=== block 1 ===
block_1/clocks.png
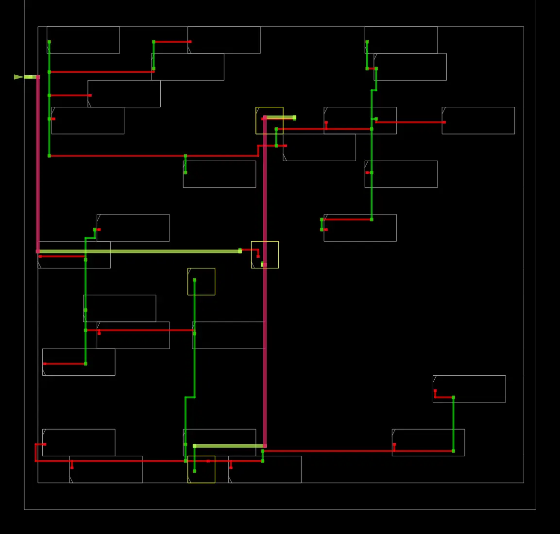

[config.mk]
export PLATFORM = sky130hd
export DESIGN_NAME = step_debounce
export DESIGN_NICKNAME = d
export VERILOG_FILES = /design/src/rtl/step_debounce.sv
export SDC_FILE = /design/constraint.sdc
export NUM_CORES = 1
export LEC_CHECK = 0
export ABC_CLOCK_PERIOD_IN_PS = 3900
export CAP_MARGIN = 20
export CELL_PAD_IN_SITES_DETAIL_PLACEMENT = 1
export CELL_PAD_IN_SITES_GLOBAL_PLACEMENT = 1
export CORE_UTILIZATION = 52
export CTS_BUF_LIST = sky130_fd_sc_hd__clkbuf_4 sky130_fd_sc_hd__clkbuf_8
export DETAILED_ROUTE_END_ITERATION = 12
export GPL_TIMING_DRIVEN = 1
export PLACE_DENSITY = 0.93
export RECOVER_POWER = 100
export SKIP_LAST_GASP = 1
export SLEW_MARGIN = 20
export SYNTH_ARGS = -nofsm -noshare
export SYNTH_HDL_FRONTEND = slang
export SYNTH_SLANG_ARGS = --single-unit
[constraint.sdc]
create_clock -name clk -period 3.9 [get_ports clk]
set_input_delay 0.975 -clock clk [delete_from_list [all_inputs] [get_ports clk]]
set_output_delay 0.975 -clock clk [all_outputs]
set_load 0.005 [all_outputs]
[src/rtl/step_debounce.sv]
// ============================================================================
//  Module   : step_debounce
//  Purpose  : Synchronise and debounce a raw button, emitting one step pulse
//             per press plus optional auto-repeat pulses while held.
//  Revision : 1.0  initial release
// ============================================================================
`timescale 1ns/1ps
`default_nettype none

module step_debounce #(
    parameter int STABLE_CYCLES = 4,
    parameter int REPEAT_EN     = 1,
    parameter int REPEAT_DELAY  = 20,
    parameter int REPEAT_PERIOD = 8
) (
    input  logic clk,
    input  logic reset,
    input  logic btn,
    output logic step,
    output logic pressed
);

    localparam int CW = $clog2(STABLE_CYCLES + 1);
    localparam logic [CW-1:0] c_stable_last = CW'(STABLE_CYCLES - 1);
    localparam logic [15:0]   c_delay_last  = 16'(REPEAT_DELAY - 1);
    localparam logic [15:0]   c_period_last = 16'(REPEAT_PERIOD - 1);
    localparam logic [15:0]   c_timer_max   = 16'hFFFF;

    typedef enum logic [1:0] {
        IDLE   = 2'd0,
        DELAY  = 2'd1,
        REPEAT = 2'd2
    } state_t;

    logic          r_s1;
    logic          r_s2;
    logic [CW-1:0] r_db_cnt;
    logic          r_pressed;
    logic          r_step;
    logic [15:0]   r_timer;
    state_t        r_state;

    logic          w_toggle;
    logic          w_rise;
    logic          w_fall;
    logic          w_step_nxt;
    logic [15:0]   w_timer_nxt;
    state_t        w_state_nxt;

    assign w_toggle = (r_s2 != r_pressed) && (r_db_cnt == c_stable_last);
    assign w_rise   = w_toggle & ~r_pressed;
    assign w_fall   = w_toggle &  r_pressed;

    // Synchroniser and debounce counter; the counter only runs while the
    // synchronised level disagrees with the debounced level.
    always_ff @(posedge clk) begin
        if (reset) begin
            r_s1      <= 1'b0;
            r_s2      <= 1'b0;
            r_db_cnt  <= '0;
            r_pressed <= 1'b0;
        end else begin
            r_s1 <= btn;
            r_s2 <= r_s1;
            if (r_s2 != r_pressed) begin
                if (r_db_cnt == c_stable_last) begin
                    r_pressed <= ~r_pressed;
                    r_db_cnt  <= '0;
                end else begin
                    r_db_cnt <= r_db_cnt + 1'b1;
                end
            end else begin
                r_db_cnt <= '0;
            end
        end
    end

    always_ff @(posedge clk) begin
        if (reset) begin
            r_state <= IDLE;
            r_timer <= '0;
            r_step  <= 1'b0;
        end else begin
            r_state <= w_state_nxt;
            r_timer <= w_timer_nxt;
            r_step  <= w_step_nxt;
        end
    end

    always_comb begin
        w_state_nxt = r_state;
        w_timer_nxt = r_timer;
        w_step_nxt  = 1'b0;
        case (r_state)
            IDLE: begin
                if (w_rise) begin
                    w_state_nxt = DELAY;
                    w_timer_nxt = '0;
                    w_step_nxt  = 1'b1;
                end
            end
            DELAY: begin
                // Release wins over any pulse that would be due this edge.
                if (w_fall) begin
                    w_state_nxt = IDLE;
                    w_timer_nxt = '0;
                end else if (REPEAT_EN != 0) begin
                    if (r_timer == c_delay_last) begin
                        w_state_nxt = REPEAT;
                        w_timer_nxt = '0;
                        w_step_nxt  = 1'b1;
                    end else begin
                        w_timer_nxt = r_timer + 16'd1;
                    end
                end else if (r_timer != c_timer_max) begin
                    w_timer_nxt = r_timer + 16'd1;
                end
            end
            REPEAT: begin
                if (w_fall) begin
                    w_state_nxt = IDLE;
                    w_timer_nxt = '0;
                end else if (r_timer == c_period_last) begin
                    w_timer_nxt = '0;
                    w_step_nxt  = 1'b1;
                end else begin
                    w_timer_nxt = r_timer + 16'd1;
                end
            end
            default: begin
                w_state_nxt = IDLE;
                w_timer_nxt = '0;
            end
        endcase
    end

    assign step    = r_step;
    assign pressed = r_pressed;

endmodule

`default_nettype wire

=== block 2 ===
===== src/rtl/beep_driver.sv =====
// Burst beeper: drives a buzzer/LED pin with N timed pulses after a one-cycle start request.
// Define BEEP_TONE_EN to turn each ON phase into a square-wave tone for passive buzzers.
module beep_driver #(
  parameter int ON_CYCLES  = 25000000,
  parameter int OFF_CYCLES = 25000000,
  parameter int CNT_W      = 4,
  parameter int TONE_HALF  = 25000
) (
  input  logic             clk,
  input  logic             rst,
  input  logic             start,
  input  logic [CNT_W-1:0] count,
  input  logic             stop,
  output logic             busy,
  output logic             done,
  output logic             beep_out
);

  localparam int MAX_PHASE = (ON_CYCLES > OFF_CYCLES) ? ON_CYCLES : OFF_CYCLES;
  localparam int MAX_CYC   = (MAX_PHASE > TONE_HALF) ? MAX_PHASE : TONE_HALF;
  localparam int TMR_W     = $clog2(MAX_CYC + 1);

  localparam logic [TMR_W-1:0] ON_LOAD  = TMR_W'(ON_CYCLES);
  localparam logic [TMR_W-1:0] OFF_LOAD = TMR_W'(OFF_CYCLES);
  localparam logic [TMR_W-1:0] TMR_ONE  = TMR_W'(1);
  localparam logic [CNT_W-1:0] CNT_ONE  = CNT_W'(1);
`ifdef BEEP_TONE_EN
  localparam logic [TMR_W-1:0] TONE_LOAD = TMR_W'(TONE_HALF);
`endif

  typedef enum logic [1:0] {
    IDLE,
    ON,
    OFF
  } state_t;

  state_t           state_q;
  logic [TMR_W-1:0] timer_q;
  logic [CNT_W-1:0] remaining_q;
  logic             busy_q;
  logic             done_q;
  logic             beep_q;
`ifdef BEEP_TONE_EN
  logic [TMR_W-1:0] tone_q;
`endif

  // Phase timer is loaded with the phase length and counts down to 1; the
  // transition happens in the cycle where it reads 1, so it never wraps.
  always_ff @(posedge clk or posedge rst) begin
    if (rst) begin
      state_q     <= IDLE;
      timer_q     <= '0;
      remaining_q <= '0;
      busy_q      <= 1'b0;
      done_q      <= 1'b0;
      beep_q      <= 1'b0;
`ifdef BEEP_TONE_EN
      tone_q      <= '0;
`endif
    end else begin
      done_q <= 1'b0;
      case (state_q)
        IDLE: begin
          if (start && !stop && (count != '0)) begin
            state_q     <= ON;
            timer_q     <= ON_LOAD;
            remaining_q <= count;
            busy_q      <= 1'b1;
            beep_q      <= 1'b1;
`ifdef BEEP_TONE_EN
            tone_q      <= TONE_LOAD;
`endif
          end
        end

        ON: begin
          if (stop) begin
            state_q     <= IDLE;
            timer_q     <= '0;
            remaining_q <= '0;
            busy_q      <= 1'b0;
            beep_q      <= 1'b0;
          end else if (timer_q == TMR_ONE) begin
            remaining_q <= remaining_q - CNT_ONE;
            beep_q      <= 1'b0;
            // Last beep ends straight in IDLE: no trailing silence before done.
            if (remaining_q == CNT_ONE) begin
              state_q <= IDLE;
              timer_q <= '0;
              busy_q  <= 1'b0;
              done_q  <= 1'b1;
            end else begin
              state_q <= OFF;
              timer_q <= OFF_LOAD;
            end
          end else begin
            timer_q <= timer_q - TMR_ONE;
`ifdef BEEP_TONE_EN
            if (tone_q == TMR_ONE) begin
              tone_q <= TONE_LOAD;
              beep_q <= ~beep_q;
            end else begin
              tone_q <= tone_q - TMR_ONE;
            end
`endif
          end
        end

        OFF: begin
          if (stop) begin
            state_q     <= IDLE;
            timer_q     <= '0;
            remaining_q <= '0;
            busy_q      <= 1'b0;
          end else if (timer_q == TMR_ONE) begin
            state_q <= ON;
            timer_q <= ON_LOAD;
            beep_q  <= 1'b1;
`ifdef BEEP_TONE_EN
            tone_q  <= TONE_LOAD;
`endif
          end else begin
            timer_q <= timer_q - TMR_ONE;
          end
        end

        default: begin
          state_q     <= IDLE;
          timer_q     <= '0;
          remaining_q <= '0;
          busy_q      <= 1'b0;
          beep_q      <= 1'b0;
        end
      endcase
    end
  end

  assign busy     = busy_q;
  assign done     = done_q;
  assign beep_out = beep_q;

endmodule


===== config.mk =====
export PLATFORM = sky130hd
export DESIGN_NAME = beep_driver
export DESIGN_NICKNAME = d
export VERILOG_FILES = /design/src/rtl/beep_driver.sv
export SDC_FILE = /design/constraint.sdc
export NUM_CORES = 1
export LEC_CHECK = 0
export ABC_AREA = 0
export CAP_MARGIN = 5
export CELL_PAD_IN_SITES_DETAIL_PLACEMENT = 1
export CELL_PAD_IN_SITES_GLOBAL_PLACEMENT = 2
export CORE_MARGIN = 2
export CORE_UTILIZATION = 40
export CTS_BUF_LIST = sky130_fd_sc_hd__clkbuf_8 sky130_fd_sc_hd__clkbuf_16
export DETAILED_ROUTE_END_ITERATION = 8
export PLACE_DENSITY_LB_ADDON = 0.1
export REMOVE_ABC_BUFFERS = 1
export SLEW_MARGIN = 20
export SYNTH_ARGS = -nofsm -noshare
export SYNTH_HDL_FRONTEND = slang
export SYNTH_SLANG_ARGS = --single-unit

===== constraint.sdc =====
create_clock -name clk -period 3.9 [get_ports clk]
set_input_delay 0.78 -clock clk [delete_from_list [all_inputs] [get_ports clk]]
set_output_delay 0.78 -clock clk [all_outputs]
set_load 0.02 [all_outputs]

=== block 3 ===
### config.mk
export PLATFORM = sky130hd
export DESIGN_NAME = logic_unit_pipe
export DESIGN_NICKNAME = d
export VERILOG_FILES = /design/src/rtl/logic_unit_pipe.sv
export SDC_FILE = /design/constraint.sdc
export NUM_CORES = 1
export LEC_CHECK = 0
export ABC_AREA = 1
export CORE_AREA = 2 2 118 120
export DETAILED_ROUTE_END_ITERATION = 7
export DIE_AREA = 0 0 120 122
export HOLD_SLACK_MARGIN = 0.05
export PLACE_DENSITY = 0.67
export SLEW_MARGIN = 5
export SYNTH_ARGS = -nofsm -noshare
export SYNTH_HDL_FRONTEND = slang
export SYNTH_SLANG_ARGS = --single-unit
### constraint.sdc
create_clock -name clk -period 1.85 [get_ports clk]
set_clock_uncertainty 0.2 [all_clocks]
set_input_delay 0.2775 -clock clk [delete_from_list [all_inputs] [get_ports clk]]
set_output_delay 0.2775 -clock clk [all_outputs]
set_load 0.02 [all_outputs]
### src/rtl/logic_unit_pipe.sv
// Two-stage valid/ready logic unit: eight bitwise ops on a/b, compare flags,
// sticky flag accumulation and a saturating delivered-beat counter.
module logic_unit_pipe #(
  parameter int WIDTH  = 16,
  parameter bit SIGNED = 1'b0,
  parameter int CNT_W  = 16
) (
  input  logic               clk,
  input  logic               rst,
  input  logic               in_valid,
  output logic               in_ready,
  input  logic [WIDTH-1:0]   a,
  input  logic [WIDTH-1:0]   b,
  input  logic [2:0]         opcode,
  output logic               out_valid,
  input  logic               out_ready,
  output logic [2*WIDTH-1:0] outlu,
  output logic               za,
  output logic               zb,
  output logic               eq,
  output logic               gt,
  output logic               lt,
  input  logic               flag_clr,
  output logic [4:0]         sticky_flags,
  output logic [CNT_W-1:0]   op_count
);

  typedef struct packed {
    logic [WIDTH-1:0] a;
    logic [WIDTH-1:0] b;
    logic [2:0]       op;
  } s1_t;

  s1_t                s1;
  logic [2:1]         vld_pipe;
  logic               adv1, adv2, dlv;
  logic [WIDTH-1:0]   lo;
  logic [2*WIDTH-1:0] res;
  logic               gt_c, lt_c;
  logic [4:0]         flg_c, flg_q;

  assign adv2      = !vld_pipe[2] || out_ready;
  assign adv1      = !vld_pipe[1] || adv2;
  assign in_ready  = adv1;
  assign out_valid = vld_pipe[2];
  assign dlv       = vld_pipe[2] && out_ready;

  always_comb begin
    lo = '0;
    case (s1.op)
      3'd0:    lo = s1.a & s1.b;
      3'd1:    lo = s1.a | s1.b;
      3'd2:    lo = s1.a ^ s1.b;
      3'd3:    lo = ~(s1.a & s1.b);
      3'd4:    lo = ~(s1.a | s1.b);
      3'd5:    lo = ~(s1.a ^ s1.b);
      default: lo = ~s1.a;
    endcase
    res = (s1.op == 3'd7) ? {s1.a, s1.b} : {{WIDTH{1'b0}}, lo};
  end

  generate
    if (SIGNED) begin : g_cmp_s
      assign gt_c = $signed(s1.a) > $signed(s1.b);
      assign lt_c = $signed(s1.a) < $signed(s1.b);
    end else begin : g_cmp_u
      assign gt_c = s1.a > s1.b;
      assign lt_c = s1.a < s1.b;
    end
  endgenerate

  assign flg_c = {s1.a == '0, s1.b == '0, s1.a == s1.b, gt_c, lt_c};
  assign {za, zb, eq, gt, lt} = flg_q;

  always_ff @(posedge clk) begin
    if (rst) begin
      vld_pipe     <= '0;
      outlu        <= '0;
      flg_q        <= '0;
      sticky_flags <= '0;
      op_count     <= '0;
    end else begin
      if (adv1) vld_pipe[1] <= in_valid;
      if (adv1 && in_valid) s1 <= '{a: a, b: b, op: opcode};
      if (adv2) vld_pipe[2] <= vld_pipe[1];
      if (adv2 && vld_pipe[1]) begin
        outlu <= res;
        flg_q <= flg_c;
      end
      // a clear coinciding with a delivery restarts accumulation from that beat
      if (flag_clr) begin
        sticky_flags <= dlv ? flg_q : 5'd0;
        op_count     <= dlv ? CNT_W'(1) : '0;
      end else if (dlv) begin
        sticky_flags <= sticky_flags | flg_q;
        if (!(&op_count)) op_count <= op_count + 1'b1;
      end
    end
  end

  // s1 payload carries no reset; it is qualified by vld_pipe[1]
endmodule

=== block 4 ===
==> src/rtl/seg_pkg.sv <==
// Shared types and glyph constants for the multiplexed seven-segment driver.
package seg_pkg;

  typedef logic [6:0] seg_t;

  // Active-high gfedcba glyphs
  localparam seg_t SEG_0     = 7'h3F;
  localparam seg_t SEG_1     = 7'h06;
  localparam seg_t SEG_2     = 7'h5B;
  localparam seg_t SEG_3     = 7'h4F;
  localparam seg_t SEG_4     = 7'h66;
  localparam seg_t SEG_5     = 7'h6D;
  localparam seg_t SEG_6     = 7'h7D;
  localparam seg_t SEG_7     = 7'h07;
  localparam seg_t SEG_8     = 7'h7F;
  localparam seg_t SEG_9     = 7'h6F;
  localparam seg_t SEG_A     = 7'h77;
  localparam seg_t SEG_B     = 7'h7C;
  localparam seg_t SEG_C     = 7'h39;
  localparam seg_t SEG_D     = 7'h5E;
  localparam seg_t SEG_E     = 7'h79;
  localparam seg_t SEG_F     = 7'h71;
  localparam seg_t SEG_BLANK = 7'h00;

  typedef enum logic {
    DEAD  = 1'b0,
    DRIVE = 1'b1
  } slot_state_e;

endpackage

==> src/rtl/seg_decode.sv <==
// Nibble to active-high seven-segment glyph; letters only when hex_en is set.
module seg_decode
  import seg_pkg::*;
(
  input  logic [3:0] nib,
  input  logic       hex_en,
  output seg_t       seg_c
);

  always_comb begin
    seg_c = SEG_BLANK;
    case (nib)
      4'h0: seg_c = SEG_0;
      4'h1: seg_c = SEG_1;
      4'h2: seg_c = SEG_2;
      4'h3: seg_c = SEG_3;
      4'h4: seg_c = SEG_4;
      4'h5: seg_c = SEG_5;
      4'h6: seg_c = SEG_6;
      4'h7: seg_c = SEG_7;
      4'h8: seg_c = SEG_8;
      4'h9: seg_c = SEG_9;
      4'hA: seg_c = hex_en ? SEG_A : SEG_BLANK;
      4'hB: seg_c = hex_en ? SEG_B : SEG_BLANK;
      4'hC: seg_c = hex_en ? SEG_C : SEG_BLANK;
      4'hD: seg_c = hex_en ? SEG_D : SEG_BLANK;
      4'hE: seg_c = hex_en ? SEG_E : SEG_BLANK;
      4'hF: seg_c = hex_en ? SEG_F : SEG_BLANK;
      default: seg_c = SEG_BLANK;
    endcase
  end

endmodule

==> src/rtl/seg_scan_driver.sv <==
// N-digit multiplexed common-anode seven-segment driver with a dead cycle per slot.
// Optional leading-zero blanking when SEG_LZ_BLANK_EN is defined.
module seg_scan_driver
  import seg_pkg::*;
#(
  parameter int unsigned NDIGITS     = 4,
  parameter int unsigned REFRESH_DIV = 50000
) (
  input  logic                   clk,
  input  logic                   n_reset,
  input  logic                   load,
  input  logic [4*NDIGITS-1:0]   value,
  input  logic [NDIGITS-1:0]     dp_in,
  input  logic                   hex_mode,
  output logic [6:0]             seg_n,
  output logic                   dp_n,
  output logic [NDIGITS-1:0]     an_n
);

  localparam int unsigned IDX_W = (NDIGITS > 1) ? $clog2(NDIGITS) : 1;
  localparam int unsigned DIV_W = $clog2(REFRESH_DIV);
  localparam int unsigned VAL_W = 4 * NDIGITS;

  logic [DIV_W-1:0]   div_q, div_d;
  logic [IDX_W-1:0]   idx_q, idx_d;
  slot_state_e        state_q, state_d;
  logic [VAL_W-1:0]   val_q, val_d;
  logic [NDIGITS-1:0] dp_q, dp_d;
  logic               hex_q, hex_d;
  seg_t               seg_n_q, seg_n_d;
  logic               dp_n_q, dp_n_d;
  logic [NDIGITS-1:0] an_n_q, an_n_d;

  logic               tick_c;
  logic [3:0]         nib_c;
  logic               dp_sel_c;
  logic               blank_c;
  logic [NDIGITS-1:0] an_drive_c;
  seg_t               glyph_c;

  // Select the current digit's nibble, dp bit, anode pattern and blanking
  always_comb begin
    nib_c      = 4'h0;
    dp_sel_c   = 1'b0;
    blank_c    = 1'b0;
    an_drive_c = '1;
    for (int unsigned k = 0; k < NDIGITS; k++) begin
      if (idx_q == IDX_W'(k)) begin
        nib_c         = val_q[4*k +: 4];
        dp_sel_c      = dp_q[k];
        an_drive_c[k] = 1'b0;
`ifdef SEG_LZ_BLANK_EN
        blank_c       = (k != 0) && ((val_q >> (4*k)) == '0);
`endif
      end
    end
  end

  seg_decode u_decode (
    .nib    (nib_c),
    .hex_en (hex_q),
    .seg_c  (glyph_c)
  );

  // Next-state and pin values; a tick always starts the next slot in DEAD
  always_comb begin
    div_d   = div_q + DIV_W'(1);
    idx_d   = idx_q;
    state_d = DRIVE;
    val_d   = val_q;
    dp_d    = dp_q;
    hex_d   = hex_q;
    seg_n_d = ~SEG_BLANK;
    dp_n_d  = 1'b1;
    an_n_d  = '1;
    tick_c  = (div_q == DIV_W'(REFRESH_DIV - 1));

    if (tick_c) begin
      div_d   = '0;
      state_d = DEAD;
      idx_d   = (idx_q == IDX_W'(NDIGITS - 1)) ? '0 : idx_q + IDX_W'(1);
    end

    if (load) begin
      val_d = value;
      dp_d  = dp_in;
      hex_d = hex_mode;
    end

    if (state_q == DRIVE) begin
      an_n_d  = an_drive_c;
      dp_n_d  = ~dp_sel_c;
      seg_n_d = blank_c ? ~SEG_BLANK : ~glyph_c;
    end
  end

  always_ff @(posedge clk) begin
    if (!n_reset) begin
      div_q   <= '0;
      idx_q   <= '0;
      state_q <= DEAD;
      val_q   <= '0;
      dp_q    <= '0;
      hex_q   <= 1'b0;
      seg_n_q <= ~SEG_BLANK;
      dp_n_q  <= 1'b1;
      an_n_q  <= '1;
    end else begin
      div_q   <= div_d;
      idx_q   <= idx_d;
      state_q <= state_d;
      val_q   <= val_d;
      dp_q    <= dp_d;
      hex_q   <= hex_d;
      seg_n_q <= seg_n_d;
      dp_n_q  <= dp_n_d;
      an_n_q  <= an_n_d;
    end
  end

  assign seg_n = seg_n_q;
  assign dp_n  = dp_n_q;
  assign an_n  = an_n_q;

endmodule

==> config.mk <==
export PLATFORM = sky130hd
export DESIGN_NAME = seg_scan_driver
export DESIGN_NICKNAME = d
export VERILOG_FILES = /design/src/rtl/seg_pkg.sv /design/src/rtl/seg_decode.sv /design/src/rtl/seg_scan_driver.sv
export SDC_FILE = /design/constraint.sdc
export NUM_CORES = 1
export LEC_CHECK = 0
export CAP_MARGIN = 40
export CORE_AREA = 2 2 70 72
export DETAILED_ROUTE_END_ITERATION = 12
export DIE_AREA = 0 0 72 74
export GPL_TIMING_DRIVEN = 0
export HOLD_SLACK_MARGIN = 0.05
export PLACE_DENSITY = 0.77
export SYNTH_ARGS = -nofsm -noshare
export SYNTH_HDL_FRONTEND = slang
export SYNTH_SLANG_ARGS = --single-unit
==> constraint.sdc <==
create_clock -name clk -period 2.4 [get_ports clk]
set_input_delay 0.48 -clock clk [delete_from_list [all_inputs] [get_ports clk]]
set_output_delay 0.48 -clock clk [all_outputs]
set_load 0.005 [all_outputs]
=== block 5 ===
`src/rtl/mem_arb_pkg.sv`:
```
// Shared types and constants for the two-port memory arbiter.
// Optional feature macro: MEM_ARB_RR_EN (round-robin tie break from idle).
package mem_arb_pkg;

  localparam int NUM_PORTS = 2;
  localparam int ADDR_W    = 16;
  localparam int DATA_W    = 8;
  localparam int CNT_W     = 4;

  localparam logic [CNT_W-1:0] CNT_SAT = {CNT_W{1'b1}};

  // Current bus owner; NONE means the next grant starts a fresh tenure.
  typedef enum logic [1:0] {
    OWN_NONE = 2'd0,
    OWN_P0   = 2'd1,
    OWN_P1   = 2'd2
  } owner_t;

  // Tenure counter increment that sticks at the top value instead of wrapping.
  function automatic logic [CNT_W-1:0] sat_inc(input logic [CNT_W-1:0] v);
    return (v == CNT_SAT) ? v : v + 4'd1;
  endfunction

endpackage

```
`src/rtl/mem_arb_pick.sv`:
```
// Combinational grant decision for the two-port memory arbiter.
// Optional feature macro: MEM_ARB_RR_EN (round-robin tie break from idle).
module mem_arb_pick
  import mem_arb_pkg::*;
#(
  parameter int MAX_BURST = 4
) (
  input  owner_t           owner,
  input  logic [CNT_W-1:0] cnt,
  input  logic             last,
  input  logic             req0,
  input  logic             req1,
  output logic             gnt0,
  output logic             gnt1
);

  localparam logic [CNT_W-1:0] LIMIT = CNT_W'(MAX_BURST);

  // Port that wins a simultaneous request while nobody owns the bus.
  logic tie_sel;
  logic burst_done;

`ifdef MEM_ARB_RR_EN
  assign tie_sel = ~last;
`else
  assign tie_sel = 1'b0;
  // last only steers ties in the round-robin build.
  logic unused_last;
  assign unused_last = last;
`endif

  assign burst_done = (cnt >= LIMIT);

  // Owner keeps the bus until its burst is spent while the other port waits,
  // or until it drops its request; a handover happens in the same cycle.
  always_comb begin
    gnt0 = 1'b0;
    gnt1 = 1'b0;
    case (owner)
      OWN_P0: begin
        if (req0 && (!burst_done || !req1)) gnt0 = 1'b1;
        else if (req1)                      gnt1 = 1'b1;
      end
      OWN_P1: begin
        if (req1 && (!burst_done || !req0)) gnt1 = 1'b1;
        else if (req0)                      gnt0 = 1'b1;
      end
      default: begin
        if (req0 && req1) begin
          gnt0 = ~tie_sel;
          gnt1 = tie_sel;
        end else begin
          gnt0 = req0;
          gnt1 = req1;
        end
      end
    endcase
  end

endmodule

```
`src/rtl/mem_arbiter.sv`:
```
// Two-port arbiter sharing one single-port synchronous memory between the
// processor data port (port 0) and the boot/debug loader (port 1).
// Optional feature macro: MEM_ARB_RR_EN (round-robin tie break from idle).
//
// Handshake: a requester raises req k with we/addr/wdata stable and holds them
// until gnt k is seen high in the same cycle; gnt k is the acceptance, the
// access goes to memory that cycle, and a read answers with rvalid k exactly
// one cycle later. Writes have no response.
module mem_arbiter
  import mem_arb_pkg::*;
#(
  parameter int MAX_BURST = 4
) (
  input  logic              clk,
  input  logic              reset,
  input  logic              req0,
  input  logic              req1,
  input  logic              we0,
  input  logic              we1,
  input  logic [ADDR_W-1:0] addr0,
  input  logic [ADDR_W-1:0] addr1,
  input  logic [DATA_W-1:0] wdata0,
  input  logic [DATA_W-1:0] wdata1,
  output logic              gnt0,
  output logic              gnt1,
  output logic              rvalid0,
  output logic              rvalid1,
  output logic [DATA_W-1:0] rdata0,
  output logic [DATA_W-1:0] rdata1,
  output logic              mem_en,
  output logic              mem_we,
  output logic [ADDR_W-1:0] mem_addr,
  output logic [DATA_W-1:0] mem_wdata,
  input  logic [DATA_W-1:0] mem_rdata,
  output owner_t            owner,
  output logic [CNT_W-1:0]  cnt
);

  logic last;
  logic pick_gnt0;
  logic pick_gnt1;

  mem_arb_pick #(
    .MAX_BURST(MAX_BURST)
  ) u_pick (
    .owner(owner),
    .cnt  (cnt),
    .last (last),
    .req0 (req0),
    .req1 (req1),
    .gnt0 (pick_gnt0),
    .gnt1 (pick_gnt1)
  );

  // No access may leave the arbiter while reset is held.
  assign gnt0 = pick_gnt0 & ~reset;
  assign gnt1 = pick_gnt1 & ~reset;

  assign mem_en    = gnt0 | gnt1;
  assign mem_we    = (gnt0 & we0) | (gnt1 & we1);
  assign mem_addr  = gnt0 ? addr0  : (gnt1 ? addr1  : '0);
  assign mem_wdata = gnt0 ? wdata0 : (gnt1 ? wdata1 : '0);

  assign rdata0 = rvalid0 ? mem_rdata : '0;
  assign rdata1 = rvalid1 ? mem_rdata : '0;

  // Ownership/tenure state and read-response flags, all advanced by the grant.
  always_ff @(posedge clk or posedge reset) begin
    if (reset) begin
      owner   <= OWN_NONE;
      cnt     <= '0;
      last    <= 1'b1;
      rvalid0 <= 1'b0;
      rvalid1 <= 1'b0;
    end else begin
      rvalid0 <= gnt0 & ~we0;
      rvalid1 <= gnt1 & ~we1;
      if (gnt0) begin
        last <= 1'b0;
        if (owner == OWN_P0) begin
          cnt <= sat_inc(cnt);
        end else begin
          owner <= OWN_P0;
          cnt   <= 4'd1;
        end
      end else if (gnt1) begin
        last <= 1'b1;
        if (owner == OWN_P1) begin
          cnt <= sat_inc(cnt);
        end else begin
          owner <= OWN_P1;
          cnt   <= 4'd1;
        end
      end else begin
        owner <= OWN_NONE;
        cnt   <= '0;
      end
    end
  end

endmodule
```
`config.mk`:
```
export PLATFORM = sky130hd
export DESIGN_NAME = mem_arbiter
export DESIGN_NICKNAME = d
export VERILOG_FILES = /design/src/rtl/mem_arb_pkg.sv /design/src/rtl/mem_arb_pick.sv /design/src/rtl/mem_arbiter.sv
export SDC_FILE = /design/constraint.sdc
export NUM_CORES = 1
export LEC_CHECK = 0
export ABC_CLOCK_PERIOD_IN_PS = 3000
export CAP_MARGIN = 20
export CORE_UTILIZATION = 29
export DETAILED_ROUTE_END_ITERATION = 10
export GPL_ROUTABILITY_DRIVEN = 0
export PLACE_DENSITY = 0.81
export RECOVER_POWER = 25
export REMOVE_ABC_BUFFERS = 1
export SETUP_SLACK_MARGIN = 0.02
export SLEW_MARGIN = 0
export SYNTH_ARGS = -nofsm -noshare
export SYNTH_HDL_FRONTEND = slang
export SYNTH_SLANG_ARGS = --single-unit
```
`constraint.sdc`:
```
create_clock -name clk -period 3 [get_ports clk]
set_input_delay 0.6 -clock clk [delete_from_list [all_inputs] [get_ports clk]]
set_output_delay 0.6 -clock clk [all_outputs]
set_load 0.1 [all_outputs]
```

==> screenshots <==
Clock wires, drivers and flops.
Bar = 20 um.
Plate I
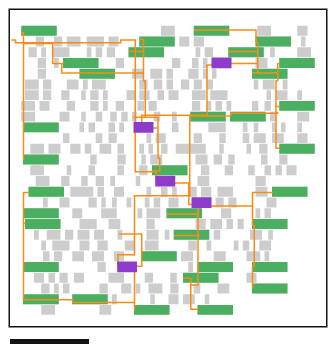
Plate II
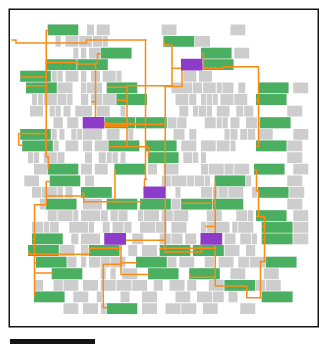
Plate III
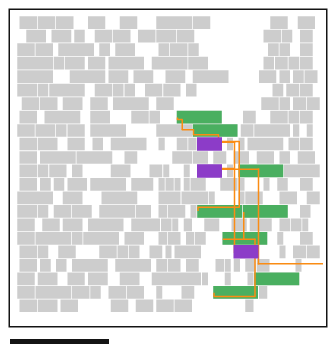
Plate IV
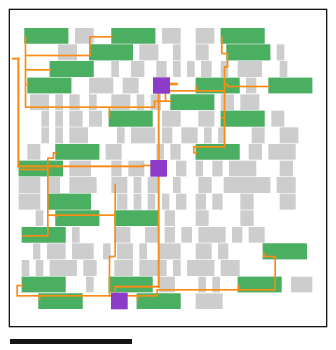
Plate V
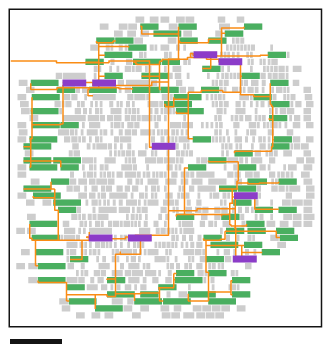
- block 2 = Plate I
- block 4 = Plate II
- block 5 = Plate III
- block 1 = Plate IV
- block 3 = Plate V

block_1/power_grid.png
Pins as bars on the die edge. Tap cells in gray.
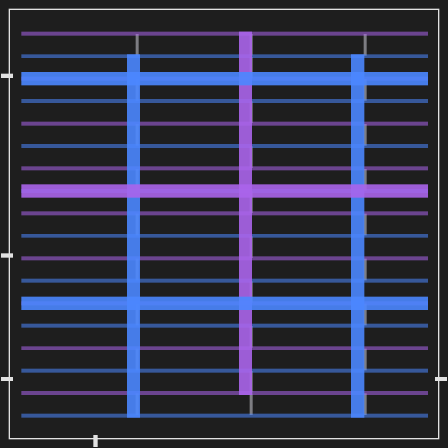
legend:
  purple:
    net: VDD
  blue:
    net: VSS
met4 straps: 3
met5 straps: 3

block_1/logic_types.png
Bar = 20 um.
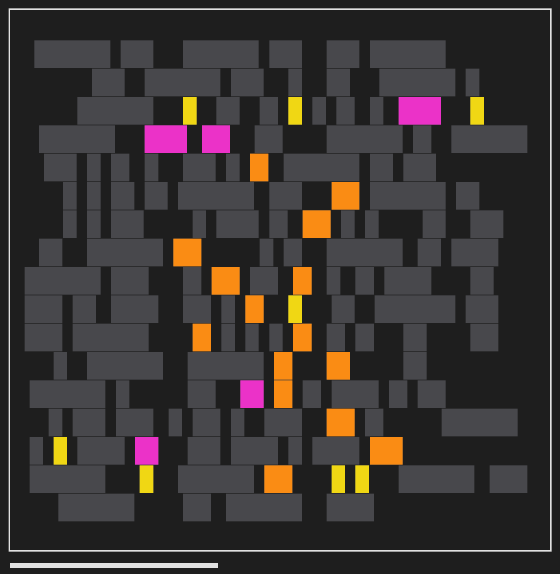
legend:
  magenta:
    family: AND and OR gates
    cells: 5
  yellow:
    family: inverters
    cells: 8
  orange:
    family: inverting AOI/OAI gates
    cells: 15

## Picture notes: block_1/clocks.png
Late-Pin Clk Latency: 0.33 ns
num sequential: 25

==> run notes, block 1 <==
run metrics: outcome=finished, final reports clean, switching part of the total=between 20% and 30%, post-synthesis average cell area=a little over 9 um2, Routed WL=2780 um, max FFs per register=16, NumNets Final=~160, cell count of the worst hold path=1, IO Port Bufs=4, Worst Skew=around 0.0015 ns, Top cell area share=about 39%, Die H=roughly 52 um, yosys stat area=0.00129 mm2, Post CTS Setup Buffer Count=0, IO Pins=5, met1 WL=approximately 1400 um, Top cell excl fill/tap=dfxtp_1, Worst R2R Path Depth=5, Clock Sinks=25, Hold Path End=r_db_cnt[0], RSZ-0062 raised after global routing=false, DRT iter0 DRCs=17, internal power=around 0.00031 W, Worst path top cell family by delay=simple AND/OR/NAND/NOR gates, first-pass iteration count of the detailed router=4, DP Area=between 0.001 and 0.0015 mm2, final instance area=approximately 0.0013 mm2, worst hold margin=approximately 0.44 ns, cts bufs inserted=3, Max-slew headroom=36.9%, met3 Use GR=under 10%, met1 Use GR=approximately a third, # setup viols final=0, DIE AREA=between 0.002 and 0.003 mm2, Post-synth regs=25, Simple Share, Synth=between 20 and 30%, # rows=17, clock share of power=between 30% and 40%, Finished Core Util=roughly three fifths, # DRC=0, min-delay worst type=flip-flop to flip-flop, Core Area=about 0.0023 mm2, Worst-Margin Slew=0.945 ns, Overall Global Routing Usage=~25%, critical path class=flip-flop to flip-flop
-- block 1: layout make-up --
class | count | area, um2 | share of cell area (%)
clock buffer | 4 | 30.0 | 2.25
inverter | 8 | 30.0 | 2.25
multi-input combinational | 104 | 697 | 52.3
sequential | 25 | 500 | 37.6
tap | 28 | 35.0 | 2.63
timing repair buffer | 4 | 40.0 | 3.00
-- block 1: power by group through the flow --
stage,registers [W],clock network [W],logic [W]
after CTS,0.000260,0.000129,0.0000304
after global placement,0.000266,0,0.0000288
final,0.000260,0.000127,0.0000284
after detailed placement,0.000266,0,0.0000301
after floorplan,0.000265,0,0.0000258
after global routing,0.000261,0.000139,0.0000318
-- block 1: cells in the mapped netlist (all sizes together) --
cell / instances
mux2: 1
inv: 8
nand4: 7
nand3: 9
xnor2: 4
a211oi: 3
nand4b: 1
a22oi: 2
nand2: 10
nor2b: 3
clkbuf: 3
o22ai: 1
ha: 8
nor3: 4
or3: 1
a21oi: 5
buf: 2
o21bai: 1
xor2: 9
or4: 3
and2: 1
o21ai: 2
nand3b: 4
dfxtp: 25
nor4: 3
a311oi: 1
mux2i: 2
nor2: 19
block_5/logic_types.png
Bar = 20 um.
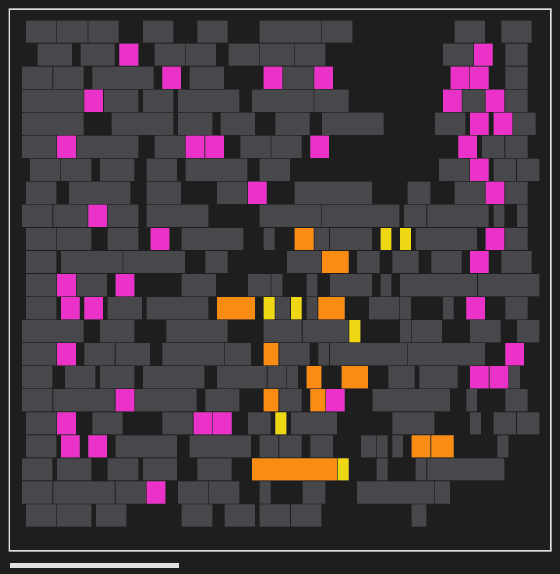
legend:
  magenta:
    family: AND and OR gates
    cells: 41
    where: spread over the die
  yellow:
    family: inverters
    cells: 7
  orange:
    family: inverting AOI/OAI gates
    cells: 12

block_5/clocks.png
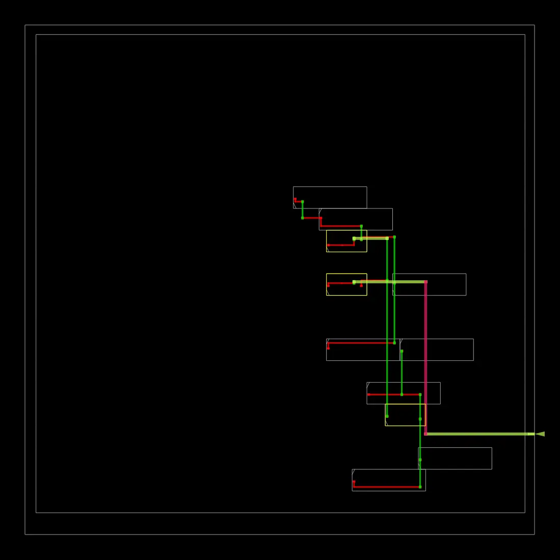
Late-Pin Clk Latency: 0.23 ns
P_clk: 0.000130 W

==> run notes, block 5 <==
run metrics: outcome=finished, final reports clean, yosys cell count=roughly 130, Max-slew headroom=22.3%, prevailing post-synth register cell=dfrtp_1, Max Root-Sink Buffers=2, Worst R2R Path Depth=6, yosys stat area=0.00111 mm2, Worst-Margin Slew=between 1 and 1.5 ns, synth warn=0, commonest cells after routing, fill and taps aside=clkdlybuf4s50_1 (61), buf_12 (29), and3_1 (24), mux2_2 (24), buf_4 (23), # DRC=0, ANT nets after route=0, final instance area=0.00260 mm2, slowest CP cell=clkdlybuf4s50_1, IO Pins=114, Routed WL=between 4000 and 5000 um
==> block 5: worst max-delay path, delay by kind of cell <==
family | cells | cell delay (ns)
AND-OR/OR-AND | 1 | 0.37
buffers and inverters | 3 | 0.82
multiplexers | 1 | 0.18
AND/OR/NAND/NOR | 2 | 0.35
==> block 5: cell type report <==
| cell class | instances | area, um2 | share of cell area (%) |
|---|---|---|---|
| clock buffer | 3 | 41.3 | 1.59 |
| inverter | 7 | 26.3 | 1.01 |
| multi-input combinational | 110 | 860 | 33.0 |
| sequential | 8 | 200 | 7.69 |
| tap | 48 | 60.1 | 2.31 |
| timing repair buffer | 123 | 1420 | 54.4 |
==> block 5: where the power goes <==
part           switching, W  internal, W  total, W
clock network     0.0000425    0.0000870  0.000130
registers         0.0000100     0.000115  0.000125
logic              0.000477     0.000293  0.000770
total              0.000530     0.000495   0.00102
==> block 5: sequential cells by signal, summed over array words and instances, names as in the netlist <==
register  cells
cnt           4
owner         2
rvalid0       1
rvalid1       1
==> block 5: synthesized netlist by cell type (3+ instances only) <==
cell type and number:
and2_1 16, and3_1 24, clkbuf_1 3, dfrtp_1 8, ha_1 3, inv_1 7, mux2_2 24, nand2_1 6
nand3_1 4, nor2_1 7, o21ai_0 3
block_4/clocks.png
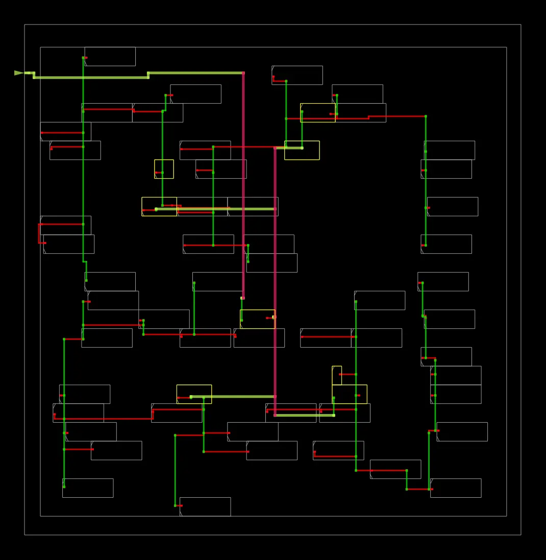
num sequential: 52
cts bufs inserted: 5
Worst Skew: 0.0105 ns
Late-Pin Clk Latency: 0.31 ns

==> run notes, block 4 <==
run metrics: CTS Root Cell=clkbuf_8, cell count of the worst hold path=1, vias=approximately 1800, # setup viols final=0, Finished Core Util=between 60% and 70%, Top logic family=simple AND/OR/NAND/NOR gates, min-delay worst type=flip-flop to flip-flop, Ant. Diodes=0, clock-pin slew on the worst setup and hold paths=0.09 ns, # rows=25, DP Area=between 0.002 and 0.003 mm2, clock share of power=a little under a third, CP max FO=10, area delta synth->final=22.1%, outcome=finished, final reports clean, final instance area=0.00285 mm2, Final period util=around 93%, maximum VDD drop=around 0.31 mV, r2r startpoint=idx_q[0], Max-slew headroom=slightly below 50%, Syn Nets=277, GRT busiest layer=met2, met1 WL=roughly 2100 um, H-tree depth=2, Final Slew Violations=0, Register-to-Register Setup Slack=0.18 ns, Max Root-Sink Buffers=2, post-DP HPWL=3240 um, worst hold margin=between 0.4 and 0.5 ns, vias in the first global route=1698, Clock Sinks=52, Core Area=0.00460 mm2, P_seq=0.000917 W, yosys stat area=0.00234 mm2, P_clk=around 0.00052 W, IO Port Bufs=34, final worst setup slack=around 0.18 ns, Overall Global Routing Usage=about 19%, CTS tree=yes, synth warn=0
## block 4: layout make-up
type	count	area, um2
well taps	54	67.6
flip-flops and latches	52	1040
multi-input cells	171	1190
repair buffers	36	355
clock buffers	7	86.3
clock inverters	1	7.51
fillers	406	1750
plain buffers	15	66.3
inverters	10	37.5
## block 4: worst max-delay path, cell delays in order, from the launching register on
cell      delay (ns)
dfxtp_1         0.41
inv_1           0.08
ha_1            0.21
buf_2           0.18
nor3b_1         0.15
a221o_1         0.31
and2_1          0.17
clkbuf_1        0.17
a222oi_1        0.32
nand2b_1        0.15
## block 4: layout by cell type, fill, tap and decap left out, types with 2 or more instances in the layout
cell              n
nand4_1           3
o211ai_1          2
and3_1            2
xor2_1           10
a211oi_1          4
ha_1              5
clkdlybuf4s50_1  34
buf_4             2
o21ai_0           5
mux2i_1          23
or3_1             2
a21oi_1           3
dfxtp_1          52
buf_1             2
xnor2_1           6
and3_2            2
nand2_1          20
nand2b_1          2
o22a_1            2
nand3_1           7
a221o_1           4
buf_2             7
nor3b_1           5
inv_1            10
clkbuf_1          6
nand3b_1          5
nor2_1           20
and2_1            2
nor2b_1          22
clkbuf_8          6
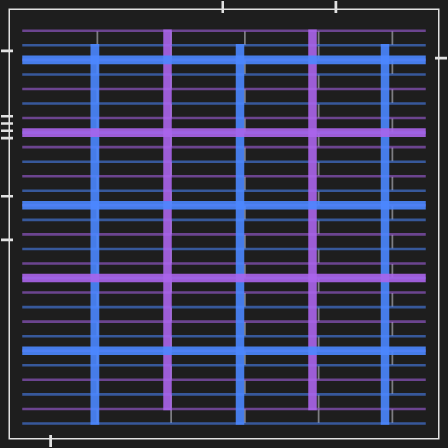
block_2/power_grid.png
Pins as bars on the die edge. Tap cells in gray.
legend:
  purple:
    net: VDD
  blue:
    net: VSS
met1 rails: 28
signal pins: 11

==> run notes, block 2 <==
run metrics: max-cap viol count=0, synth warn=0, Post-synth regs=34, H-tree depth=2, nonclk buf count=21, Post CTS Setup Buffer Count=0, area delta synth->final=12.2%, Comb power=between 0.0004 and 0.0005 W, pwr/cell area=a little under 500 mW/mm2, Routed WL=6960 um, Logic area=between 0.001 and 0.0015 mm2, min-delay worst type=flip-flop to flip-flop, Most flops, register=timer_q, RSZ-0062 raised after global routing=false, top layer used by detailed routing=met4, internal power=about 0.00075 W, Static Leak=approximately 1.0 nW, placed instance count=around 350, cell type with the largest total area=dfrtp_1, outcome=finished, final reports clean, Synth Seq Share=36.8%, sequential cell area share=between 30% and 40%, # setup viols final=0, yosys cell count=approximately 270, initial antenna violation count=0, post-synthesis average cell area=approximately 8.4 um2
## block 2: final timing paths
path                                  start              to  depth (start not counted)
worst max-delay path            timer_q[12]     timer_q[18]                          5
worst min-delay path               beep_out        beep_out                          1
worst max register to register  timer_q[12]     timer_q[18]                          5
worst min register to register     beep_out        beep_out                          1
max in group asynchronous               rst     timer_q[22]                          3
min in group asynchronous               rst  remaining_q[1]                          3
## block 2: cell families (layout without fill, tap and decap cells)
group / count (synthesis) / count (layout) / share of synthesized area [%]
buf+inv: 27 / 38 / 4.49
compound gates: 73 / 73 / 22.5
simple gates: 122 / 122 / 28.7
fa+ha+maj: 4 / 4 / 2.16
mux: 2 / 2 / 0.865
flops: 34 / 34 / 36.8
xor+xnor: 12 / 12 / 4.54
## block 2: layout by cell type, fill, tap and decap left out, types with 8 or more instances in the layout
master | Yosys | final
o21ai_0 | 11 | 11
buf_4 | 0 | 11
or4_1 | 8 | 8
nand2_1 | 18 | 18
nor2b_1 | 11 | 11
inv_1 | 10 | 12
dfrtp_1 | 34 | 34
nand3_1 | 8 | 8
clkdlybuf4s50_1 | 0 | 10
nor2_1 | 31 | 31
a21oi_1 | 17 | 17
nor3_1 | 11 | 11
block_3/placement_by_type.png
Bar = 20 um.
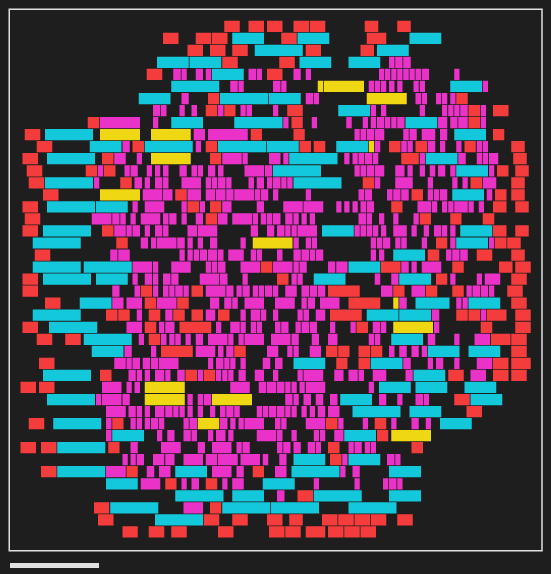
legend:
  red:
    class: other buffers and delay cells
    cells: 192
    share_of_their_area: 24%
  cyan:
    class: flops
    cells: 95
    share_of_their_area: 30%
  magenta:
    class: combinational and other logic
    cells: 586
    share_of_their_area: 42%
  yellow:
    class: clock drivers and dummy loads
    cells: 16
    share_of_their_area: 4.4%

==> run notes, block 3 <==
run metrics: mapped cell area=0.00536 mm2, CTS Root Cell=clkbuf_16, Final Slew Violations=0, Core Area=~0.014 mm2, Top cell area share=between 20% and 30%, Worst-Margin Slew=between 0.4 and 0.5 ns, CP Capture Point=flg_q[1], critical path's largest stage delay=0.40 ns, Simple Share, Synth=about 22%, NumNets Final=a little under 1000, internal power=between 0.003 and 0.004 W, Comb power=~0.00076 W, fin crit period=around 1.8 ns, Seq pwr share=a little under half, cell count of the worst hold path=2, clock-pin slew on the worst setup and hold paths=0.07 ns, CP Cell Sequence=inv_2 -> ha_4 -> inv_2 -> nand2_2 -> nor3_2 -> inv_1 -> nor2_2 -> nand2_2 -> nand2_1 -> nor2_1 -> nand2_1 -> nand2_1, xor/xnor share=less than 1%, yosys cell count=705, CP Launch Type=flip-flop, r2r startpoint=s1[18], MUX share of area=0%, Yosys cell types=29, yosys stat area=0.00536 mm2, P_seq=approximately 0.0023 W, Adders+Majority by Area=between 10% and 20%, initial antenna violation count=0, Final period util=between 90% and 100%, # setup viols final=0, count leader, synth=nand2_1, Die H=approximately 120 um, total negative slack=0 ns, switching part of the total=roughly a quarter, Top logic family=simple AND/OR/NAND/NOR gates, DIE AREA=roughly 0.015 mm2, post-synthesis average cell area=7.60 um2, nonclk inv count=around 89, crit path buf inv count=3, largest net degree at the start of global routing=27, Finished Core Util=56.6%, P_clk=0.00200 W, Synth Seq Share=a little over two fifths, post-DP HPWL=between 10000 and 15000 um, first-pass iteration count of the detailed router=6, num sequential=~95, Fin. Hold Viols=0, outcome=finished, final reports clean, Psw=between 0.001 and 0.0015 W, Register-to-Register Setup Slack=about 0.0015 ns, CTS tree=yes
==> block 3: layer usage <==
metal  wire, um  GRT usage, %
met2       7350          34.4
met1       7110          28.1
met5          0             0
met4        276          6.69
met3        747          3.79
==> block 3: flip-flops by register name, indices dropped and copies added (netlist names) <==
signal	count
sticky_flags	5
op_count	16
vld_pipe	2
s1	35
flg_q	5
outlu	32
==> block 3: cells in the final DEF (no fill, tap or decap), types with 2 or more instances in the layout <==
master	count
inv_1	79
edfxtp_1	35
nor4_1	5
buf_4	87
clkbuf_16	12
o21ai_1	8
xor2_1	3
o22ai_1	6
clkbuf_1	3
a21oi_2	2
nand2_1	172
dlygate4sd2_1	16
nor3_2	3
a21oi_1	66
nor2_2	7
dlymetal6s2s_1	6
ha_4	2
clkdlybuf4s50_1	77
buf_12	5
ha_1	47
xnor2_1	2
nor2_1	63
a32o_1	3
o21ai_0	49
nor3_1	3
nand3_1	25
nand2_2	3
dfxtp_1	59
nand4_1	7
a22oi_1	16
inv_2	8
==> block 3: stage by stage <==
step | worst slack [ns] | cells
after CTS | 0.0126 | 1062
final | 0.00146 | 1069
after global placement | -0.249 | 1046
after floorplan | 0.0358 | 705
after global routing | -0.0792 | 1069
after detailed placement | -0.282 | 1046

=== block 6 ===
block_6/clk_routes.png
Bar = 100 um.
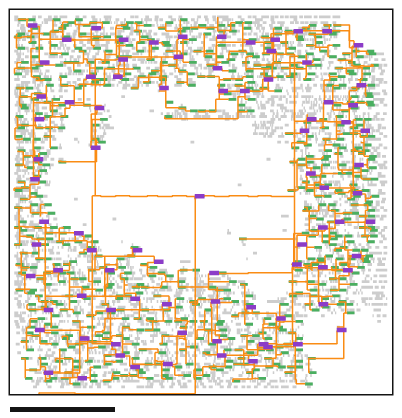

--- src/rtl/eth_flat_frame_bridge.sv ---
// Bridge between a flat fixed-size Ethernet frame vector and the split
// Ethernet header + AXI-stream payload interface.
// TX: flat frame in -> header + payload beats out.
// RX: header + payload beats in -> flat frame out.
// Optional: define FLAT_FRAME_LEN_CHECK_EN to add m_frame_len_error.
module eth_flat_frame_bridge #(
  parameter int unsigned DATA_WIDTH    = 8,
  parameter int unsigned KEEP_WIDTH    = DATA_WIDTH / 8,
  parameter int unsigned PAYLOAD_BYTES = 28,
  parameter int unsigned FRAME_WIDTH   = 112 + 8 * PAYLOAD_BYTES
) (
  input  logic                   clk,
  input  logic                   rst,
  input  logic                   s_frame_valid,
  output logic                   s_frame_ready,
  input  logic [FRAME_WIDTH-1:0] s_frame_data,
  output logic                   m_eth_hdr_valid,
  input  logic                   m_eth_hdr_ready,
  output logic [47:0]            m_eth_dest_mac,
  output logic [47:0]            m_eth_src_mac,
  output logic [15:0]            m_eth_type,
  output logic [DATA_WIDTH-1:0]  m_eth_payload_axis_tdata,
  output logic [KEEP_WIDTH-1:0]  m_eth_payload_axis_tkeep,
  output logic                   m_eth_payload_axis_tvalid,
  input  logic                   m_eth_payload_axis_tready,
  output logic                   m_eth_payload_axis_tlast,
  output logic                   m_eth_payload_axis_tuser,
  input  logic                   s_eth_hdr_valid,
  output logic                   s_eth_hdr_ready,
  input  logic [47:0]            s_eth_dest_mac,
  input  logic [47:0]            s_eth_src_mac,
  input  logic [15:0]            s_eth_type,
  input  logic [DATA_WIDTH-1:0]  s_eth_payload_axis_tdata,
  input  logic [KEEP_WIDTH-1:0]  s_eth_payload_axis_tkeep,
  input  logic                   s_eth_payload_axis_tvalid,
  output logic                   s_eth_payload_axis_tready,
  input  logic                   s_eth_payload_axis_tlast,
  input  logic                   s_eth_payload_axis_tuser,
  output logic                   m_frame_valid,
  input  logic                   m_frame_ready,
  output logic [FRAME_WIDTH-1:0] m_frame_data,
  output logic                   m_frame_user
`ifdef FLAT_FRAME_LEN_CHECK_EN
  ,output logic                  m_frame_len_error
`endif
);

  localparam int unsigned PAY_W  = 8 * PAYLOAD_BYTES;
  localparam int unsigned BEATS  = (PAYLOAD_BYTES + KEEP_WIDTH - 1) / KEEP_WIDTH;
  localparam int unsigned BEAT_W = (BEATS > 1) ? $clog2(BEATS) : 1;
  localparam int unsigned CNT_W  = $clog2(PAYLOAD_BYTES + 1);
  localparam logic [BEAT_W-1:0] LAST_BEAT = BEAT_W'(BEATS - 1);

  typedef enum logic [0:0] {TX_IDLE, TX_SEND} tx_state_e;
  typedef enum logic [1:0] {RX_HDR, RX_PAYLOAD, RX_OUT} rx_state_e;

  tx_state_e              tx_state_q, tx_state_d;
  logic [FRAME_WIDTH-1:0] tx_frame_q, tx_frame_d;
  logic [BEAT_W-1:0]      tx_beat_q, tx_beat_d;
  logic                   tx_hdr_valid_q, tx_hdr_valid_d;
  logic                   tx_tvalid_q, tx_tvalid_d;
  logic                   tx_frame_ready_q, tx_frame_ready_d;
  logic                   tx_hdr_done_c, tx_pay_done_c;
  logic [DATA_WIDTH-1:0]  tx_tdata_c;
  logic [KEEP_WIDTH-1:0]  tx_tkeep_c;

  rx_state_e              rx_state_q, rx_state_d;
  logic [111:0]           rx_hdr_q, rx_hdr_d;
  logic [PAY_W-1:0]       rx_buf_q, rx_buf_d;
  logic [CNT_W-1:0]       rx_cnt_q, rx_cnt_d;
  logic                   rx_user_q, rx_user_d;
  logic                   rx_hdr_ready_q, rx_hdr_ready_d;
  logic                   rx_tready_q, rx_tready_d;
  logic                   rx_valid_q, rx_valid_d;
  int unsigned            rx_keep_n_c;
`ifdef FLAT_FRAME_LEN_CHECK_EN
  logic [15:0]            rx_len_q, rx_len_d;
  logic                   rx_len_err_q, rx_len_err_d;
`endif

  // TX state register
  always_ff @(posedge clk) begin
    if (rst) begin
      tx_state_q       <= TX_IDLE;
      tx_frame_q       <= '0;
      tx_beat_q        <= '0;
      tx_hdr_valid_q   <= 1'b0;
      tx_tvalid_q      <= 1'b0;
      tx_frame_ready_q <= 1'b0;
    end else begin
      tx_state_q       <= tx_state_d;
      tx_frame_q       <= tx_frame_d;
      tx_beat_q        <= tx_beat_d;
      tx_hdr_valid_q   <= tx_hdr_valid_d;
      tx_tvalid_q      <= tx_tvalid_d;
      tx_frame_ready_q <= tx_frame_ready_d;
    end
  end

  // TX next state: header and payload handshakes complete independently
  always_comb begin
    tx_state_d       = tx_state_q;
    tx_frame_d       = tx_frame_q;
    tx_beat_d        = tx_beat_q;
    tx_hdr_valid_d   = tx_hdr_valid_q;
    tx_tvalid_d      = tx_tvalid_q;
    tx_frame_ready_d = tx_frame_ready_q;
    tx_hdr_done_c    = 1'b0;
    tx_pay_done_c    = 1'b0;
    case (tx_state_q)
      TX_IDLE: begin
        tx_frame_ready_d = 1'b1;
        if (s_frame_valid && tx_frame_ready_q) begin
          tx_frame_d       = s_frame_data;
          tx_beat_d        = '0;
          tx_hdr_valid_d   = 1'b1;
          tx_tvalid_d      = 1'b1;
          tx_frame_ready_d = 1'b0;
          tx_state_d       = TX_SEND;
        end
      end
      TX_SEND: begin
        tx_hdr_done_c = !tx_hdr_valid_q || m_eth_hdr_ready;
        tx_pay_done_c = !tx_tvalid_q ||
                        (m_eth_payload_axis_tready && (tx_beat_q == LAST_BEAT));
        if (tx_hdr_valid_q && m_eth_hdr_ready) tx_hdr_valid_d = 1'b0;
        if (tx_tvalid_q && m_eth_payload_axis_tready) begin
          if (tx_beat_q == LAST_BEAT) tx_tvalid_d = 1'b0;
          else                        tx_beat_d   = tx_beat_q + 1'b1;
        end
        if (tx_hdr_done_c && tx_pay_done_c) begin
          tx_state_d       = TX_IDLE;
          tx_frame_ready_d = 1'b1;
        end
      end
      default: tx_state_d = TX_IDLE;
    endcase
  end

  // TX beat slicing: lane 0 carries the earliest payload byte
  always_comb begin
    tx_tdata_c = '0;
    tx_tkeep_c = '0;
    for (int unsigned j = 0; j < KEEP_WIDTH; j++) begin
      if (32'(tx_beat_q) * KEEP_WIDTH + j < PAYLOAD_BYTES) begin
        tx_tdata_c[8*j +: 8] =
          tx_frame_q[8*(PAYLOAD_BYTES - 1 - (32'(tx_beat_q) * KEEP_WIDTH + j)) +: 8];
        tx_tkeep_c[j] = tx_tvalid_q;
      end
    end
  end

  assign s_frame_ready             = tx_frame_ready_q;
  assign m_eth_hdr_valid           = tx_hdr_valid_q;
  assign m_eth_dest_mac            = tx_frame_q[FRAME_WIDTH-1 -: 48];
  assign m_eth_src_mac             = tx_frame_q[FRAME_WIDTH-49 -: 48];
  assign m_eth_type                = tx_frame_q[FRAME_WIDTH-97 -: 16];
  assign m_eth_payload_axis_tdata  = tx_tdata_c;
  assign m_eth_payload_axis_tkeep  = tx_tkeep_c;
  assign m_eth_payload_axis_tvalid = tx_tvalid_q;
  assign m_eth_payload_axis_tlast  = tx_tvalid_q && (tx_beat_q == LAST_BEAT);
  assign m_eth_payload_axis_tuser  = 1'b0;

  // RX state register
  always_ff @(posedge clk) begin
    if (rst) begin
      rx_state_q     <= RX_HDR;
      rx_hdr_q       <= '0;
      rx_buf_q       <= '0;
      rx_cnt_q       <= '0;
      rx_user_q      <= 1'b0;
      rx_hdr_ready_q <= 1'b0;
      rx_tready_q    <= 1'b0;
      rx_valid_q     <= 1'b0;
`ifdef FLAT_FRAME_LEN_CHECK_EN
      rx_len_q       <= '0;
      rx_len_err_q   <= 1'b0;
`endif
    end else begin
      rx_state_q     <= rx_state_d;
      rx_hdr_q       <= rx_hdr_d;
      rx_buf_q       <= rx_buf_d;
      rx_cnt_q       <= rx_cnt_d;
      rx_user_q      <= rx_user_d;
      rx_hdr_ready_q <= rx_hdr_ready_d;
      rx_tready_q    <= rx_tready_d;
      rx_valid_q     <= rx_valid_d;
`ifdef FLAT_FRAME_LEN_CHECK_EN
      rx_len_q       <= rx_len_d;
      rx_len_err_q   <= rx_len_err_d;
`endif
    end
  end

  // Number of contiguous low bytes enabled by tkeep on the current RX beat
  always_comb begin
    rx_keep_n_c = 0;
    for (int unsigned j = 0; j < KEEP_WIDTH; j++) begin
      if (s_eth_payload_axis_tkeep[j] && (rx_keep_n_c == j)) rx_keep_n_c = j + 1;
    end
  end

  // RX next state: gather beats into the byte buffer, then present the frame
  always_comb begin
    rx_state_d     = rx_state_q;
    rx_hdr_d       = rx_hdr_q;
    rx_buf_d       = rx_buf_q;
    rx_cnt_d       = rx_cnt_q;
    rx_user_d      = rx_user_q;
    rx_hdr_ready_d = rx_hdr_ready_q;
    rx_tready_d    = rx_tready_q;
    rx_valid_d     = rx_valid_q;
`ifdef FLAT_FRAME_LEN_CHECK_EN
    rx_len_d       = rx_len_q;
    rx_len_err_d   = rx_len_err_q;
`endif
    case (rx_state_q)
      RX_HDR: begin
        rx_hdr_ready_d = 1'b1;
        if (s_eth_hdr_valid && rx_hdr_ready_q) begin
          rx_hdr_d       = {s_eth_dest_mac, s_eth_src_mac, s_eth_type};
          rx_buf_d       = '0;
          rx_cnt_d       = '0;
          rx_user_d      = 1'b0;
          rx_hdr_ready_d = 1'b0;
          rx_tready_d    = 1'b1;
          rx_state_d     = RX_PAYLOAD;
`ifdef FLAT_FRAME_LEN_CHECK_EN
          rx_len_d       = '0;
`endif
        end
      end
      RX_PAYLOAD: begin
        if (s_eth_payload_axis_tvalid && rx_tready_q) begin
          for (int unsigned j = 0; j < KEEP_WIDTH; j++) begin
            if ((j < rx_keep_n_c) && (32'(rx_cnt_q) + j < PAYLOAD_BYTES)) begin
              rx_buf_d[8*(PAYLOAD_BYTES - 1 - (32'(rx_cnt_q) + j)) +: 8] =
                s_eth_payload_axis_tdata[8*j +: 8];
            end
          end
          if (32'(rx_cnt_q) + rx_keep_n_c >= PAYLOAD_BYTES) rx_cnt_d = CNT_W'(PAYLOAD_BYTES);
          else rx_cnt_d = CNT_W'(32'(rx_cnt_q) + rx_keep_n_c);
          rx_user_d = rx_user_q | s_eth_payload_axis_tuser;
`ifdef FLAT_FRAME_LEN_CHECK_EN
          rx_len_d  = rx_len_q + 16'(rx_keep_n_c);
`endif
          if (s_eth_payload_axis_tlast) begin
            rx_tready_d = 1'b0;
            rx_valid_d  = 1'b1;
            rx_state_d  = RX_OUT;
`ifdef FLAT_FRAME_LEN_CHECK_EN
            rx_len_err_d = (rx_len_d != 16'(PAYLOAD_BYTES));
`else
            // short frames stay zero-padded, long frames are truncated silently
`endif
          end
        end
      end
      RX_OUT: begin
        if (m_frame_ready && rx_valid_q) begin
          rx_valid_d     = 1'b0;
          rx_hdr_ready_d = 1'b1;
          rx_state_d     = RX_HDR;
`ifdef FLAT_FRAME_LEN_CHECK_EN
          rx_len_err_d   = 1'b0;
`endif
        end
      end
      default: rx_state_d = RX_HDR;
    endcase
  end

  assign s_eth_hdr_ready           = rx_hdr_ready_q;
  assign s_eth_payload_axis_tready = rx_tready_q;
  assign m_frame_valid             = rx_valid_q;
  assign m_frame_data              = {rx_hdr_q, rx_buf_q};
  assign m_frame_user              = rx_user_q;
`ifdef FLAT_FRAME_LEN_CHECK_EN
  assign m_frame_len_error         = rx_len_err_q;
`endif

endmodule

--- config.mk ---
export PLATFORM = sky130hd
export DESIGN_NAME = eth_flat_frame_bridge
export DESIGN_NICKNAME = d
export VERILOG_FILES = /design/src/rtl/eth_flat_frame_bridge.sv
export SDC_FILE = /design/constraint.sdc
export NUM_CORES = 2
export LEC_CHECK = 0
export ABC_AREA = 1
export CAP_MARGIN = 40
export CORE_AREA = 4 4 361 363
export CTS_CLUSTER_DIAMETER = 120
export DETAILED_ROUTE_END_ITERATION = 8
export DIE_AREA = 0 0 365 367
export PLACE_DENSITY = 0.48
export SYNTH_ARGS = -nofsm -noshare
export SYNTH_HDL_FRONTEND = slang
export SYNTH_SLANG_ARGS = --single-unit
--- constraint.sdc ---
create_clock -name clk -period 4.5 [get_ports clk]
set_input_delay 1.35 -clock clk [delete_from_list [all_inputs] [get_ports clk]]
set_output_delay 1.35 -clock clk [all_outputs]
set_load 0.02 [all_outputs]
=== block 7 ===
**config.mk**
```make
export PLATFORM = sky130hd
export DESIGN_NAME = search_job_sched
export DESIGN_NICKNAME = d
export VERILOG_FILES = /design/src/rtl/search_job_sched.sv
export SDC_FILE = /design/constraint.sdc
export NUM_CORES = 1
export LEC_CHECK = 0
export ABC_AREA = 1
export CORE_ASPECT_RATIO = 0.5
export CORE_MARGIN = 2
export CORE_UTILIZATION = 25
export DETAILED_ROUTE_END_ITERATION = 7
export SYNTH_ARGS = -nofsm -noshare
export SYNTH_HDL_FRONTEND = slang
export SYNTH_SLANG_ARGS = --single-unit
```
**constraint.sdc**
```tcl
create_clock -name CLK -period 3.7 [get_ports CLK]
set_input_delay 0.74 -clock CLK [delete_from_list [all_inputs] [get_ports CLK]]
set_output_delay 0.74 -clock CLK [all_outputs]
set_load 0.02 [all_outputs]
```
**src/rtl/search_job_sched.sv**
```systemverilog
// Round-robin job scheduler for the shared mk_SEARCH engine: accepts jobs from two
// requesters, sequences the engine through clear/run, returns tagged counts and keeps totals.
module search_job_sched #(
    parameter int unsigned ENG_LAT = 4,
    parameter int unsigned TOTW    = 16
) (
    input  logic            CLK,
    input  logic            RST,
    input  logic            req0_valid,
    input  logic [3:0]      req0_str,
    input  logic [7:0]      req0_data,
    output logic            req0_ready,
    input  logic            req1_valid,
    input  logic [3:0]      req1_str,
    input  logic [7:0]      req1_data,
    output logic            req1_ready,
    output logic            resp_valid,
    output logic            resp_id,
    output logic [7:0]      resp_num,
    input  logic            resp_ready,
    output logic [3:0]      eng_str,
    output logic [7:0]      eng_data,
    output logic [1:0]      eng_ctrl,
    input  logic [7:0]      eng_num,
    output logic [TOTW-1:0] tot0,
    output logic [TOTW-1:0] tot1,
    input  logic            clr_tot,
    output logic            busy
);

    localparam int unsigned     SUMW     = ((TOTW > 8) ? TOTW : 8) + 1;
    localparam logic [TOTW-1:0] TOT_MAX  = '1;
    localparam logic [3:0]      RUN_LOAD = 4'(ENG_LAT - 1);

    typedef enum logic [1:0] {IDLE, CLEAR, RUN, RESP} state_t;

    state_t          state, state_nx;
    logic            rr_ptr;
    logic            grant;
    logic            job_id;
    logic            accept;
    logic            capture;
    logic [3:0]      run_cnt;
    logic [TOTW-1:0] tot_sel;
    logic [TOTW-1:0] tot_upd;
    logic [SUMW-1:0] tot_sum;

    // rr_ptr holds the last grant; on a tie the other requester wins
    always_comb begin
        if (req0_valid && req1_valid) grant = ~rr_ptr;
        else                          grant = req1_valid;
    end

    assign req0_ready = (state == IDLE) && req0_valid && !grant;
    assign req1_ready = (state == IDLE) && req1_valid && grant;
    assign accept     = req0_ready || req1_ready;

    always_ff @(posedge CLK or posedge RST) begin
        if (RST) state <= IDLE;
        else     state <= state_nx;
    end

    always_comb begin
        state_nx = state;
        capture  = 1'b0;
        case (state)
            IDLE:  if (accept) state_nx = CLEAR;
            CLEAR: state_nx = RUN;
            RUN: begin
                if (run_cnt == 4'd0) begin
                    capture  = 1'b1;
                    state_nx = RESP;
                end
            end
            RESP:  if (resp_ready) state_nx = IDLE;
            default: state_nx = IDLE;
        endcase
    end

    // Saturating add of the captured count into the owner's total
    always_comb begin
        tot_sel = job_id ? tot1 : tot0;
        tot_sum = SUMW'(tot_sel) + SUMW'(eng_num);
        tot_upd = (tot_sum > SUMW'(TOT_MAX)) ? TOT_MAX : TOTW'(tot_sum);
    end

    always_ff @(posedge CLK or posedge RST) begin
        if (RST) begin
            rr_ptr     <= 1'b1;
            job_id     <= 1'b0;
            run_cnt    <= 4'd0;
            eng_str    <= 4'd0;
            eng_data   <= 8'd0;
            eng_ctrl   <= 2'b00;
            resp_valid <= 1'b0;
            resp_id    <= 1'b0;
            resp_num   <= 8'd0;
            busy       <= 1'b0;
            tot0       <= '0;
            tot1       <= '0;
        end else begin
            busy       <= (state_nx != IDLE);
            eng_ctrl   <= (state_nx == RUN) ? 2'b01 : 2'b00;
            resp_valid <= (state_nx == RESP);
            if (accept) begin
                rr_ptr   <= grant;
                job_id   <= grant;
                eng_str  <= grant ? req1_str  : req0_str;
                eng_data <= grant ? req1_data : req0_data;
            end
            if (state == CLEAR)    run_cnt <= RUN_LOAD;
            else if (state == RUN) run_cnt <= run_cnt - 4'd1;
            if (capture) begin
                resp_id  <= job_id;
                resp_num <= eng_num;
            end
            // A clear coinciding with a capture discards that capture's increment
            if (clr_tot) begin
                tot0 <= '0;
                tot1 <= '0;
            end else if (capture) begin
                if (job_id) tot1 <= tot_upd;
                else        tot0 <= tot_upd;
            end
        end
    end

endmodule

```
=== block 8 ===
[src/rtl/key_debounce_if.sv]
// Key bundle between the raw DE0-Nano buttons and the debounced outputs.
// The debouncer takes the slave side; whoever drives KEY holds the master side.
interface key_debounce_if #(
  parameter int NUM_KEYS = 2
);
  logic [NUM_KEYS-1:0] KEY;
  logic [NUM_KEYS-1:0] KEY_LEVEL;
  logic [NUM_KEYS-1:0] KEY_PRESS;
  logic [NUM_KEYS-1:0] KEY_RELEASE;

  modport master (
    output KEY,
    input  KEY_LEVEL,
    input  KEY_PRESS,
    input  KEY_RELEASE
  );

  modport slave (
    input  KEY,
    output KEY_LEVEL,
    output KEY_PRESS,
    output KEY_RELEASE
  );
endinterface

[src/rtl/key_debounce.sv]
// Push-button conditioner: per key a 2-flop synchroniser and a debounce FSM
// producing a clean pressed level plus one-cycle press/release pulses.
module key_debounce #(
  parameter int NUM_KEYS        = 2,
  parameter int DEBOUNCE_CYCLES = 500000,
  parameter int CNT_WIDTH       = 20,
  parameter int KEY_ACTIVE_LOW  = 1
) (
  input logic           CLOCK_50,
  input logic           RESET_N,
  key_debounce_if.slave keyIf
);

  typedef enum logic [1:0] {
    RELEASED,
    PRESS_WAIT,
    PRESSED,
    RELEASE_WAIT
  } debounceState_e;

  localparam logic                 RELEASED_RAW = (KEY_ACTIVE_LOW != 0);
  localparam logic [CNT_WIDTH-1:0] CNT_LAST     = CNT_WIDTH'(DEBOUNCE_CYCLES - 1);

  for (genvar k = 0; k < NUM_KEYS; k++) begin : gKey
    logic                 sync1_q;
    logic                 sync2_q;
    logic                 pressed;
    debounceState_e       state_q;
    debounceState_e       state_d;
    logic [CNT_WIDTH-1:0] cnt_q;
    logic [CNT_WIDTH-1:0] cnt_d;
    logic                 level_q;
    logic                 level_d;
    logic                 press_q;
    logic                 press_d;
    logic                 release_q;
    logic                 release_d;

    // Sync flops reset to the released raw level so reset never looks like a press.
    always_ff @(posedge CLOCK_50 or negedge RESET_N) begin
      if (!RESET_N) begin
        sync1_q <= RELEASED_RAW;
        sync2_q <= RELEASED_RAW;
      end else begin
        sync1_q <= keyIf.KEY[k];
        sync2_q <= sync1_q;
      end
    end

    assign pressed = sync2_q ^ RELEASED_RAW;

    always_ff @(posedge CLOCK_50 or negedge RESET_N) begin
      if (!RESET_N) begin
        state_q   <= RELEASED;
        cnt_q     <= '0;
        level_q   <= 1'b0;
        press_q   <= 1'b0;
        release_q <= 1'b0;
      end else begin
        state_q   <= state_d;
        cnt_q     <= cnt_d;
        level_q   <= level_d;
        press_q   <= press_d;
        release_q <= release_d;
      end
    end

    // A contrary sample in either WAIT state abandons the attempt; the count
    // is cleared on the next entry, so partial counts never accumulate.
    always_comb begin
      state_d   = state_q;
      cnt_d     = cnt_q;
      level_d   = level_q;
      press_d   = 1'b0;
      release_d = 1'b0;
      case (state_q)
        RELEASED: begin
          if (pressed) begin
            state_d = PRESS_WAIT;
            cnt_d   = '0;
          end
        end
        PRESS_WAIT: begin
          if (!pressed) begin
            state_d = RELEASED;
          end else if (cnt_q == CNT_LAST) begin
            state_d = PRESSED;
            level_d = 1'b1;
            press_d = 1'b1;
          end else begin
            cnt_d = cnt_q + 1'b1;
          end
        end
        PRESSED: begin
          if (!pressed) begin
            state_d = RELEASE_WAIT;
            cnt_d   = '0;
          end
        end
        RELEASE_WAIT: begin
          if (pressed) begin
            state_d = PRESSED;
          end else if (cnt_q == CNT_LAST) begin
            state_d   = RELEASED;
            level_d   = 1'b0;
            release_d = 1'b1;
          end else begin
            cnt_d = cnt_q + 1'b1;
          end
        end
        default: begin
          state_d = RELEASED;
        end
      endcase
    end

    assign keyIf.KEY_LEVEL[k]   = level_q;
    assign keyIf.KEY_PRESS[k]   = press_q;
    assign keyIf.KEY_RELEASE[k] = release_q;
  end

endmodule
[src/flat_wrapper.sv]
// flat-port wrapper written by rule: the top's interface ports become plain ports
module key_debounce_flat 
#(
  parameter int NUM_KEYS        = 2,
  parameter int DEBOUNCE_CYCLES = 500000,
  parameter int CNT_WIDTH       = 20,
  parameter int KEY_ACTIVE_LOW  = 1
)
  (CLOCK_50, RESET_N, keyIf_KEY, keyIf_KEY_LEVEL, keyIf_KEY_PRESS, keyIf_KEY_RELEASE);
  key_debounce_if #(.NUM_KEYS(NUM_KEYS)) keyIf_i ();
  input logic CLOCK_50;
  input logic RESET_N;
  input wire logic [$bits(keyIf_i.KEY)-1:0] keyIf_KEY;
  output wire logic [$bits(keyIf_i.KEY_LEVEL)-1:0] keyIf_KEY_LEVEL;
  output wire logic [$bits(keyIf_i.KEY_PRESS)-1:0] keyIf_KEY_PRESS;
  output wire logic [$bits(keyIf_i.KEY_RELEASE)-1:0] keyIf_KEY_RELEASE;
  assign keyIf_i.KEY = keyIf_KEY;
  assign keyIf_KEY_LEVEL = keyIf_i.KEY_LEVEL;
  assign keyIf_KEY_PRESS = keyIf_i.KEY_PRESS;
  assign keyIf_KEY_RELEASE = keyIf_i.KEY_RELEASE;
  key_debounce #(.NUM_KEYS(NUM_KEYS), .DEBOUNCE_CYCLES(DEBOUNCE_CYCLES), .CNT_WIDTH(CNT_WIDTH), .KEY_ACTIVE_LOW(KEY_ACTIVE_LOW)) u_core (.CLOCK_50(CLOCK_50), .RESET_N(RESET_N), .keyIf(keyIf_i));
endmodule
[config.mk]
export PLATFORM = sky130hd
export DESIGN_NAME = key_debounce_flat
export DESIGN_NICKNAME = d
export VERILOG_FILES = /design/src/rtl/key_debounce_if.sv /design/src/rtl/key_debounce.sv /design/src/flat_wrapper.sv
export SDC_FILE = /design/constraint.sdc
export NUM_CORES = 1
export LEC_CHECK = 0
export CAP_MARGIN = 20
export CORE_UTILIZATION = 57
export DETAILED_ROUTE_END_ITERATION = 10
export GPL_TIMING_DRIVEN = 0
export PLACE_DENSITY = 0.75
export SYNTH_ARGS = -nofsm -noshare
export SYNTH_HDL_FRONTEND = slang
export SYNTH_SLANG_ARGS = --single-unit
export TNS_END_PERCENT = 10
[constraint.sdc]
create_clock -name CLOCK_50 -period 5.9 [get_ports CLOCK_50]
set_clock_uncertainty 0.05 [all_clocks]
set_input_delay 1.18 -clock CLOCK_50 [delete_from_list [all_inputs] [get_ports CLOCK_50]]
set_output_delay 1.18 -clock CLOCK_50 [all_outputs]
set_load 0.01 [all_outputs]
=== block 9 ===
--- config.mk ---
export PLATFORM = sky130hd
export DESIGN_NAME = lsb_message_extractor
export DESIGN_NICKNAME = d
export VERILOG_FILES = /design/src/rtl/lsb_message_extractor.sv
export SDC_FILE = /design/constraint.sdc
export NUM_CORES = 1
export LEC_CHECK = 0
export CORE_ASPECT_RATIO = 0.9
export CORE_MARGIN = 2
export CORE_UTILIZATION = 39
export CTS_CLUSTER_DIAMETER = 50
export CTS_CLUSTER_SIZE = 40
export DETAILED_ROUTE_END_ITERATION = 8
export PLACE_DENSITY = 0.7
export SYNTH_ARGS = -nofsm -noshare
export SYNTH_HDL_FRONTEND = slang
export SYNTH_SLANG_ARGS = --single-unit
--- constraint.sdc ---
create_clock -name in_clk -period 5.2 [get_ports in_clk]
set_input_delay 0.78 -clock in_clk [delete_from_list [all_inputs] [get_ports in_clk]]
set_output_delay 0.78 -clock in_clk [all_outputs]
set_load 0.02 [all_outputs]
--- src/rtl/lsb_message_extractor.sv ---
// Recovers one hidden bit (the LSB) per stego sample and packs the bits LSB-first
// into WORD_W-bit message words delivered over a valid/ack handshake.
module lsb_message_extractor #(
   parameter int FRAME_SIZE = 1,
   parameter int BPS        = 8,
   parameter int WORD_W     = 8
) (
   input  logic                       in_clk,
   input  logic                       in_rst,
   input  logic                       in_enable,
   input  logic [FRAME_SIZE*BPS-1:0]  in_frame,
   input  logic                       in_flush,
   input  logic                       in_word_ack,
   output logic                       out_busy,
   output logic [WORD_W-1:0]          out_word,
   output logic                       out_valid,
   output logic                       out_last,
   output logic                       out_overflow,
   output logic [15:0]                out_word_cnt
);

   localparam int ACC_W = WORD_W + FRAME_SIZE;
   localparam int CNT_W = $clog2(ACC_W + 1);
   localparam logic [CNT_W-1:0] WORD_CNT = CNT_W'(WORD_W);
   localparam logic [CNT_W-1:0] FS_CNT   = CNT_W'(FRAME_SIZE);

   typedef enum logic {ST_RUN, ST_FLUSH} state_t;

   state_t              r_state, w_state_next;
   logic [ACC_W-1:0]    r_acc, w_acc_next, w_acc_shift, w_msg_ext;
   logic [CNT_W-1:0]    r_cnt, w_cnt_next, w_cnt_shift;
   logic [WORD_W-1:0]   r_word, w_word_next;
   logic                r_valid, w_valid_next;
   logic                r_last, w_last_next;
   logic                r_overflow, w_overflow_next;
   logic [15:0]         r_word_cnt, w_word_cnt_next;

   logic [FRAME_SIZE-1:0] w_msg;
   logic                  w_busy, w_accept, w_free, w_xfer, w_partial;
   logic                  w_flush_start, w_flushing, w_emit;
   logic                  w_unused_frame;

   // Only the LSB of each sample carries message data.
   assign w_unused_frame = ^in_frame;

   always_comb begin
      for (int i = 0; i < FRAME_SIZE; i++) begin
         w_msg[i] = in_frame[i*BPS];
      end
   end

   assign w_busy        = (r_state == ST_FLUSH) | (r_cnt > WORD_CNT);
   assign w_accept      = in_enable & ~w_busy;
   assign w_free        = ~r_valid | in_word_ack;
   assign w_xfer        = (r_cnt >= WORD_CNT) & w_free;
   assign w_partial     = (r_state == ST_FLUSH) & (r_cnt != '0) & (r_cnt < WORD_CNT) & w_free;
   assign w_flush_start = (r_state == ST_RUN) & in_flush & ((r_cnt != '0) | w_accept);
   assign w_flushing    = (r_state == ST_FLUSH) | w_flush_start;
   assign w_emit        = w_xfer | w_partial;

   // Bits of r_acc at and above r_cnt are always zero, so new bits are OR-ed in
   // and a partial word is already zero-padded.
   assign w_cnt_shift = w_xfer ? (r_cnt - WORD_CNT) : r_cnt;
   assign w_acc_shift = w_xfer ? (r_acc >> WORD_W) : r_acc;
   assign w_msg_ext   = ACC_W'(w_msg) << w_cnt_shift;

   always_comb begin
      // NOTE: every variable gets a default first so no latch is inferred.
      w_acc_next      = w_acc_shift;
      w_cnt_next      = w_cnt_shift;
      w_word_next     = r_word;
      w_valid_next    = r_valid;
      w_last_next     = r_last;
      w_overflow_next = r_overflow | (in_enable & w_busy);
      w_word_cnt_next = r_word_cnt + {15'd0, r_valid & in_word_ack};
      w_state_next    = ST_RUN;

      if (w_partial) begin
         w_acc_next = '0;
         w_cnt_next = '0;
      end else if (w_accept) begin
         w_acc_next = w_acc_shift | w_msg_ext;
         w_cnt_next = w_cnt_shift + FS_CNT;
      end

      if (w_emit) begin
         w_word_next  = r_acc[WORD_W-1:0];
         w_valid_next = 1'b1;
         w_last_next  = w_flushing & (w_cnt_next == '0);
      end else if (in_word_ack) begin
         w_valid_next = 1'b0;
      end

      if (w_flushing && (w_cnt_next != '0)) begin
         w_state_next = ST_FLUSH;
      end
   end

   // NOTE: sequential state uses non-blocking assignments only.
   always_ff @(posedge in_clk) begin
      if (in_rst) begin
         r_state    <= ST_RUN;
         r_acc      <= '0;
         r_cnt      <= '0;
         r_word     <= '0;
         r_valid    <= 1'b0;
         r_last     <= 1'b0;
         r_overflow <= 1'b0;
         r_word_cnt <= '0;
      end else begin
         r_state    <= w_state_next;
         r_acc      <= w_acc_next;
         r_cnt      <= w_cnt_next;
         r_word     <= w_word_next;
         r_valid    <= w_valid_next;
         r_last     <= w_last_next;
         r_overflow <= w_overflow_next;
         r_word_cnt <= w_word_cnt_next;
      end
   end

   assign out_busy     = w_busy;
   assign out_word     = r_word;
   assign out_valid    = r_valid;
   assign out_last     = r_last;
   assign out_overflow = r_overflow;
   assign out_word_cnt = r_word_cnt;

endmodule

block_6/power_grid.png
Pins as bars on the die edge. Tap cells in gray.
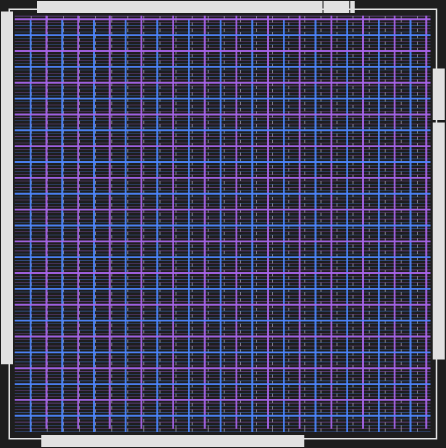
legend:
  purple:
    net: VDD
  blue:
    net: VSS
rows: 131
met1 rails: 132
met4 straps: 26

Notes on block_6/clk_routes.png above:
legend:
  purple:
    item: clock drivers
    count: 86
  orange:
    item: clock wires
    length: 11200 um
  green:
    item: flip-flops
    count: 692
flops lie: spread over the die

==> run notes, block 6 <==
run metrics: outcome=finished, final reports clean, Critical Path RT=roughly 3.2 ns, grt ovf=0, post-DP HPWL=approximately 100000 um, Crit path top cell by count=inv_2, Top logic family=simple AND/OR/NAND/NOR gates, yosys cell count=roughly 4000, critical path class=flip-flop to output port, Routed WL=between 100000 and 150000 um, Adders+Majority by Area=0.870%, placed instance count=between 6000 and 7000, Tool Warnings=47, fin crit period=~4.4 ns, Worst R2R Path Depth=19, Post-synth EDFFs=0, CTS Root Cell=clkbuf_16, IO Port Bufs=slightly above 900, Top cell area share=48.2%, total negative slack=0 ns, clock-pin slew on the worst setup and hold paths=roughly 0.060 ns, met1 Use GR=25.2%, cell count of the worst hold path=2, RR Endpoint=rx_buf_q[86], post-cts resize count=29, DRT iter0 DRCs=2461, count leader, synth=nor2_1, Overall Global Routing Usage=between 10% and 20%, yosys aoi share=13.9%, Worst-Margin Slew=0.884 ns, post-synthesis average cell area=7.15 um2, Clock Sinks=692, CP Cell Sequence=inv_2 -> ha_1 -> inv_2 -> buf_12 -> a31oi_1 -> a221oi_2 -> nor3_2 -> or2_2 -> dlygate4sd2_1, MUX share of area=0%, vias per cell=4.50, largest net degree at the start of global routing=roughly 150, Synth Seq Share=just under 50%, vias in the first global route=approximately 29000, top flop regs=tx_frame_q x336, rx_buf_q x224, rx_hdr_q x112, Top cell excl fill/tap=nor2_1, max FFs per register=roughly 340, commonest cells after routing, fill and taps aside=nor2_1 (1095), clkdlybuf4s50_1 (922), dfxtp_1 (688), Top pwr grp=clock, Seq pwr share=about two fifths, Yosys cell types=around 40, H-tree depth=3
==> block 6: metrics by stage <==
step                      worst slack, ns  cell area [um2]  hold WS, ns  total power, W
final                               0.138            42100        0.462          0.0173
after global routing             0.000623            42100        0.478          0.0181
after CTS                          0.0654            42000        0.462          0.0175
after detailed placement            0.311            39000        0.453          0.0102
after global placement              0.287            39000        0.449          0.0103
after floorplan                      1.16            28800        0.478         0.00858
==> block 6: critical path, delay by kind of cell (launching register included) <==
kind                       cells  cell delay, ns
AOI/OAI and AO/OA              2            0.44
adders and majority gates      1            0.35
buffers and inverters          4            0.72
DFF                            1            0.41
and+or+nand+nor                2            0.42
==> block 6: final cells by class <==
class	instances	area [um2]	share of cell area (%)
antenna	29	72.6	0.172
clock buffer	131	2560	6.09
clock inverter	27	327	0.776
inverter	81	334	0.794
multi-input combinational	2889	12800	30.4
sequential	692	13900	32.9
tap	1662	2080	4.94
timing repair buffer	990	10000	23.9
==> block 6: per-layer routing <==
layer / share of wire (%) / wire (um) / up-vias
li1: - / - / 14400
met1: 43 / 58800 / 13800
met2: 46 / 62900 / 997
met3: 7.9 / 10800 / 158
met4: 2.7 / 3670 / 8
met5: 0.034 / 47 / -
block_9/placement_by_type.png
Bar = 20 um.
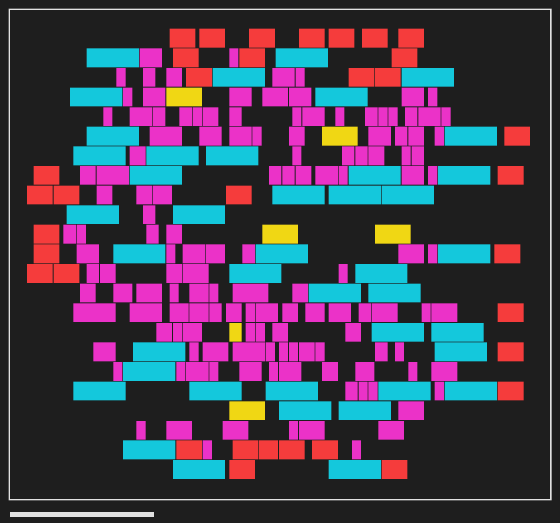
legend:
  yellow:
    class: clock drivers and dummy loads
    cells: 6
    share_of_their_area: 3.5%
  red:
    class: other buffers and delay cells
    cells: 34
    share_of_their_area: 16%
  cyan:
    class: flops
    cells: 41
    share_of_their_area: 39%
  magenta:
    class: combinational and other logic
    cells: 140
    share_of_their_area: 42%

==> run notes, block 9 <==
run metrics: WL met2=around 1400 um, max-cap viol count=0, final worst setup slack=~2.5 ns, Post-synth regs=41, Ant. Diodes=0, Hold Path End=r_acc[2], Worst Setup SP=r_cnt[0], CLK BUF=5, Top logic family=simple AND/OR/NAND/NOR gates, NonClk Buf Share=15.4%, outcome=finished, final reports clean, Worst Skew=about 0.0046 ns, drt wl/cell=11.3 um, Overall Global Routing Usage=between 10% and 20%, Psw=0.000148 W, top layer used by detailed routing=met4, hold buffers post-CTS=0, Post-synth EDFFs=0, Static Leak=~0.78 nW, ANT nets after route=0, Syn Nets=a little over 200, maximum VDD drop=about 0.11 mV, Critical Path AT=between 1.5 and 2 ns, r2r startpoint=r_cnt[0], Max-slew headroom=between 60 and 70%, clock network area share=around 3.4%, # fillers=about 420, pwr/cell area=~270 mW/mm2, DIE AREA=a little over 0.005 mm2, # DRC=0, RR Endpoint=out_last, Comb power=roughly 0.00007 W, cts bufs inserted=5
[block 9: worst max-delay path, stage by stage, from the launching register on]
cell	delay [ns]
dfxtp_1	0.44
inv_1	0.12
ha_1	0.26
nand2b_4	0.12
a21o_2	0.14
clkdlybuf4s50_1	0.59
[block 9: synthesized netlist by cell type (all sizes together) (2+ instances only)]
| cell type | count | area, um2 |
|---|---|---|
| and4 | 3 | 26.3 |
| dfxtp | 41 | 821 |
| nand4 | 2 | 12.5 |
| clkbuf | 2 | 27.5 |
| ha | 4 | 50.1 |
| a21oi | 11 | 66.3 |
| nor4 | 2 | 12.5 |
| a21o | 2 | 16.3 |
| o21ai | 3 | 15.0 |
| nor2b | 3 | 18.8 |
| xnor2 | 7 | 61.3 |
| nand2b | 4 | 32.5 |
| or3 | 5 | 31.3 |
| a32oi | 3 | 26.3 |
| nor3 | 3 | 15.0 |
| mux2i | 10 | 100 |
| nor3b | 2 | 15.0 |
| nor2 | 33 | 126 |
| nand2 | 10 | 37.5 |
| buf | 3 | 27.5 |
| xor2 | 6 | 52.6 |
| nand3 | 6 | 35.0 |
| inv | 5 | 18.8 |
| and3 | 2 | 12.5 |
| and2 | 2 | 12.5 |
| a22oi | 2 | 15.0 |
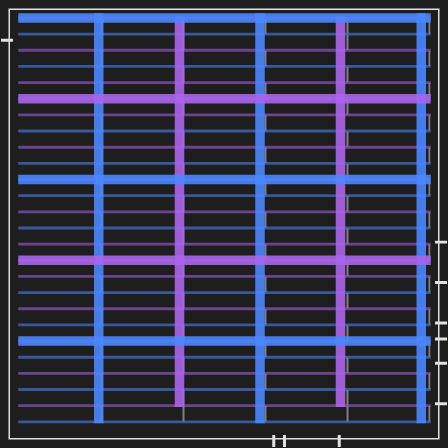
block_8/power_grid.png
Pins as bars on the die edge. Tap cells in gray.
legend:
  purple:
    net: VDD
  blue:
    net: VSS
met5 straps: 5
met1 rails: 26
signal pins: 10
rows: 25
met4 straps: 5

==> run notes, block 8 <==
run metrics: outcome=finished, final reports clean, Hold Startpoint=u_core.gKey[0].sync1_q, worst hold margin=0.311 ns, vias per cell=5.87, placed instance count=370, nonclk buf count=25, crit path buf inv count=2, Syn Nets=~300, yosys aoi share=about 10%, IO Port Bufs=9, maximum VDD drop=0.133 mV, Final period util=a little over two fifths, initial antenna violation count=0, hold buffers post-CTS=0, clock-pin slew on the worst setup and hold paths=0.10 ns, critical path's largest stage delay=just over 0.5 ns, P_clk=approximately 0.00025 W, CP Capture Point=keyIf_KEY_LEVEL[1], Logic Gate Count=approximately 220, pwr/cell area=~220 mW/mm2, Final Slew Violations=0, Top logic family=simple AND/OR/NAND/NOR gates, Tool Warnings=26, sequential cell area share=around 44%, min-delay worst type=flip-flop to flip-flop, H-tree depth=2, num tapcells=about 67, NonClk Buf Share=approximately 6.1%, # rows=25, clock network area share=3.56%, Max Root-Sink Buffers=2
-- block 8: synth_stat cells (8+ instances only) --
master   number  area share, %
and3_1       10            2.2
o21ai_0      11            2.0
xor2_1        9            2.8
nor2_1       34            4.6
nand4_1      11            2.5
xnor2_1       8            2.5
nor3_1       13            2.3
a21oi_1      14            2.5
nand3_1      21            3.8
dfrtp_1      50             45
nand2_1      25            3.4
or3_1         8            1.8
-- block 8: stage by stage --
stage          total power (W)  util (%)
5_1_grt               0.000721      65.6
3_5_place_dp          0.000450      63.2
3_3_place_gp          0.000447      62.9
4_1_cts               0.000700      65.6
2_1_floorplan         0.000429         -
6_report              0.000693      65.6
-- block 8: registers in the layout (all words and copies together), names as in the netlist, named ones only --
name,count
u_core.gKey.cnt_q,40
u_core.gKey.level_q,2
u_core.gKey.press_q,2
u_core.gKey.release_q,2
u_core.gKey.state_q,2
u_core.gKey.sync1_q,2
u_core.gKey.sync2_q,2
-- block 8: layer usage --
| metal | wire [um] | share of wire (%) | track usage [%] |
|---|---|---|---|
| met1 | 2630 | 48 | 33.0 |
| met4 | 73 | 1.3 | 8.71 |
| met2 | 2550 | 47 | 36.1 |
| met3 | 197 | 3.6 | 4.44 |
| met5 | 0 | 0 | 0 |
block_7/placement_by_type.png
Bar = 50 um.
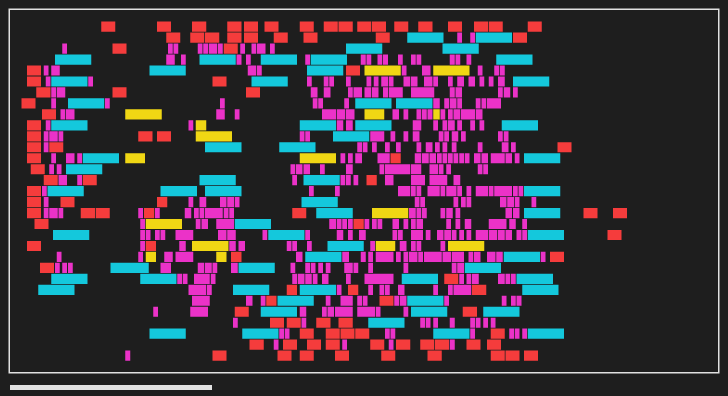
legend:
  cyan:
    class: flops
    cells: 64
    share_of_their_area: 33%
  yellow:
    class: clock drivers and dummy loads
    cells: 16
    share_of_their_area: 6.0%
  red:
    class: other buffers and delay cells
    cells: 105
    share_of_their_area: 21%
  magenta:
    class: combinational and other logic
    cells: 411
    share_of_their_area: 40%

==> run notes, block 7 <==
run metrics: outcome=finished, final reports clean, Final Slew Violations=0, hold buffers post-CTS=0, vias per cell=4.34, post-cts resize count=0, placed instance count=approximately 780, Tot Pwr=0.00422 W, H-tree depth=3, count leader, synth=nand2_1, top flop regs=tot0 x16, tot1 x16, Comb pwr share=a little over half, Routed WL=slightly above 10000 um, Async S/R FF share, synth=100%, post-DP HPWL=roughly 7500 um, NumNets Final=about 650, CP Launch Type=input port, internal power=approximately 0.0024 W, initial antenna violation count=0, mapped cell area=around 0.0037 mm2, largest net degree at the start of global routing=39, Logic area=0.00181 mm2, Top cell area share=42.8%, P_seq=~0.0012 W, FP Core Util=between 20% and 30%, Static Leak=~2.5 nW, Clock Sinks=64
-- block 7: worst paths after layout --
kind / startpoint / to / slack (ns) / cells after the start
worst min register to register: resp_num[2] / resp_num[2] / 0.48 / 2
worst min-delay path: resp_num[2] / resp_num[2] / 0.48 / 2
worst max-delay path: req0_valid / req0_ready / 0.71 / 6
min in group asynchronous: RST / resp_num[0] / 0.59 / 2
max in group asynchronous: RST / tot0[3] / 2.45 / 3
worst max register to register: job_id / tot1[1] / 0.86 / 14
-- block 7: logic make-up after synthesis --
group                    count (synthesis)  share of synthesized area [%]
AND-OR/OR-AND                           52                           7.98
adder cells (fa/ha/maj)                 16                           5.64
other                                    1                          0.102
XOR/XNOR                                 6                           1.43
AND/OR/NAND/NOR                        289                           34.0
flip-flops                              64                           43.5
buffers and inverters                   63                           7.27
-- block 7: routing by layer --
metal	global-route usage [%]	share of wire [%]	vias up
li1	-	-	1761
met1	17.2	47	1612
met2	23.3	48	63
met3	3.30	4.4	10
met4	4.34	1.3	0
met5	0	0	-
-- block 7: worst max-delay path, stage by stage --
cell             delay (ns)
clkdlybuf4s50_1        0.49
nand2_1                0.06
nand2_1                0.07
inv_1                  0.06
nor2_1                 0.18
clkdlybuf4s50_1        0.65

=== block 10 ===
==> src/rtl/evm_ballot_if.sv <==
// Ballot-unit bus: presiding-officer / voter inputs and the counter, LED and result outputs.
// The master modport drives the inputs; the ballot controller connects through slave.
interface evm_ballot_if #(
    parameter int CNT_W = 8
);
    logic             issue_ballot;
    logic             close_poll;
    logic [3:0]       btn;
    logic [3:0]       passkey;
    logic             result_req;
    logic             vote_inc;
    logic [1:0]       vote_sel;
    logic [3:0]       led;
    logic             ready_led;
    logic             multi_press;
    logic             timeout;
    logic [CNT_W-1:0] total_votes;
    logic             poll_closed;
    logic             result_grant;

    modport master (
        output issue_ballot, close_poll, btn, passkey, result_req,
        input  vote_inc, vote_sel, led, ready_led, multi_press, timeout,
               total_votes, poll_closed, result_grant
    );

    modport slave (
        input  issue_ballot, close_poll, btn, passkey, result_req,
        output vote_inc, vote_sel, led, ready_led, multi_press, timeout,
               total_votes, poll_closed, result_grant
    );
endinterface

==> src/rtl/evm_ballot_ctrl.sv <==
// One-vote-per-authorisation ballot controller with button edge detection, ballot timeout,
// poll closure and passkey-gated result release. Every output is registered.
module evm_ballot_ctrl #(
    parameter logic [3:0] PASSKEY     = 4'b1010,
    parameter int         TIMEOUT_CYC = 200,
    parameter int         LED_HOLD    = 4,
    parameter int         CNT_W       = 8
) (
    input  logic         clk,
    input  logic         rst,
    evm_ballot_if.slave  bus
);

    // One timer serves both the armed-ballot wait and the LED hold.
    localparam int TMR_MAX = (TIMEOUT_CYC > LED_HOLD) ? TIMEOUT_CYC : LED_HOLD;
    localparam int TMR_W   = $clog2(TMR_MAX);

    typedef enum logic [2:0] {IDLE, ARMED, CAST, HOLD, CLOSED} state_t;

    state_t           state, state_nxt;
    logic [3:0]       btn_q;
    logic             close_pend;
    logic [TMR_W-1:0] timer;

    logic [3:0]       rise;
    logic             press_ok, press_multi, armed_done, hold_done;
    logic [1:0]       btn_idx;

    logic             vote_inc_q, vote_inc_d;
    logic [1:0]       vote_sel_q, vote_sel_d;
    logic [3:0]       led_q, led_d;
    logic             ready_q, ready_d;
    logic             multi_q, multi_d;
    logic             timeout_q, timeout_d;
    logic [CNT_W-1:0] total_q, total_d;
    logic             closed_q, closed_d;
    logic             grant_q, grant_d;

    always_comb begin
        rise        = bus.btn & ~btn_q;
        press_ok    = (|rise) && $onehot(bus.btn);
        press_multi = (|rise) && !$onehot(bus.btn);
        armed_done  = (timer == TMR_W'(TIMEOUT_CYC - 1));
        hold_done   = (timer == TMR_W'(LED_HOLD - 1));
        case (bus.btn)
            4'b0010: btn_idx = 2'd1;
            4'b0100: btn_idx = 2'd2;
            4'b1000: btn_idx = 2'd3;
            default: btn_idx = 2'd0;
        endcase
    end

    // NOTE: sequential state uses non-blocking assignments so every register samples
    // the pre-edge values; blocking here would create order-dependent simulation.
    always_ff @(posedge clk) begin
        if (rst) begin
            state      <= IDLE;
            btn_q      <= '0;
            close_pend <= 1'b0;
            timer      <= '0;
        end else begin
            state <= state_nxt;
            btn_q <= bus.btn;
            if (bus.close_poll && state != IDLE && state != CLOSED)
                close_pend <= 1'b1;
            if (state_nxt != state)
                timer <= '0;
            else if (state == ARMED || state == HOLD)
                timer <= timer + TMR_W'(1);
        end
    end

    // NOTE: every combinational output gets a default first, so no path can infer a latch.
    always_comb begin
        state_nxt = state;
        case (state)
            IDLE: begin
                if (bus.close_poll || close_pend) state_nxt = CLOSED;
                else if (bus.issue_ballot)        state_nxt = ARMED;
            end
            ARMED: begin
                if (press_ok)        state_nxt = CAST;
                else if (armed_done) state_nxt = IDLE;
            end
            CAST:    state_nxt = HOLD;
            HOLD:    if (hold_done) state_nxt = IDLE;
            CLOSED:  state_nxt = CLOSED;
            default: state_nxt = IDLE;
        endcase
    end

    // Output values are derived from the transition so they line up with the new state.
    always_comb begin
        vote_inc_d = (state == ARMED) && (state_nxt == CAST);
        vote_sel_d = vote_inc_d ? btn_idx : vote_sel_q;
        if (vote_inc_d)
            led_d = bus.btn;
        else if (state_nxt == CAST || state_nxt == HOLD)
            led_d = led_q;
        else
            led_d = '0;
        ready_d   = (state_nxt == ARMED) || (state_nxt == CAST) || (state_nxt == HOLD);
        multi_d   = (state == ARMED) && press_multi;
        timeout_d = (state == ARMED) && (state_nxt == IDLE);
        total_d   = (state == CAST && total_q != '1) ? total_q + CNT_W'(1) : total_q;
        closed_d  = (state_nxt == CLOSED);
        grant_d   = (state == CLOSED) && bus.result_req && (bus.passkey == PASSKEY);
    end

    always_ff @(posedge clk) begin
        if (rst) begin
            vote_inc_q <= 1'b0;
            vote_sel_q <= '0;
            led_q      <= '0;
            ready_q    <= 1'b0;
            multi_q    <= 1'b0;
            timeout_q  <= 1'b0;
            total_q    <= '0;
            closed_q   <= 1'b0;
            grant_q    <= 1'b0;
        end else begin
            vote_inc_q <= vote_inc_d;
            vote_sel_q <= vote_sel_d;
            led_q      <= led_d;
            ready_q    <= ready_d;
            multi_q    <= multi_d;
            timeout_q  <= timeout_d;
            total_q    <= total_d;
            closed_q   <= closed_d;
            grant_q    <= grant_d;
        end
    end

    assign bus.vote_inc     = vote_inc_q;
    assign bus.vote_sel     = vote_sel_q;
    assign bus.led          = led_q;
    assign bus.ready_led    = ready_q;
    assign bus.multi_press  = multi_q;
    assign bus.timeout      = timeout_q;
    assign bus.total_votes  = total_q;
    assign bus.poll_closed  = closed_q;
    assign bus.result_grant = grant_q;

endmodule

==> src/flat_wrapper.sv <==
// flat-port wrapper written by rule: the top's interface ports become plain ports
module evm_ballot_ctrl_flat 
#(
    parameter logic [3:0] PASSKEY     = 4'b1010,
    parameter int         TIMEOUT_CYC = 200,
    parameter int         LED_HOLD    = 4,
    parameter int         CNT_W       = 8
)
  (clk, rst, bus_issue_ballot, bus_close_poll, bus_btn, bus_passkey, bus_result_req, bus_vote_inc, bus_vote_sel, bus_led, bus_ready_led, bus_multi_press, bus_timeout, bus_total_votes, bus_poll_closed, bus_result_grant);
  evm_ballot_if #(.CNT_W(CNT_W)) bus_i ();
  input  logic clk;
  input  logic rst;
  input wire logic [$bits(bus_i.issue_ballot)-1:0] bus_issue_ballot;
  input wire logic [$bits(bus_i.close_poll)-1:0] bus_close_poll;
  input wire logic [$bits(bus_i.btn)-1:0] bus_btn;
  input wire logic [$bits(bus_i.passkey)-1:0] bus_passkey;
  input wire logic [$bits(bus_i.result_req)-1:0] bus_result_req;
  output wire logic [$bits(bus_i.vote_inc)-1:0] bus_vote_inc;
  output wire logic [$bits(bus_i.vote_sel)-1:0] bus_vote_sel;
  output wire logic [$bits(bus_i.led)-1:0] bus_led;
  output wire logic [$bits(bus_i.ready_led)-1:0] bus_ready_led;
  output wire logic [$bits(bus_i.multi_press)-1:0] bus_multi_press;
  output wire logic [$bits(bus_i.timeout)-1:0] bus_timeout;
  output wire logic [$bits(bus_i.total_votes)-1:0] bus_total_votes;
  output wire logic [$bits(bus_i.poll_closed)-1:0] bus_poll_closed;
  output wire logic [$bits(bus_i.result_grant)-1:0] bus_result_grant;
  assign bus_i.issue_ballot = bus_issue_ballot;
  assign bus_i.close_poll = bus_close_poll;
  assign bus_i.btn = bus_btn;
  assign bus_i.passkey = bus_passkey;
  assign bus_i.result_req = bus_result_req;
  assign bus_vote_inc = bus_i.vote_inc;
  assign bus_vote_sel = bus_i.vote_sel;
  assign bus_led = bus_i.led;
  assign bus_ready_led = bus_i.ready_led;
  assign bus_multi_press = bus_i.multi_press;
  assign bus_timeout = bus_i.timeout;
  assign bus_total_votes = bus_i.total_votes;
  assign bus_poll_closed = bus_i.poll_closed;
  assign bus_result_grant = bus_i.result_grant;
  evm_ballot_ctrl #(.PASSKEY(PASSKEY), .TIMEOUT_CYC(TIMEOUT_CYC), .LED_HOLD(LED_HOLD), .CNT_W(CNT_W)) u_core (.clk(clk), .rst(rst), .bus(bus_i));
endmodule
==> config.mk <==
export PLATFORM = sky130hd
export DESIGN_NAME = evm_ballot_ctrl_flat
export DESIGN_NICKNAME = d
export VERILOG_FILES = /design/src/rtl/evm_ballot_if.sv /design/src/rtl/evm_ballot_ctrl.sv /design/src/flat_wrapper.sv
export SDC_FILE = /design/constraint.sdc
export NUM_CORES = 1
export LEC_CHECK = 0
export ABC_AREA = 0
export ABC_CLOCK_PERIOD_IN_PS = 2900
export CORE_MARGIN = 4
export CORE_UTILIZATION = 45
export DETAILED_ROUTE_END_ITERATION = 16
export GPL_TIMING_DRIVEN = 0
export HOLD_SLACK_MARGIN = 0.06
export PLACE_DENSITY = 0.74
export SETUP_SLACK_MARGIN = 0.5
export SLEW_MARGIN = 20
export SYNTH_ARGS = -nofsm -noshare
export SYNTH_HDL_FRONTEND = slang
export SYNTH_SLANG_ARGS = --single-unit
==> constraint.sdc <==
create_clock -name clk -period 2.9 [get_ports clk]
set_input_delay 0.58 -clock clk [delete_from_list [all_inputs] [get_ports clk]]
set_output_delay 0.58 -clock clk [all_outputs]
set_load 0.005 [all_outputs]
=== block 11 ===
[src/rtl/scr_ram_arbiter_if.sv]
// Host write and display fetch channels shared between the screen RAM arbiter and its clients.
interface scr_ram_arbiter_if;
   localparam int unsigned AW = 16;
   localparam int unsigned DW = 8;

   logic          wr_valid;
   logic [AW-1:0] wr_addr;
   logic [DW-1:0] wr_data;
   logic          wr_ready;
   logic          disp_req;
   logic [AW-1:0] disp_addr;
   logic          disp_gnt;
   logic          disp_rvalid;
   logic [DW-1:0] disp_rdata;

   modport slave (
      input  wr_valid, wr_addr, wr_data, disp_req, disp_addr,
      output wr_ready, disp_gnt, disp_rvalid, disp_rdata
   );

   modport master (
      output wr_valid, wr_addr, wr_data, disp_req, disp_addr,
      input  wr_ready, disp_gnt, disp_rvalid, disp_rdata
   );
endinterface

[src/rtl/scr_ram_arbiter.sv]
// Screen RAM arbiter: display fetches win by default, queued host writes fill idle
// cycles and are forced through after STARVE_MAX consecutive denials.
module scr_ram_arbiter #(
   parameter int unsigned FIFO_DEPTH = 4,
   parameter int unsigned STARVE_MAX = 16
) (
   input  logic              clk,
   input  logic              rst_n,
   scr_ram_arbiter_if.slave  bus,
   output logic [15:0]       ram_addr,
   output logic [7:0]        ram_wdata,
   output logic              ram_we,
   input  logic [7:0]        ram_rdata,
   output logic [4:0]        fifo_level,
   output logic              ovf
);
   localparam int unsigned AW    = 16;
   localparam int unsigned DW    = 8;
   localparam int unsigned LVL_W = 5;
   localparam int unsigned CNT_W = 5;
   localparam int unsigned PTR_W = (FIFO_DEPTH > 2) ? $clog2(FIFO_DEPTH) : 1;

   typedef struct packed {
      logic [AW-1:0] addr;
      logic [DW-1:0] data;
   } wr_entry_t;

   typedef enum logic [1:0] {
      OWN_IDLE,
      OWN_DISP,
      OWN_HOST,
      OWN_FORCE
   } owner_e;

   wr_entry_t        queue [FIFO_DEPTH];
   wr_entry_t        head;
   logic [PTR_W-1:0] wr_ptr;
   logic [PTR_W-1:0] rd_ptr;
   logic [CNT_W-1:0] starve_cnt;
   logic [1:0]       gnt_pipe;
   owner_e           owner;
   logic             fifo_empty;
   logic             push;
   logic             pop;

   assign fifo_empty   = (fifo_level == '0);
   assign head         = queue[rd_ptr];
   assign bus.wr_ready = !rst_n || (fifo_level < LVL_W'(FIFO_DEPTH));
   assign push         = rst_n && bus.wr_valid && bus.wr_ready;
   assign pop          = (owner == OWN_HOST) || (owner == OWN_FORCE);
   assign bus.disp_gnt = rst_n && (owner == OWN_DISP);

   // Per-cycle ownership of the RAM port
   always_comb begin
      owner = OWN_IDLE;
      if (!fifo_empty && (starve_cnt == CNT_W'(STARVE_MAX))) begin
         owner = OWN_FORCE;
      end else if (bus.disp_req) begin
         owner = OWN_DISP;
      end else if (!fifo_empty) begin
         owner = OWN_HOST;
      end
   end

   // Queue storage needs no reset; occupancy is tracked by the pointers and level
   always_ff @(posedge clk) begin
      if (push) begin
         queue[wr_ptr] <= '{addr: bus.wr_addr, data: bus.wr_data};
      end
   end

   always_ff @(posedge clk) begin
      if (!rst_n) begin
         wr_ptr          <= '0;
         rd_ptr          <= '0;
         fifo_level      <= '0;
         starve_cnt      <= '0;
         ovf             <= 1'b0;
         ram_we          <= 1'b0;
         ram_addr        <= '0;
         ram_wdata       <= '0;
         gnt_pipe        <= '0;
         bus.disp_rvalid <= 1'b0;
         bus.disp_rdata  <= '0;
      end else begin
         if (push) begin
            wr_ptr <= wr_ptr + PTR_W'(1);
         end
         if (pop) begin
            rd_ptr <= rd_ptr + PTR_W'(1);
         end
         fifo_level <= fifo_level + LVL_W'(push) - LVL_W'(pop);
         if (bus.wr_valid && !bus.wr_ready) begin
            ovf <= 1'b1;
         end

         case (owner)
            OWN_DISP: begin
               ram_addr <= bus.disp_addr;
               ram_we   <= 1'b0;
               if (fifo_empty) begin
                  starve_cnt <= '0;
               end else if (starve_cnt != '1) begin
                  starve_cnt <= starve_cnt + CNT_W'(1);
               end
            end
            OWN_HOST, OWN_FORCE: begin
               ram_addr   <= head.addr;
               ram_wdata  <= head.data;
               ram_we     <= 1'b1;
               starve_cnt <= '0;
            end
            default: begin
               ram_we     <= 1'b0;
               starve_cnt <= '0;
            end
         endcase

         // RAM answers one cycle after the address, so capture two cycles after it
         gnt_pipe        <= {gnt_pipe[0], bus.disp_gnt};
         bus.disp_rvalid <= gnt_pipe[1];
         if (gnt_pipe[1]) begin
            bus.disp_rdata <= ram_rdata;
         end
      end
   end
endmodule

[src/flat_wrapper.sv]
// flat-port wrapper written by rule: the top's interface ports become plain ports
module scr_ram_arbiter_flat 
#(
   parameter int unsigned FIFO_DEPTH = 4,
   parameter int unsigned STARVE_MAX = 16
)
  (clk, rst_n, ram_addr, ram_wdata, ram_we, ram_rdata, fifo_level, ovf, bus_wr_valid, bus_wr_addr, bus_wr_data, bus_disp_req, bus_disp_addr, bus_wr_ready, bus_disp_gnt, bus_disp_rvalid, bus_disp_rdata);
  scr_ram_arbiter_if bus_i ();
  input  logic clk;
  input  logic rst_n;
  output logic [15:0] ram_addr;
  output logic [7:0] ram_wdata;
  output logic ram_we;
  input  logic [7:0] ram_rdata;
  output logic [4:0] fifo_level;
  output logic ovf;
  input wire logic [$bits(bus_i.wr_valid)-1:0] bus_wr_valid;
  input wire logic [$bits(bus_i.wr_addr)-1:0] bus_wr_addr;
  input wire logic [$bits(bus_i.wr_data)-1:0] bus_wr_data;
  input wire logic [$bits(bus_i.disp_req)-1:0] bus_disp_req;
  input wire logic [$bits(bus_i.disp_addr)-1:0] bus_disp_addr;
  output wire logic [$bits(bus_i.wr_ready)-1:0] bus_wr_ready;
  output wire logic [$bits(bus_i.disp_gnt)-1:0] bus_disp_gnt;
  output wire logic [$bits(bus_i.disp_rvalid)-1:0] bus_disp_rvalid;
  output wire logic [$bits(bus_i.disp_rdata)-1:0] bus_disp_rdata;
  assign bus_i.wr_valid = bus_wr_valid;
  assign bus_i.wr_addr = bus_wr_addr;
  assign bus_i.wr_data = bus_wr_data;
  assign bus_i.disp_req = bus_disp_req;
  assign bus_i.disp_addr = bus_disp_addr;
  assign bus_wr_ready = bus_i.wr_ready;
  assign bus_disp_gnt = bus_i.disp_gnt;
  assign bus_disp_rvalid = bus_i.disp_rvalid;
  assign bus_disp_rdata = bus_i.disp_rdata;
  scr_ram_arbiter #(.FIFO_DEPTH(FIFO_DEPTH), .STARVE_MAX(STARVE_MAX)) u_core (.clk(clk), .rst_n(rst_n), .bus(bus_i), .ram_addr(ram_addr), .ram_wdata(ram_wdata), .ram_we(ram_we), .ram_rdata(ram_rdata), .fifo_level(fifo_level), .ovf(ovf));
endmodule
[config.mk]
export PLATFORM = sky130hd
export DESIGN_NAME = scr_ram_arbiter_flat
export DESIGN_NICKNAME = d
export VERILOG_FILES = /design/src/rtl/scr_ram_arbiter_if.sv /design/src/rtl/scr_ram_arbiter.sv /design/src/flat_wrapper.sv
export SDC_FILE = /design/constraint.sdc
export NUM_CORES = 1
export LEC_CHECK = 0
export CORE_AREA = 2 2 120 122
export DETAILED_ROUTE_END_ITERATION = 16
export DIE_AREA = 0 0 122 124
export PLACE_DENSITY = 0.76
export SYNTH_ARGS = -nofsm -noshare
export SYNTH_HDL_FRONTEND = slang
export SYNTH_SLANG_ARGS = --single-unit
[constraint.sdc]
create_clock -name clk -period 5.7 [get_ports clk]
set_clock_uncertainty 0.05 [all_clocks]
set_input_delay 1.14 -clock clk [delete_from_list [all_inputs] [get_ports clk]]
set_output_delay 1.14 -clock clk [all_outputs]
set_load 0.01 [all_outputs]
block_11/logic_types.png
Bar = 20 um.
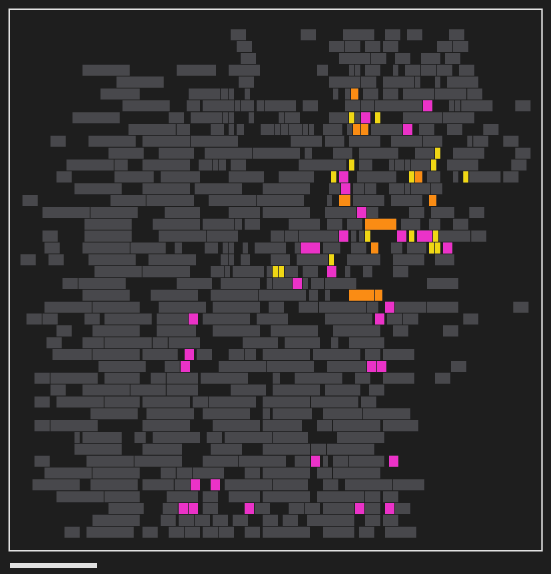
legend:
  magenta:
    family: AND and OR gates
    cells: 29
  yellow:
    family: inverters
    cells: 16
  orange:
    family: inverting AOI/OAI gates
    cells: 10

block_11/power_grid.png
Pins as bars on the die edge. Tap cells in gray.
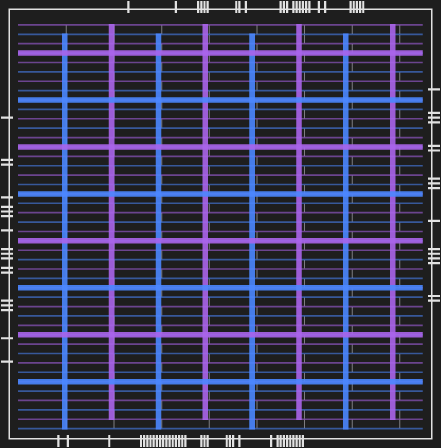
legend:
  purple:
    net: VDD
  blue:
    net: VSS
tap cells: 180
met4 straps: 8
met5 straps: 8
met1 rails: 44

==> run notes, block 11 <==
run metrics: sequential cell area share=between 50% and 60%, CP Launch Type=input port, RR Endpoint=u_core.fifo_level[4], Syn Nets=435, r2r startpoint=u_core.fifo_level[3], first-pass iteration count of the detailed router=4, IO Port Bufs=about 93, Register-to-Register Setup Slack=between 2 and 3 ns, Final period util=between 70% and 80%, CP Capture Type=output port, Tot Pwr=approximately 0.0032 W, # DRC=0, clock share of power=a little over a third, Post-synth EDFFs=~96, vias=between 3000 and 4000, mapped cell area=between 0.005 and 0.006 mm2, pwr/cell area=between 400 and 500 mW/mm2, outcome=finished, final reports clean, Finished Core Util=a little under three fifths, logic share of the area=a little under a quarter, Final Slew Violations=0, synth cell count leaders=edfxtp_1 (96), dfxtp_1 (53), mux4_2 (24), nor2_1 (24), nand2_1 (18), yosys stat area=0.00582 mm2, Max Root-Sink Buffers=2, # setup viols final=0, Seq pwr share=around 43%, prevailing post-synth register cell=edfxtp_1, Clock Sinks=~150, commonest cells after routing, fill and taps aside=edfxtp_1 (96), clkdlybuf4s50_1 (93), dfxtp_1 (52), Comb pwr share=between 20% and 30%, Fin. Hold Viols=0, CLK BUF=19, NonClk Buf Share=13.1%
block 11: power by group through the flow:
stage / logic [W] / clock network [W] / registers (W)
finish: 0.000702 / 0.00112 / 0.00137
global route: 0.000767 / 0.00117 / 0.00139
CTS: 0.000710 / 0.00113 / 0.00137
detailed placement: 0.000704 / 0 / 0.00140
global placement: 0.000679 / 0 / 0.00139
floorplan: 0.000440 / 0 / 0.00136
block 11: stage by stage:
stage	hold slack, ns	setup WS [ns]
3_5_place_dp	0.370	1.51
6_report	0.385	1.52
3_3_place_gp	0.370	1.54
2_1_floorplan	0.362	2.49
4_1_cts	0.388	1.51
5_1_grt	0.418	1.43
block 11: layer usage:
layer,part of all wire (%),vias up,global-route usage [%]
met5,0,-,0
met4,2.1,0,8.05
met3,5.7,18,4.30
met2,51,100,28.1
met1,41,1694,19.8
li1,-,1611,-
block 11: logic make-up after synthesis:
group | synth area share [%]
xor gates and xnor gates | 0.602
adders and majority gates | 3.57
and+or+nand+nor | 7.61
DFF | 67.8
muxes | 12.0
AOI/OAI and AO/OA | 5.61
buffers and inverters | 2.75
block_10/logic_types.png
Bar = 20 um.
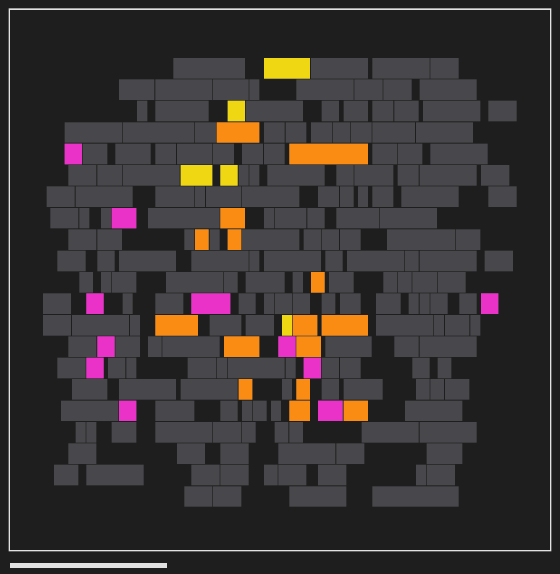
legend:
  magenta:
    family: AND and OR gates
    cells: 11
  orange:
    family: inverting AOI/OAI gates
    cells: 15
  yellow:
    family: inverters
    cells: 5

==> run notes, block 10 <==
run metrics: outcome=finished, final reports clean, Synth Seq Share=43.6%, vias in the first global route=between 1000 and 1500, FP Core Util=between 40% and 50%, sequential cell area share=30.1%, mapped cell area=roughly 0.0017 mm2, Top logic family=simple AND/OR/NAND/NOR gates, cell count of the worst hold path=2, Logic area=978 um2, Adders+Majority by Area=slightly below 9%, Seq pwr share=45.1%, Routed WL=4000 um, Die H=around 69 um, CTS tree=yes, nonclk buf count=51, largest net degree at the start of global routing=12, Clock Sinks=36, NonClk Buf Share=a little over 20%, fin crit period=2.47 ns, Hold Path End=u_core.bus.vote_sel[1], # DRC=0, Async S/R FF share, synth=0%, Comb pwr share=17.1%, post-synthesis average cell area=9.84 um2, first-pass iteration count of the detailed router=4, vias per cell=~5.2
block 10: routing by layer:
layer / vias to the layer above / routed length [um] / global-route usage (%)
li1: 704 / - / -
met5: - / 0 / 0
met2: 26 / 2070 / 33.1
met1: 662 / 1740 / 23.3
met3: 5 / 136 / 6.48
met4: 0 / 48 / 6.70
block 10: power by group through the flow:
stage / Clock (W) / Sequential (W) / Combinational [W]
after detailed placement: 0 / 0.000525 / 0.000144
after CTS: 0.000437 / 0.000514 / 0.000181
final: 0.000430 / 0.000514 / 0.000195
after global routing: 0.000460 / 0.000515 / 0.000211
after global placement: 0 / 0.000525 / 0.000140
after floorplan: 0 / 0.000524 / 0.0000909
block 10: per-stage QoR:
| stage | setup WS (ns) | total power [W] | utilization (%) | area (um2) | TNS (ns) |
|---|---|---|---|---|---|
| finish | 0.428 | 0.00114 | 69.5 | 2390 | 0 |
| CTS | 0.422 | 0.00113 | 68.4 | 2350 | 0 |
| global route | 0.330 | 0.00119 | 69.5 | 2390 | 0 |
| global placement | -0.654 | 0.000665 | 61.0 | 2100 | -8.54 |
| detailed placement | -0.686 | 0.000669 | 61.0 | 2100 | -8.99 |
| floorplan | 0.329 | 0.000615 | - | 1720 | 0 |


## Gallery

Clock wires, drivers and flops.
(a)
Bar = 20 um.
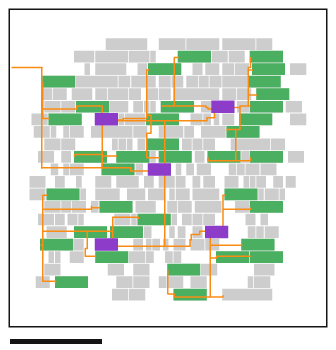
(b)
Bar = 50 um.
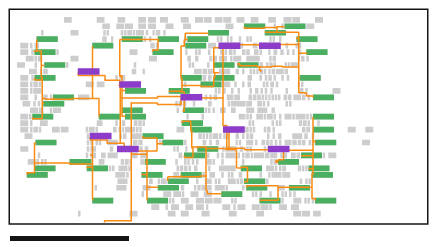
(c)
Bar = 20 um.
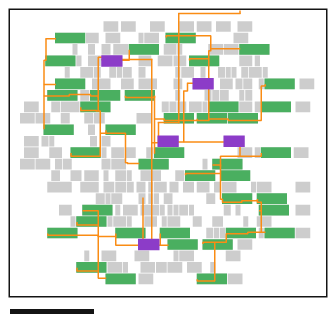
(d)
Bar = 20 um.
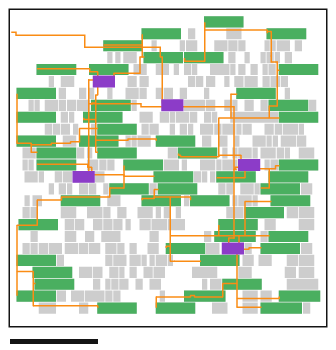
(e)
Bar = 20 um.
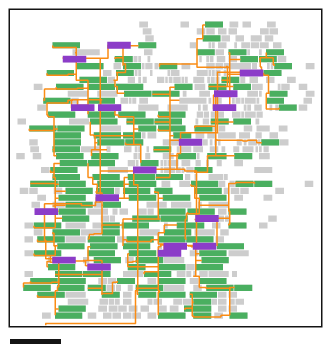
Of these, most sequential cells: (e)
- block 10 = (a)
- block 7 = (b)
- block 11 = (e)
- block 8 = (d)
- block 9 = (c)


==> gallery <==
Logic cells by family.
image #1
Bar = 20 um.
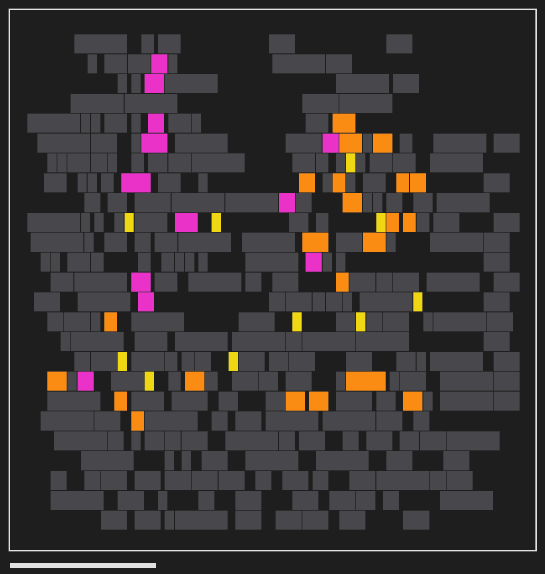
image #2
Bar = 20 um.
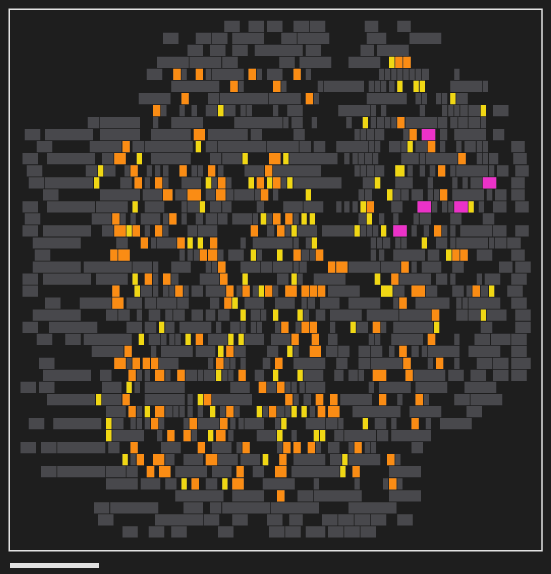
image #3
Bar = 100 um.
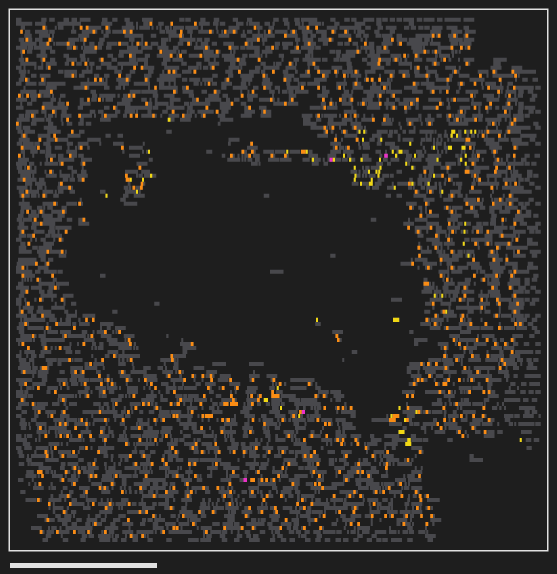
image #4
Bar = 20 um.
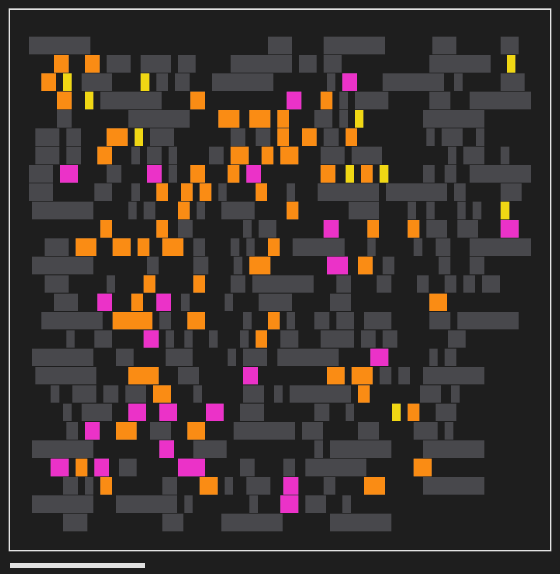
image #5
Bar = 20 um.
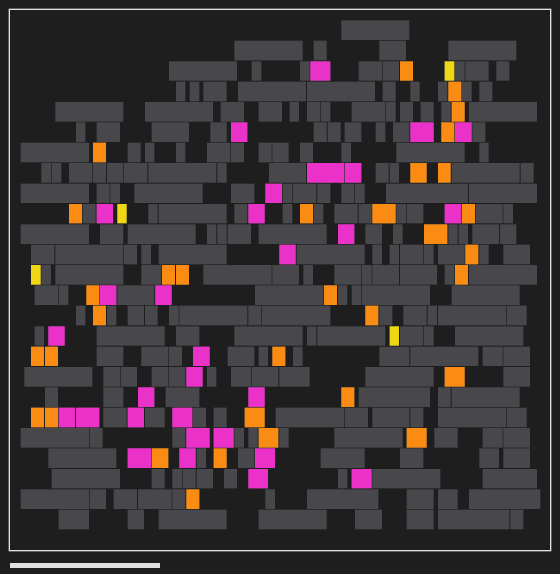
image #6
Bar = 50 um.
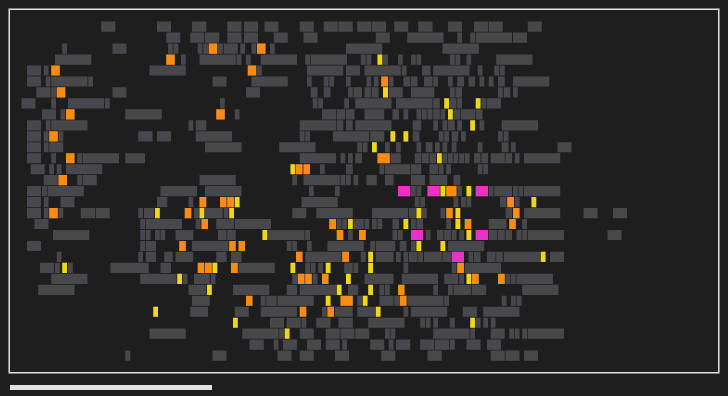
- largest die: image #3
- most cells: image #3
Image #2 comes from block 3.
Image #5 comes from block 8.
Image #3 comes from block 6.
Image #4 comes from block 2.
Image #6 comes from block 7.
Image #1 comes from block 4.

Key to image #3:
legend:
  orange:
    family: inverting AOI/OAI gates
    cells: 788
    where: spread over the die
  magenta:
    family: AND and OR gates
    cells: 4
  yellow:
    family: inverters
    cells: 81

No activity file was given, so power comes from the tool's default toggle rates.
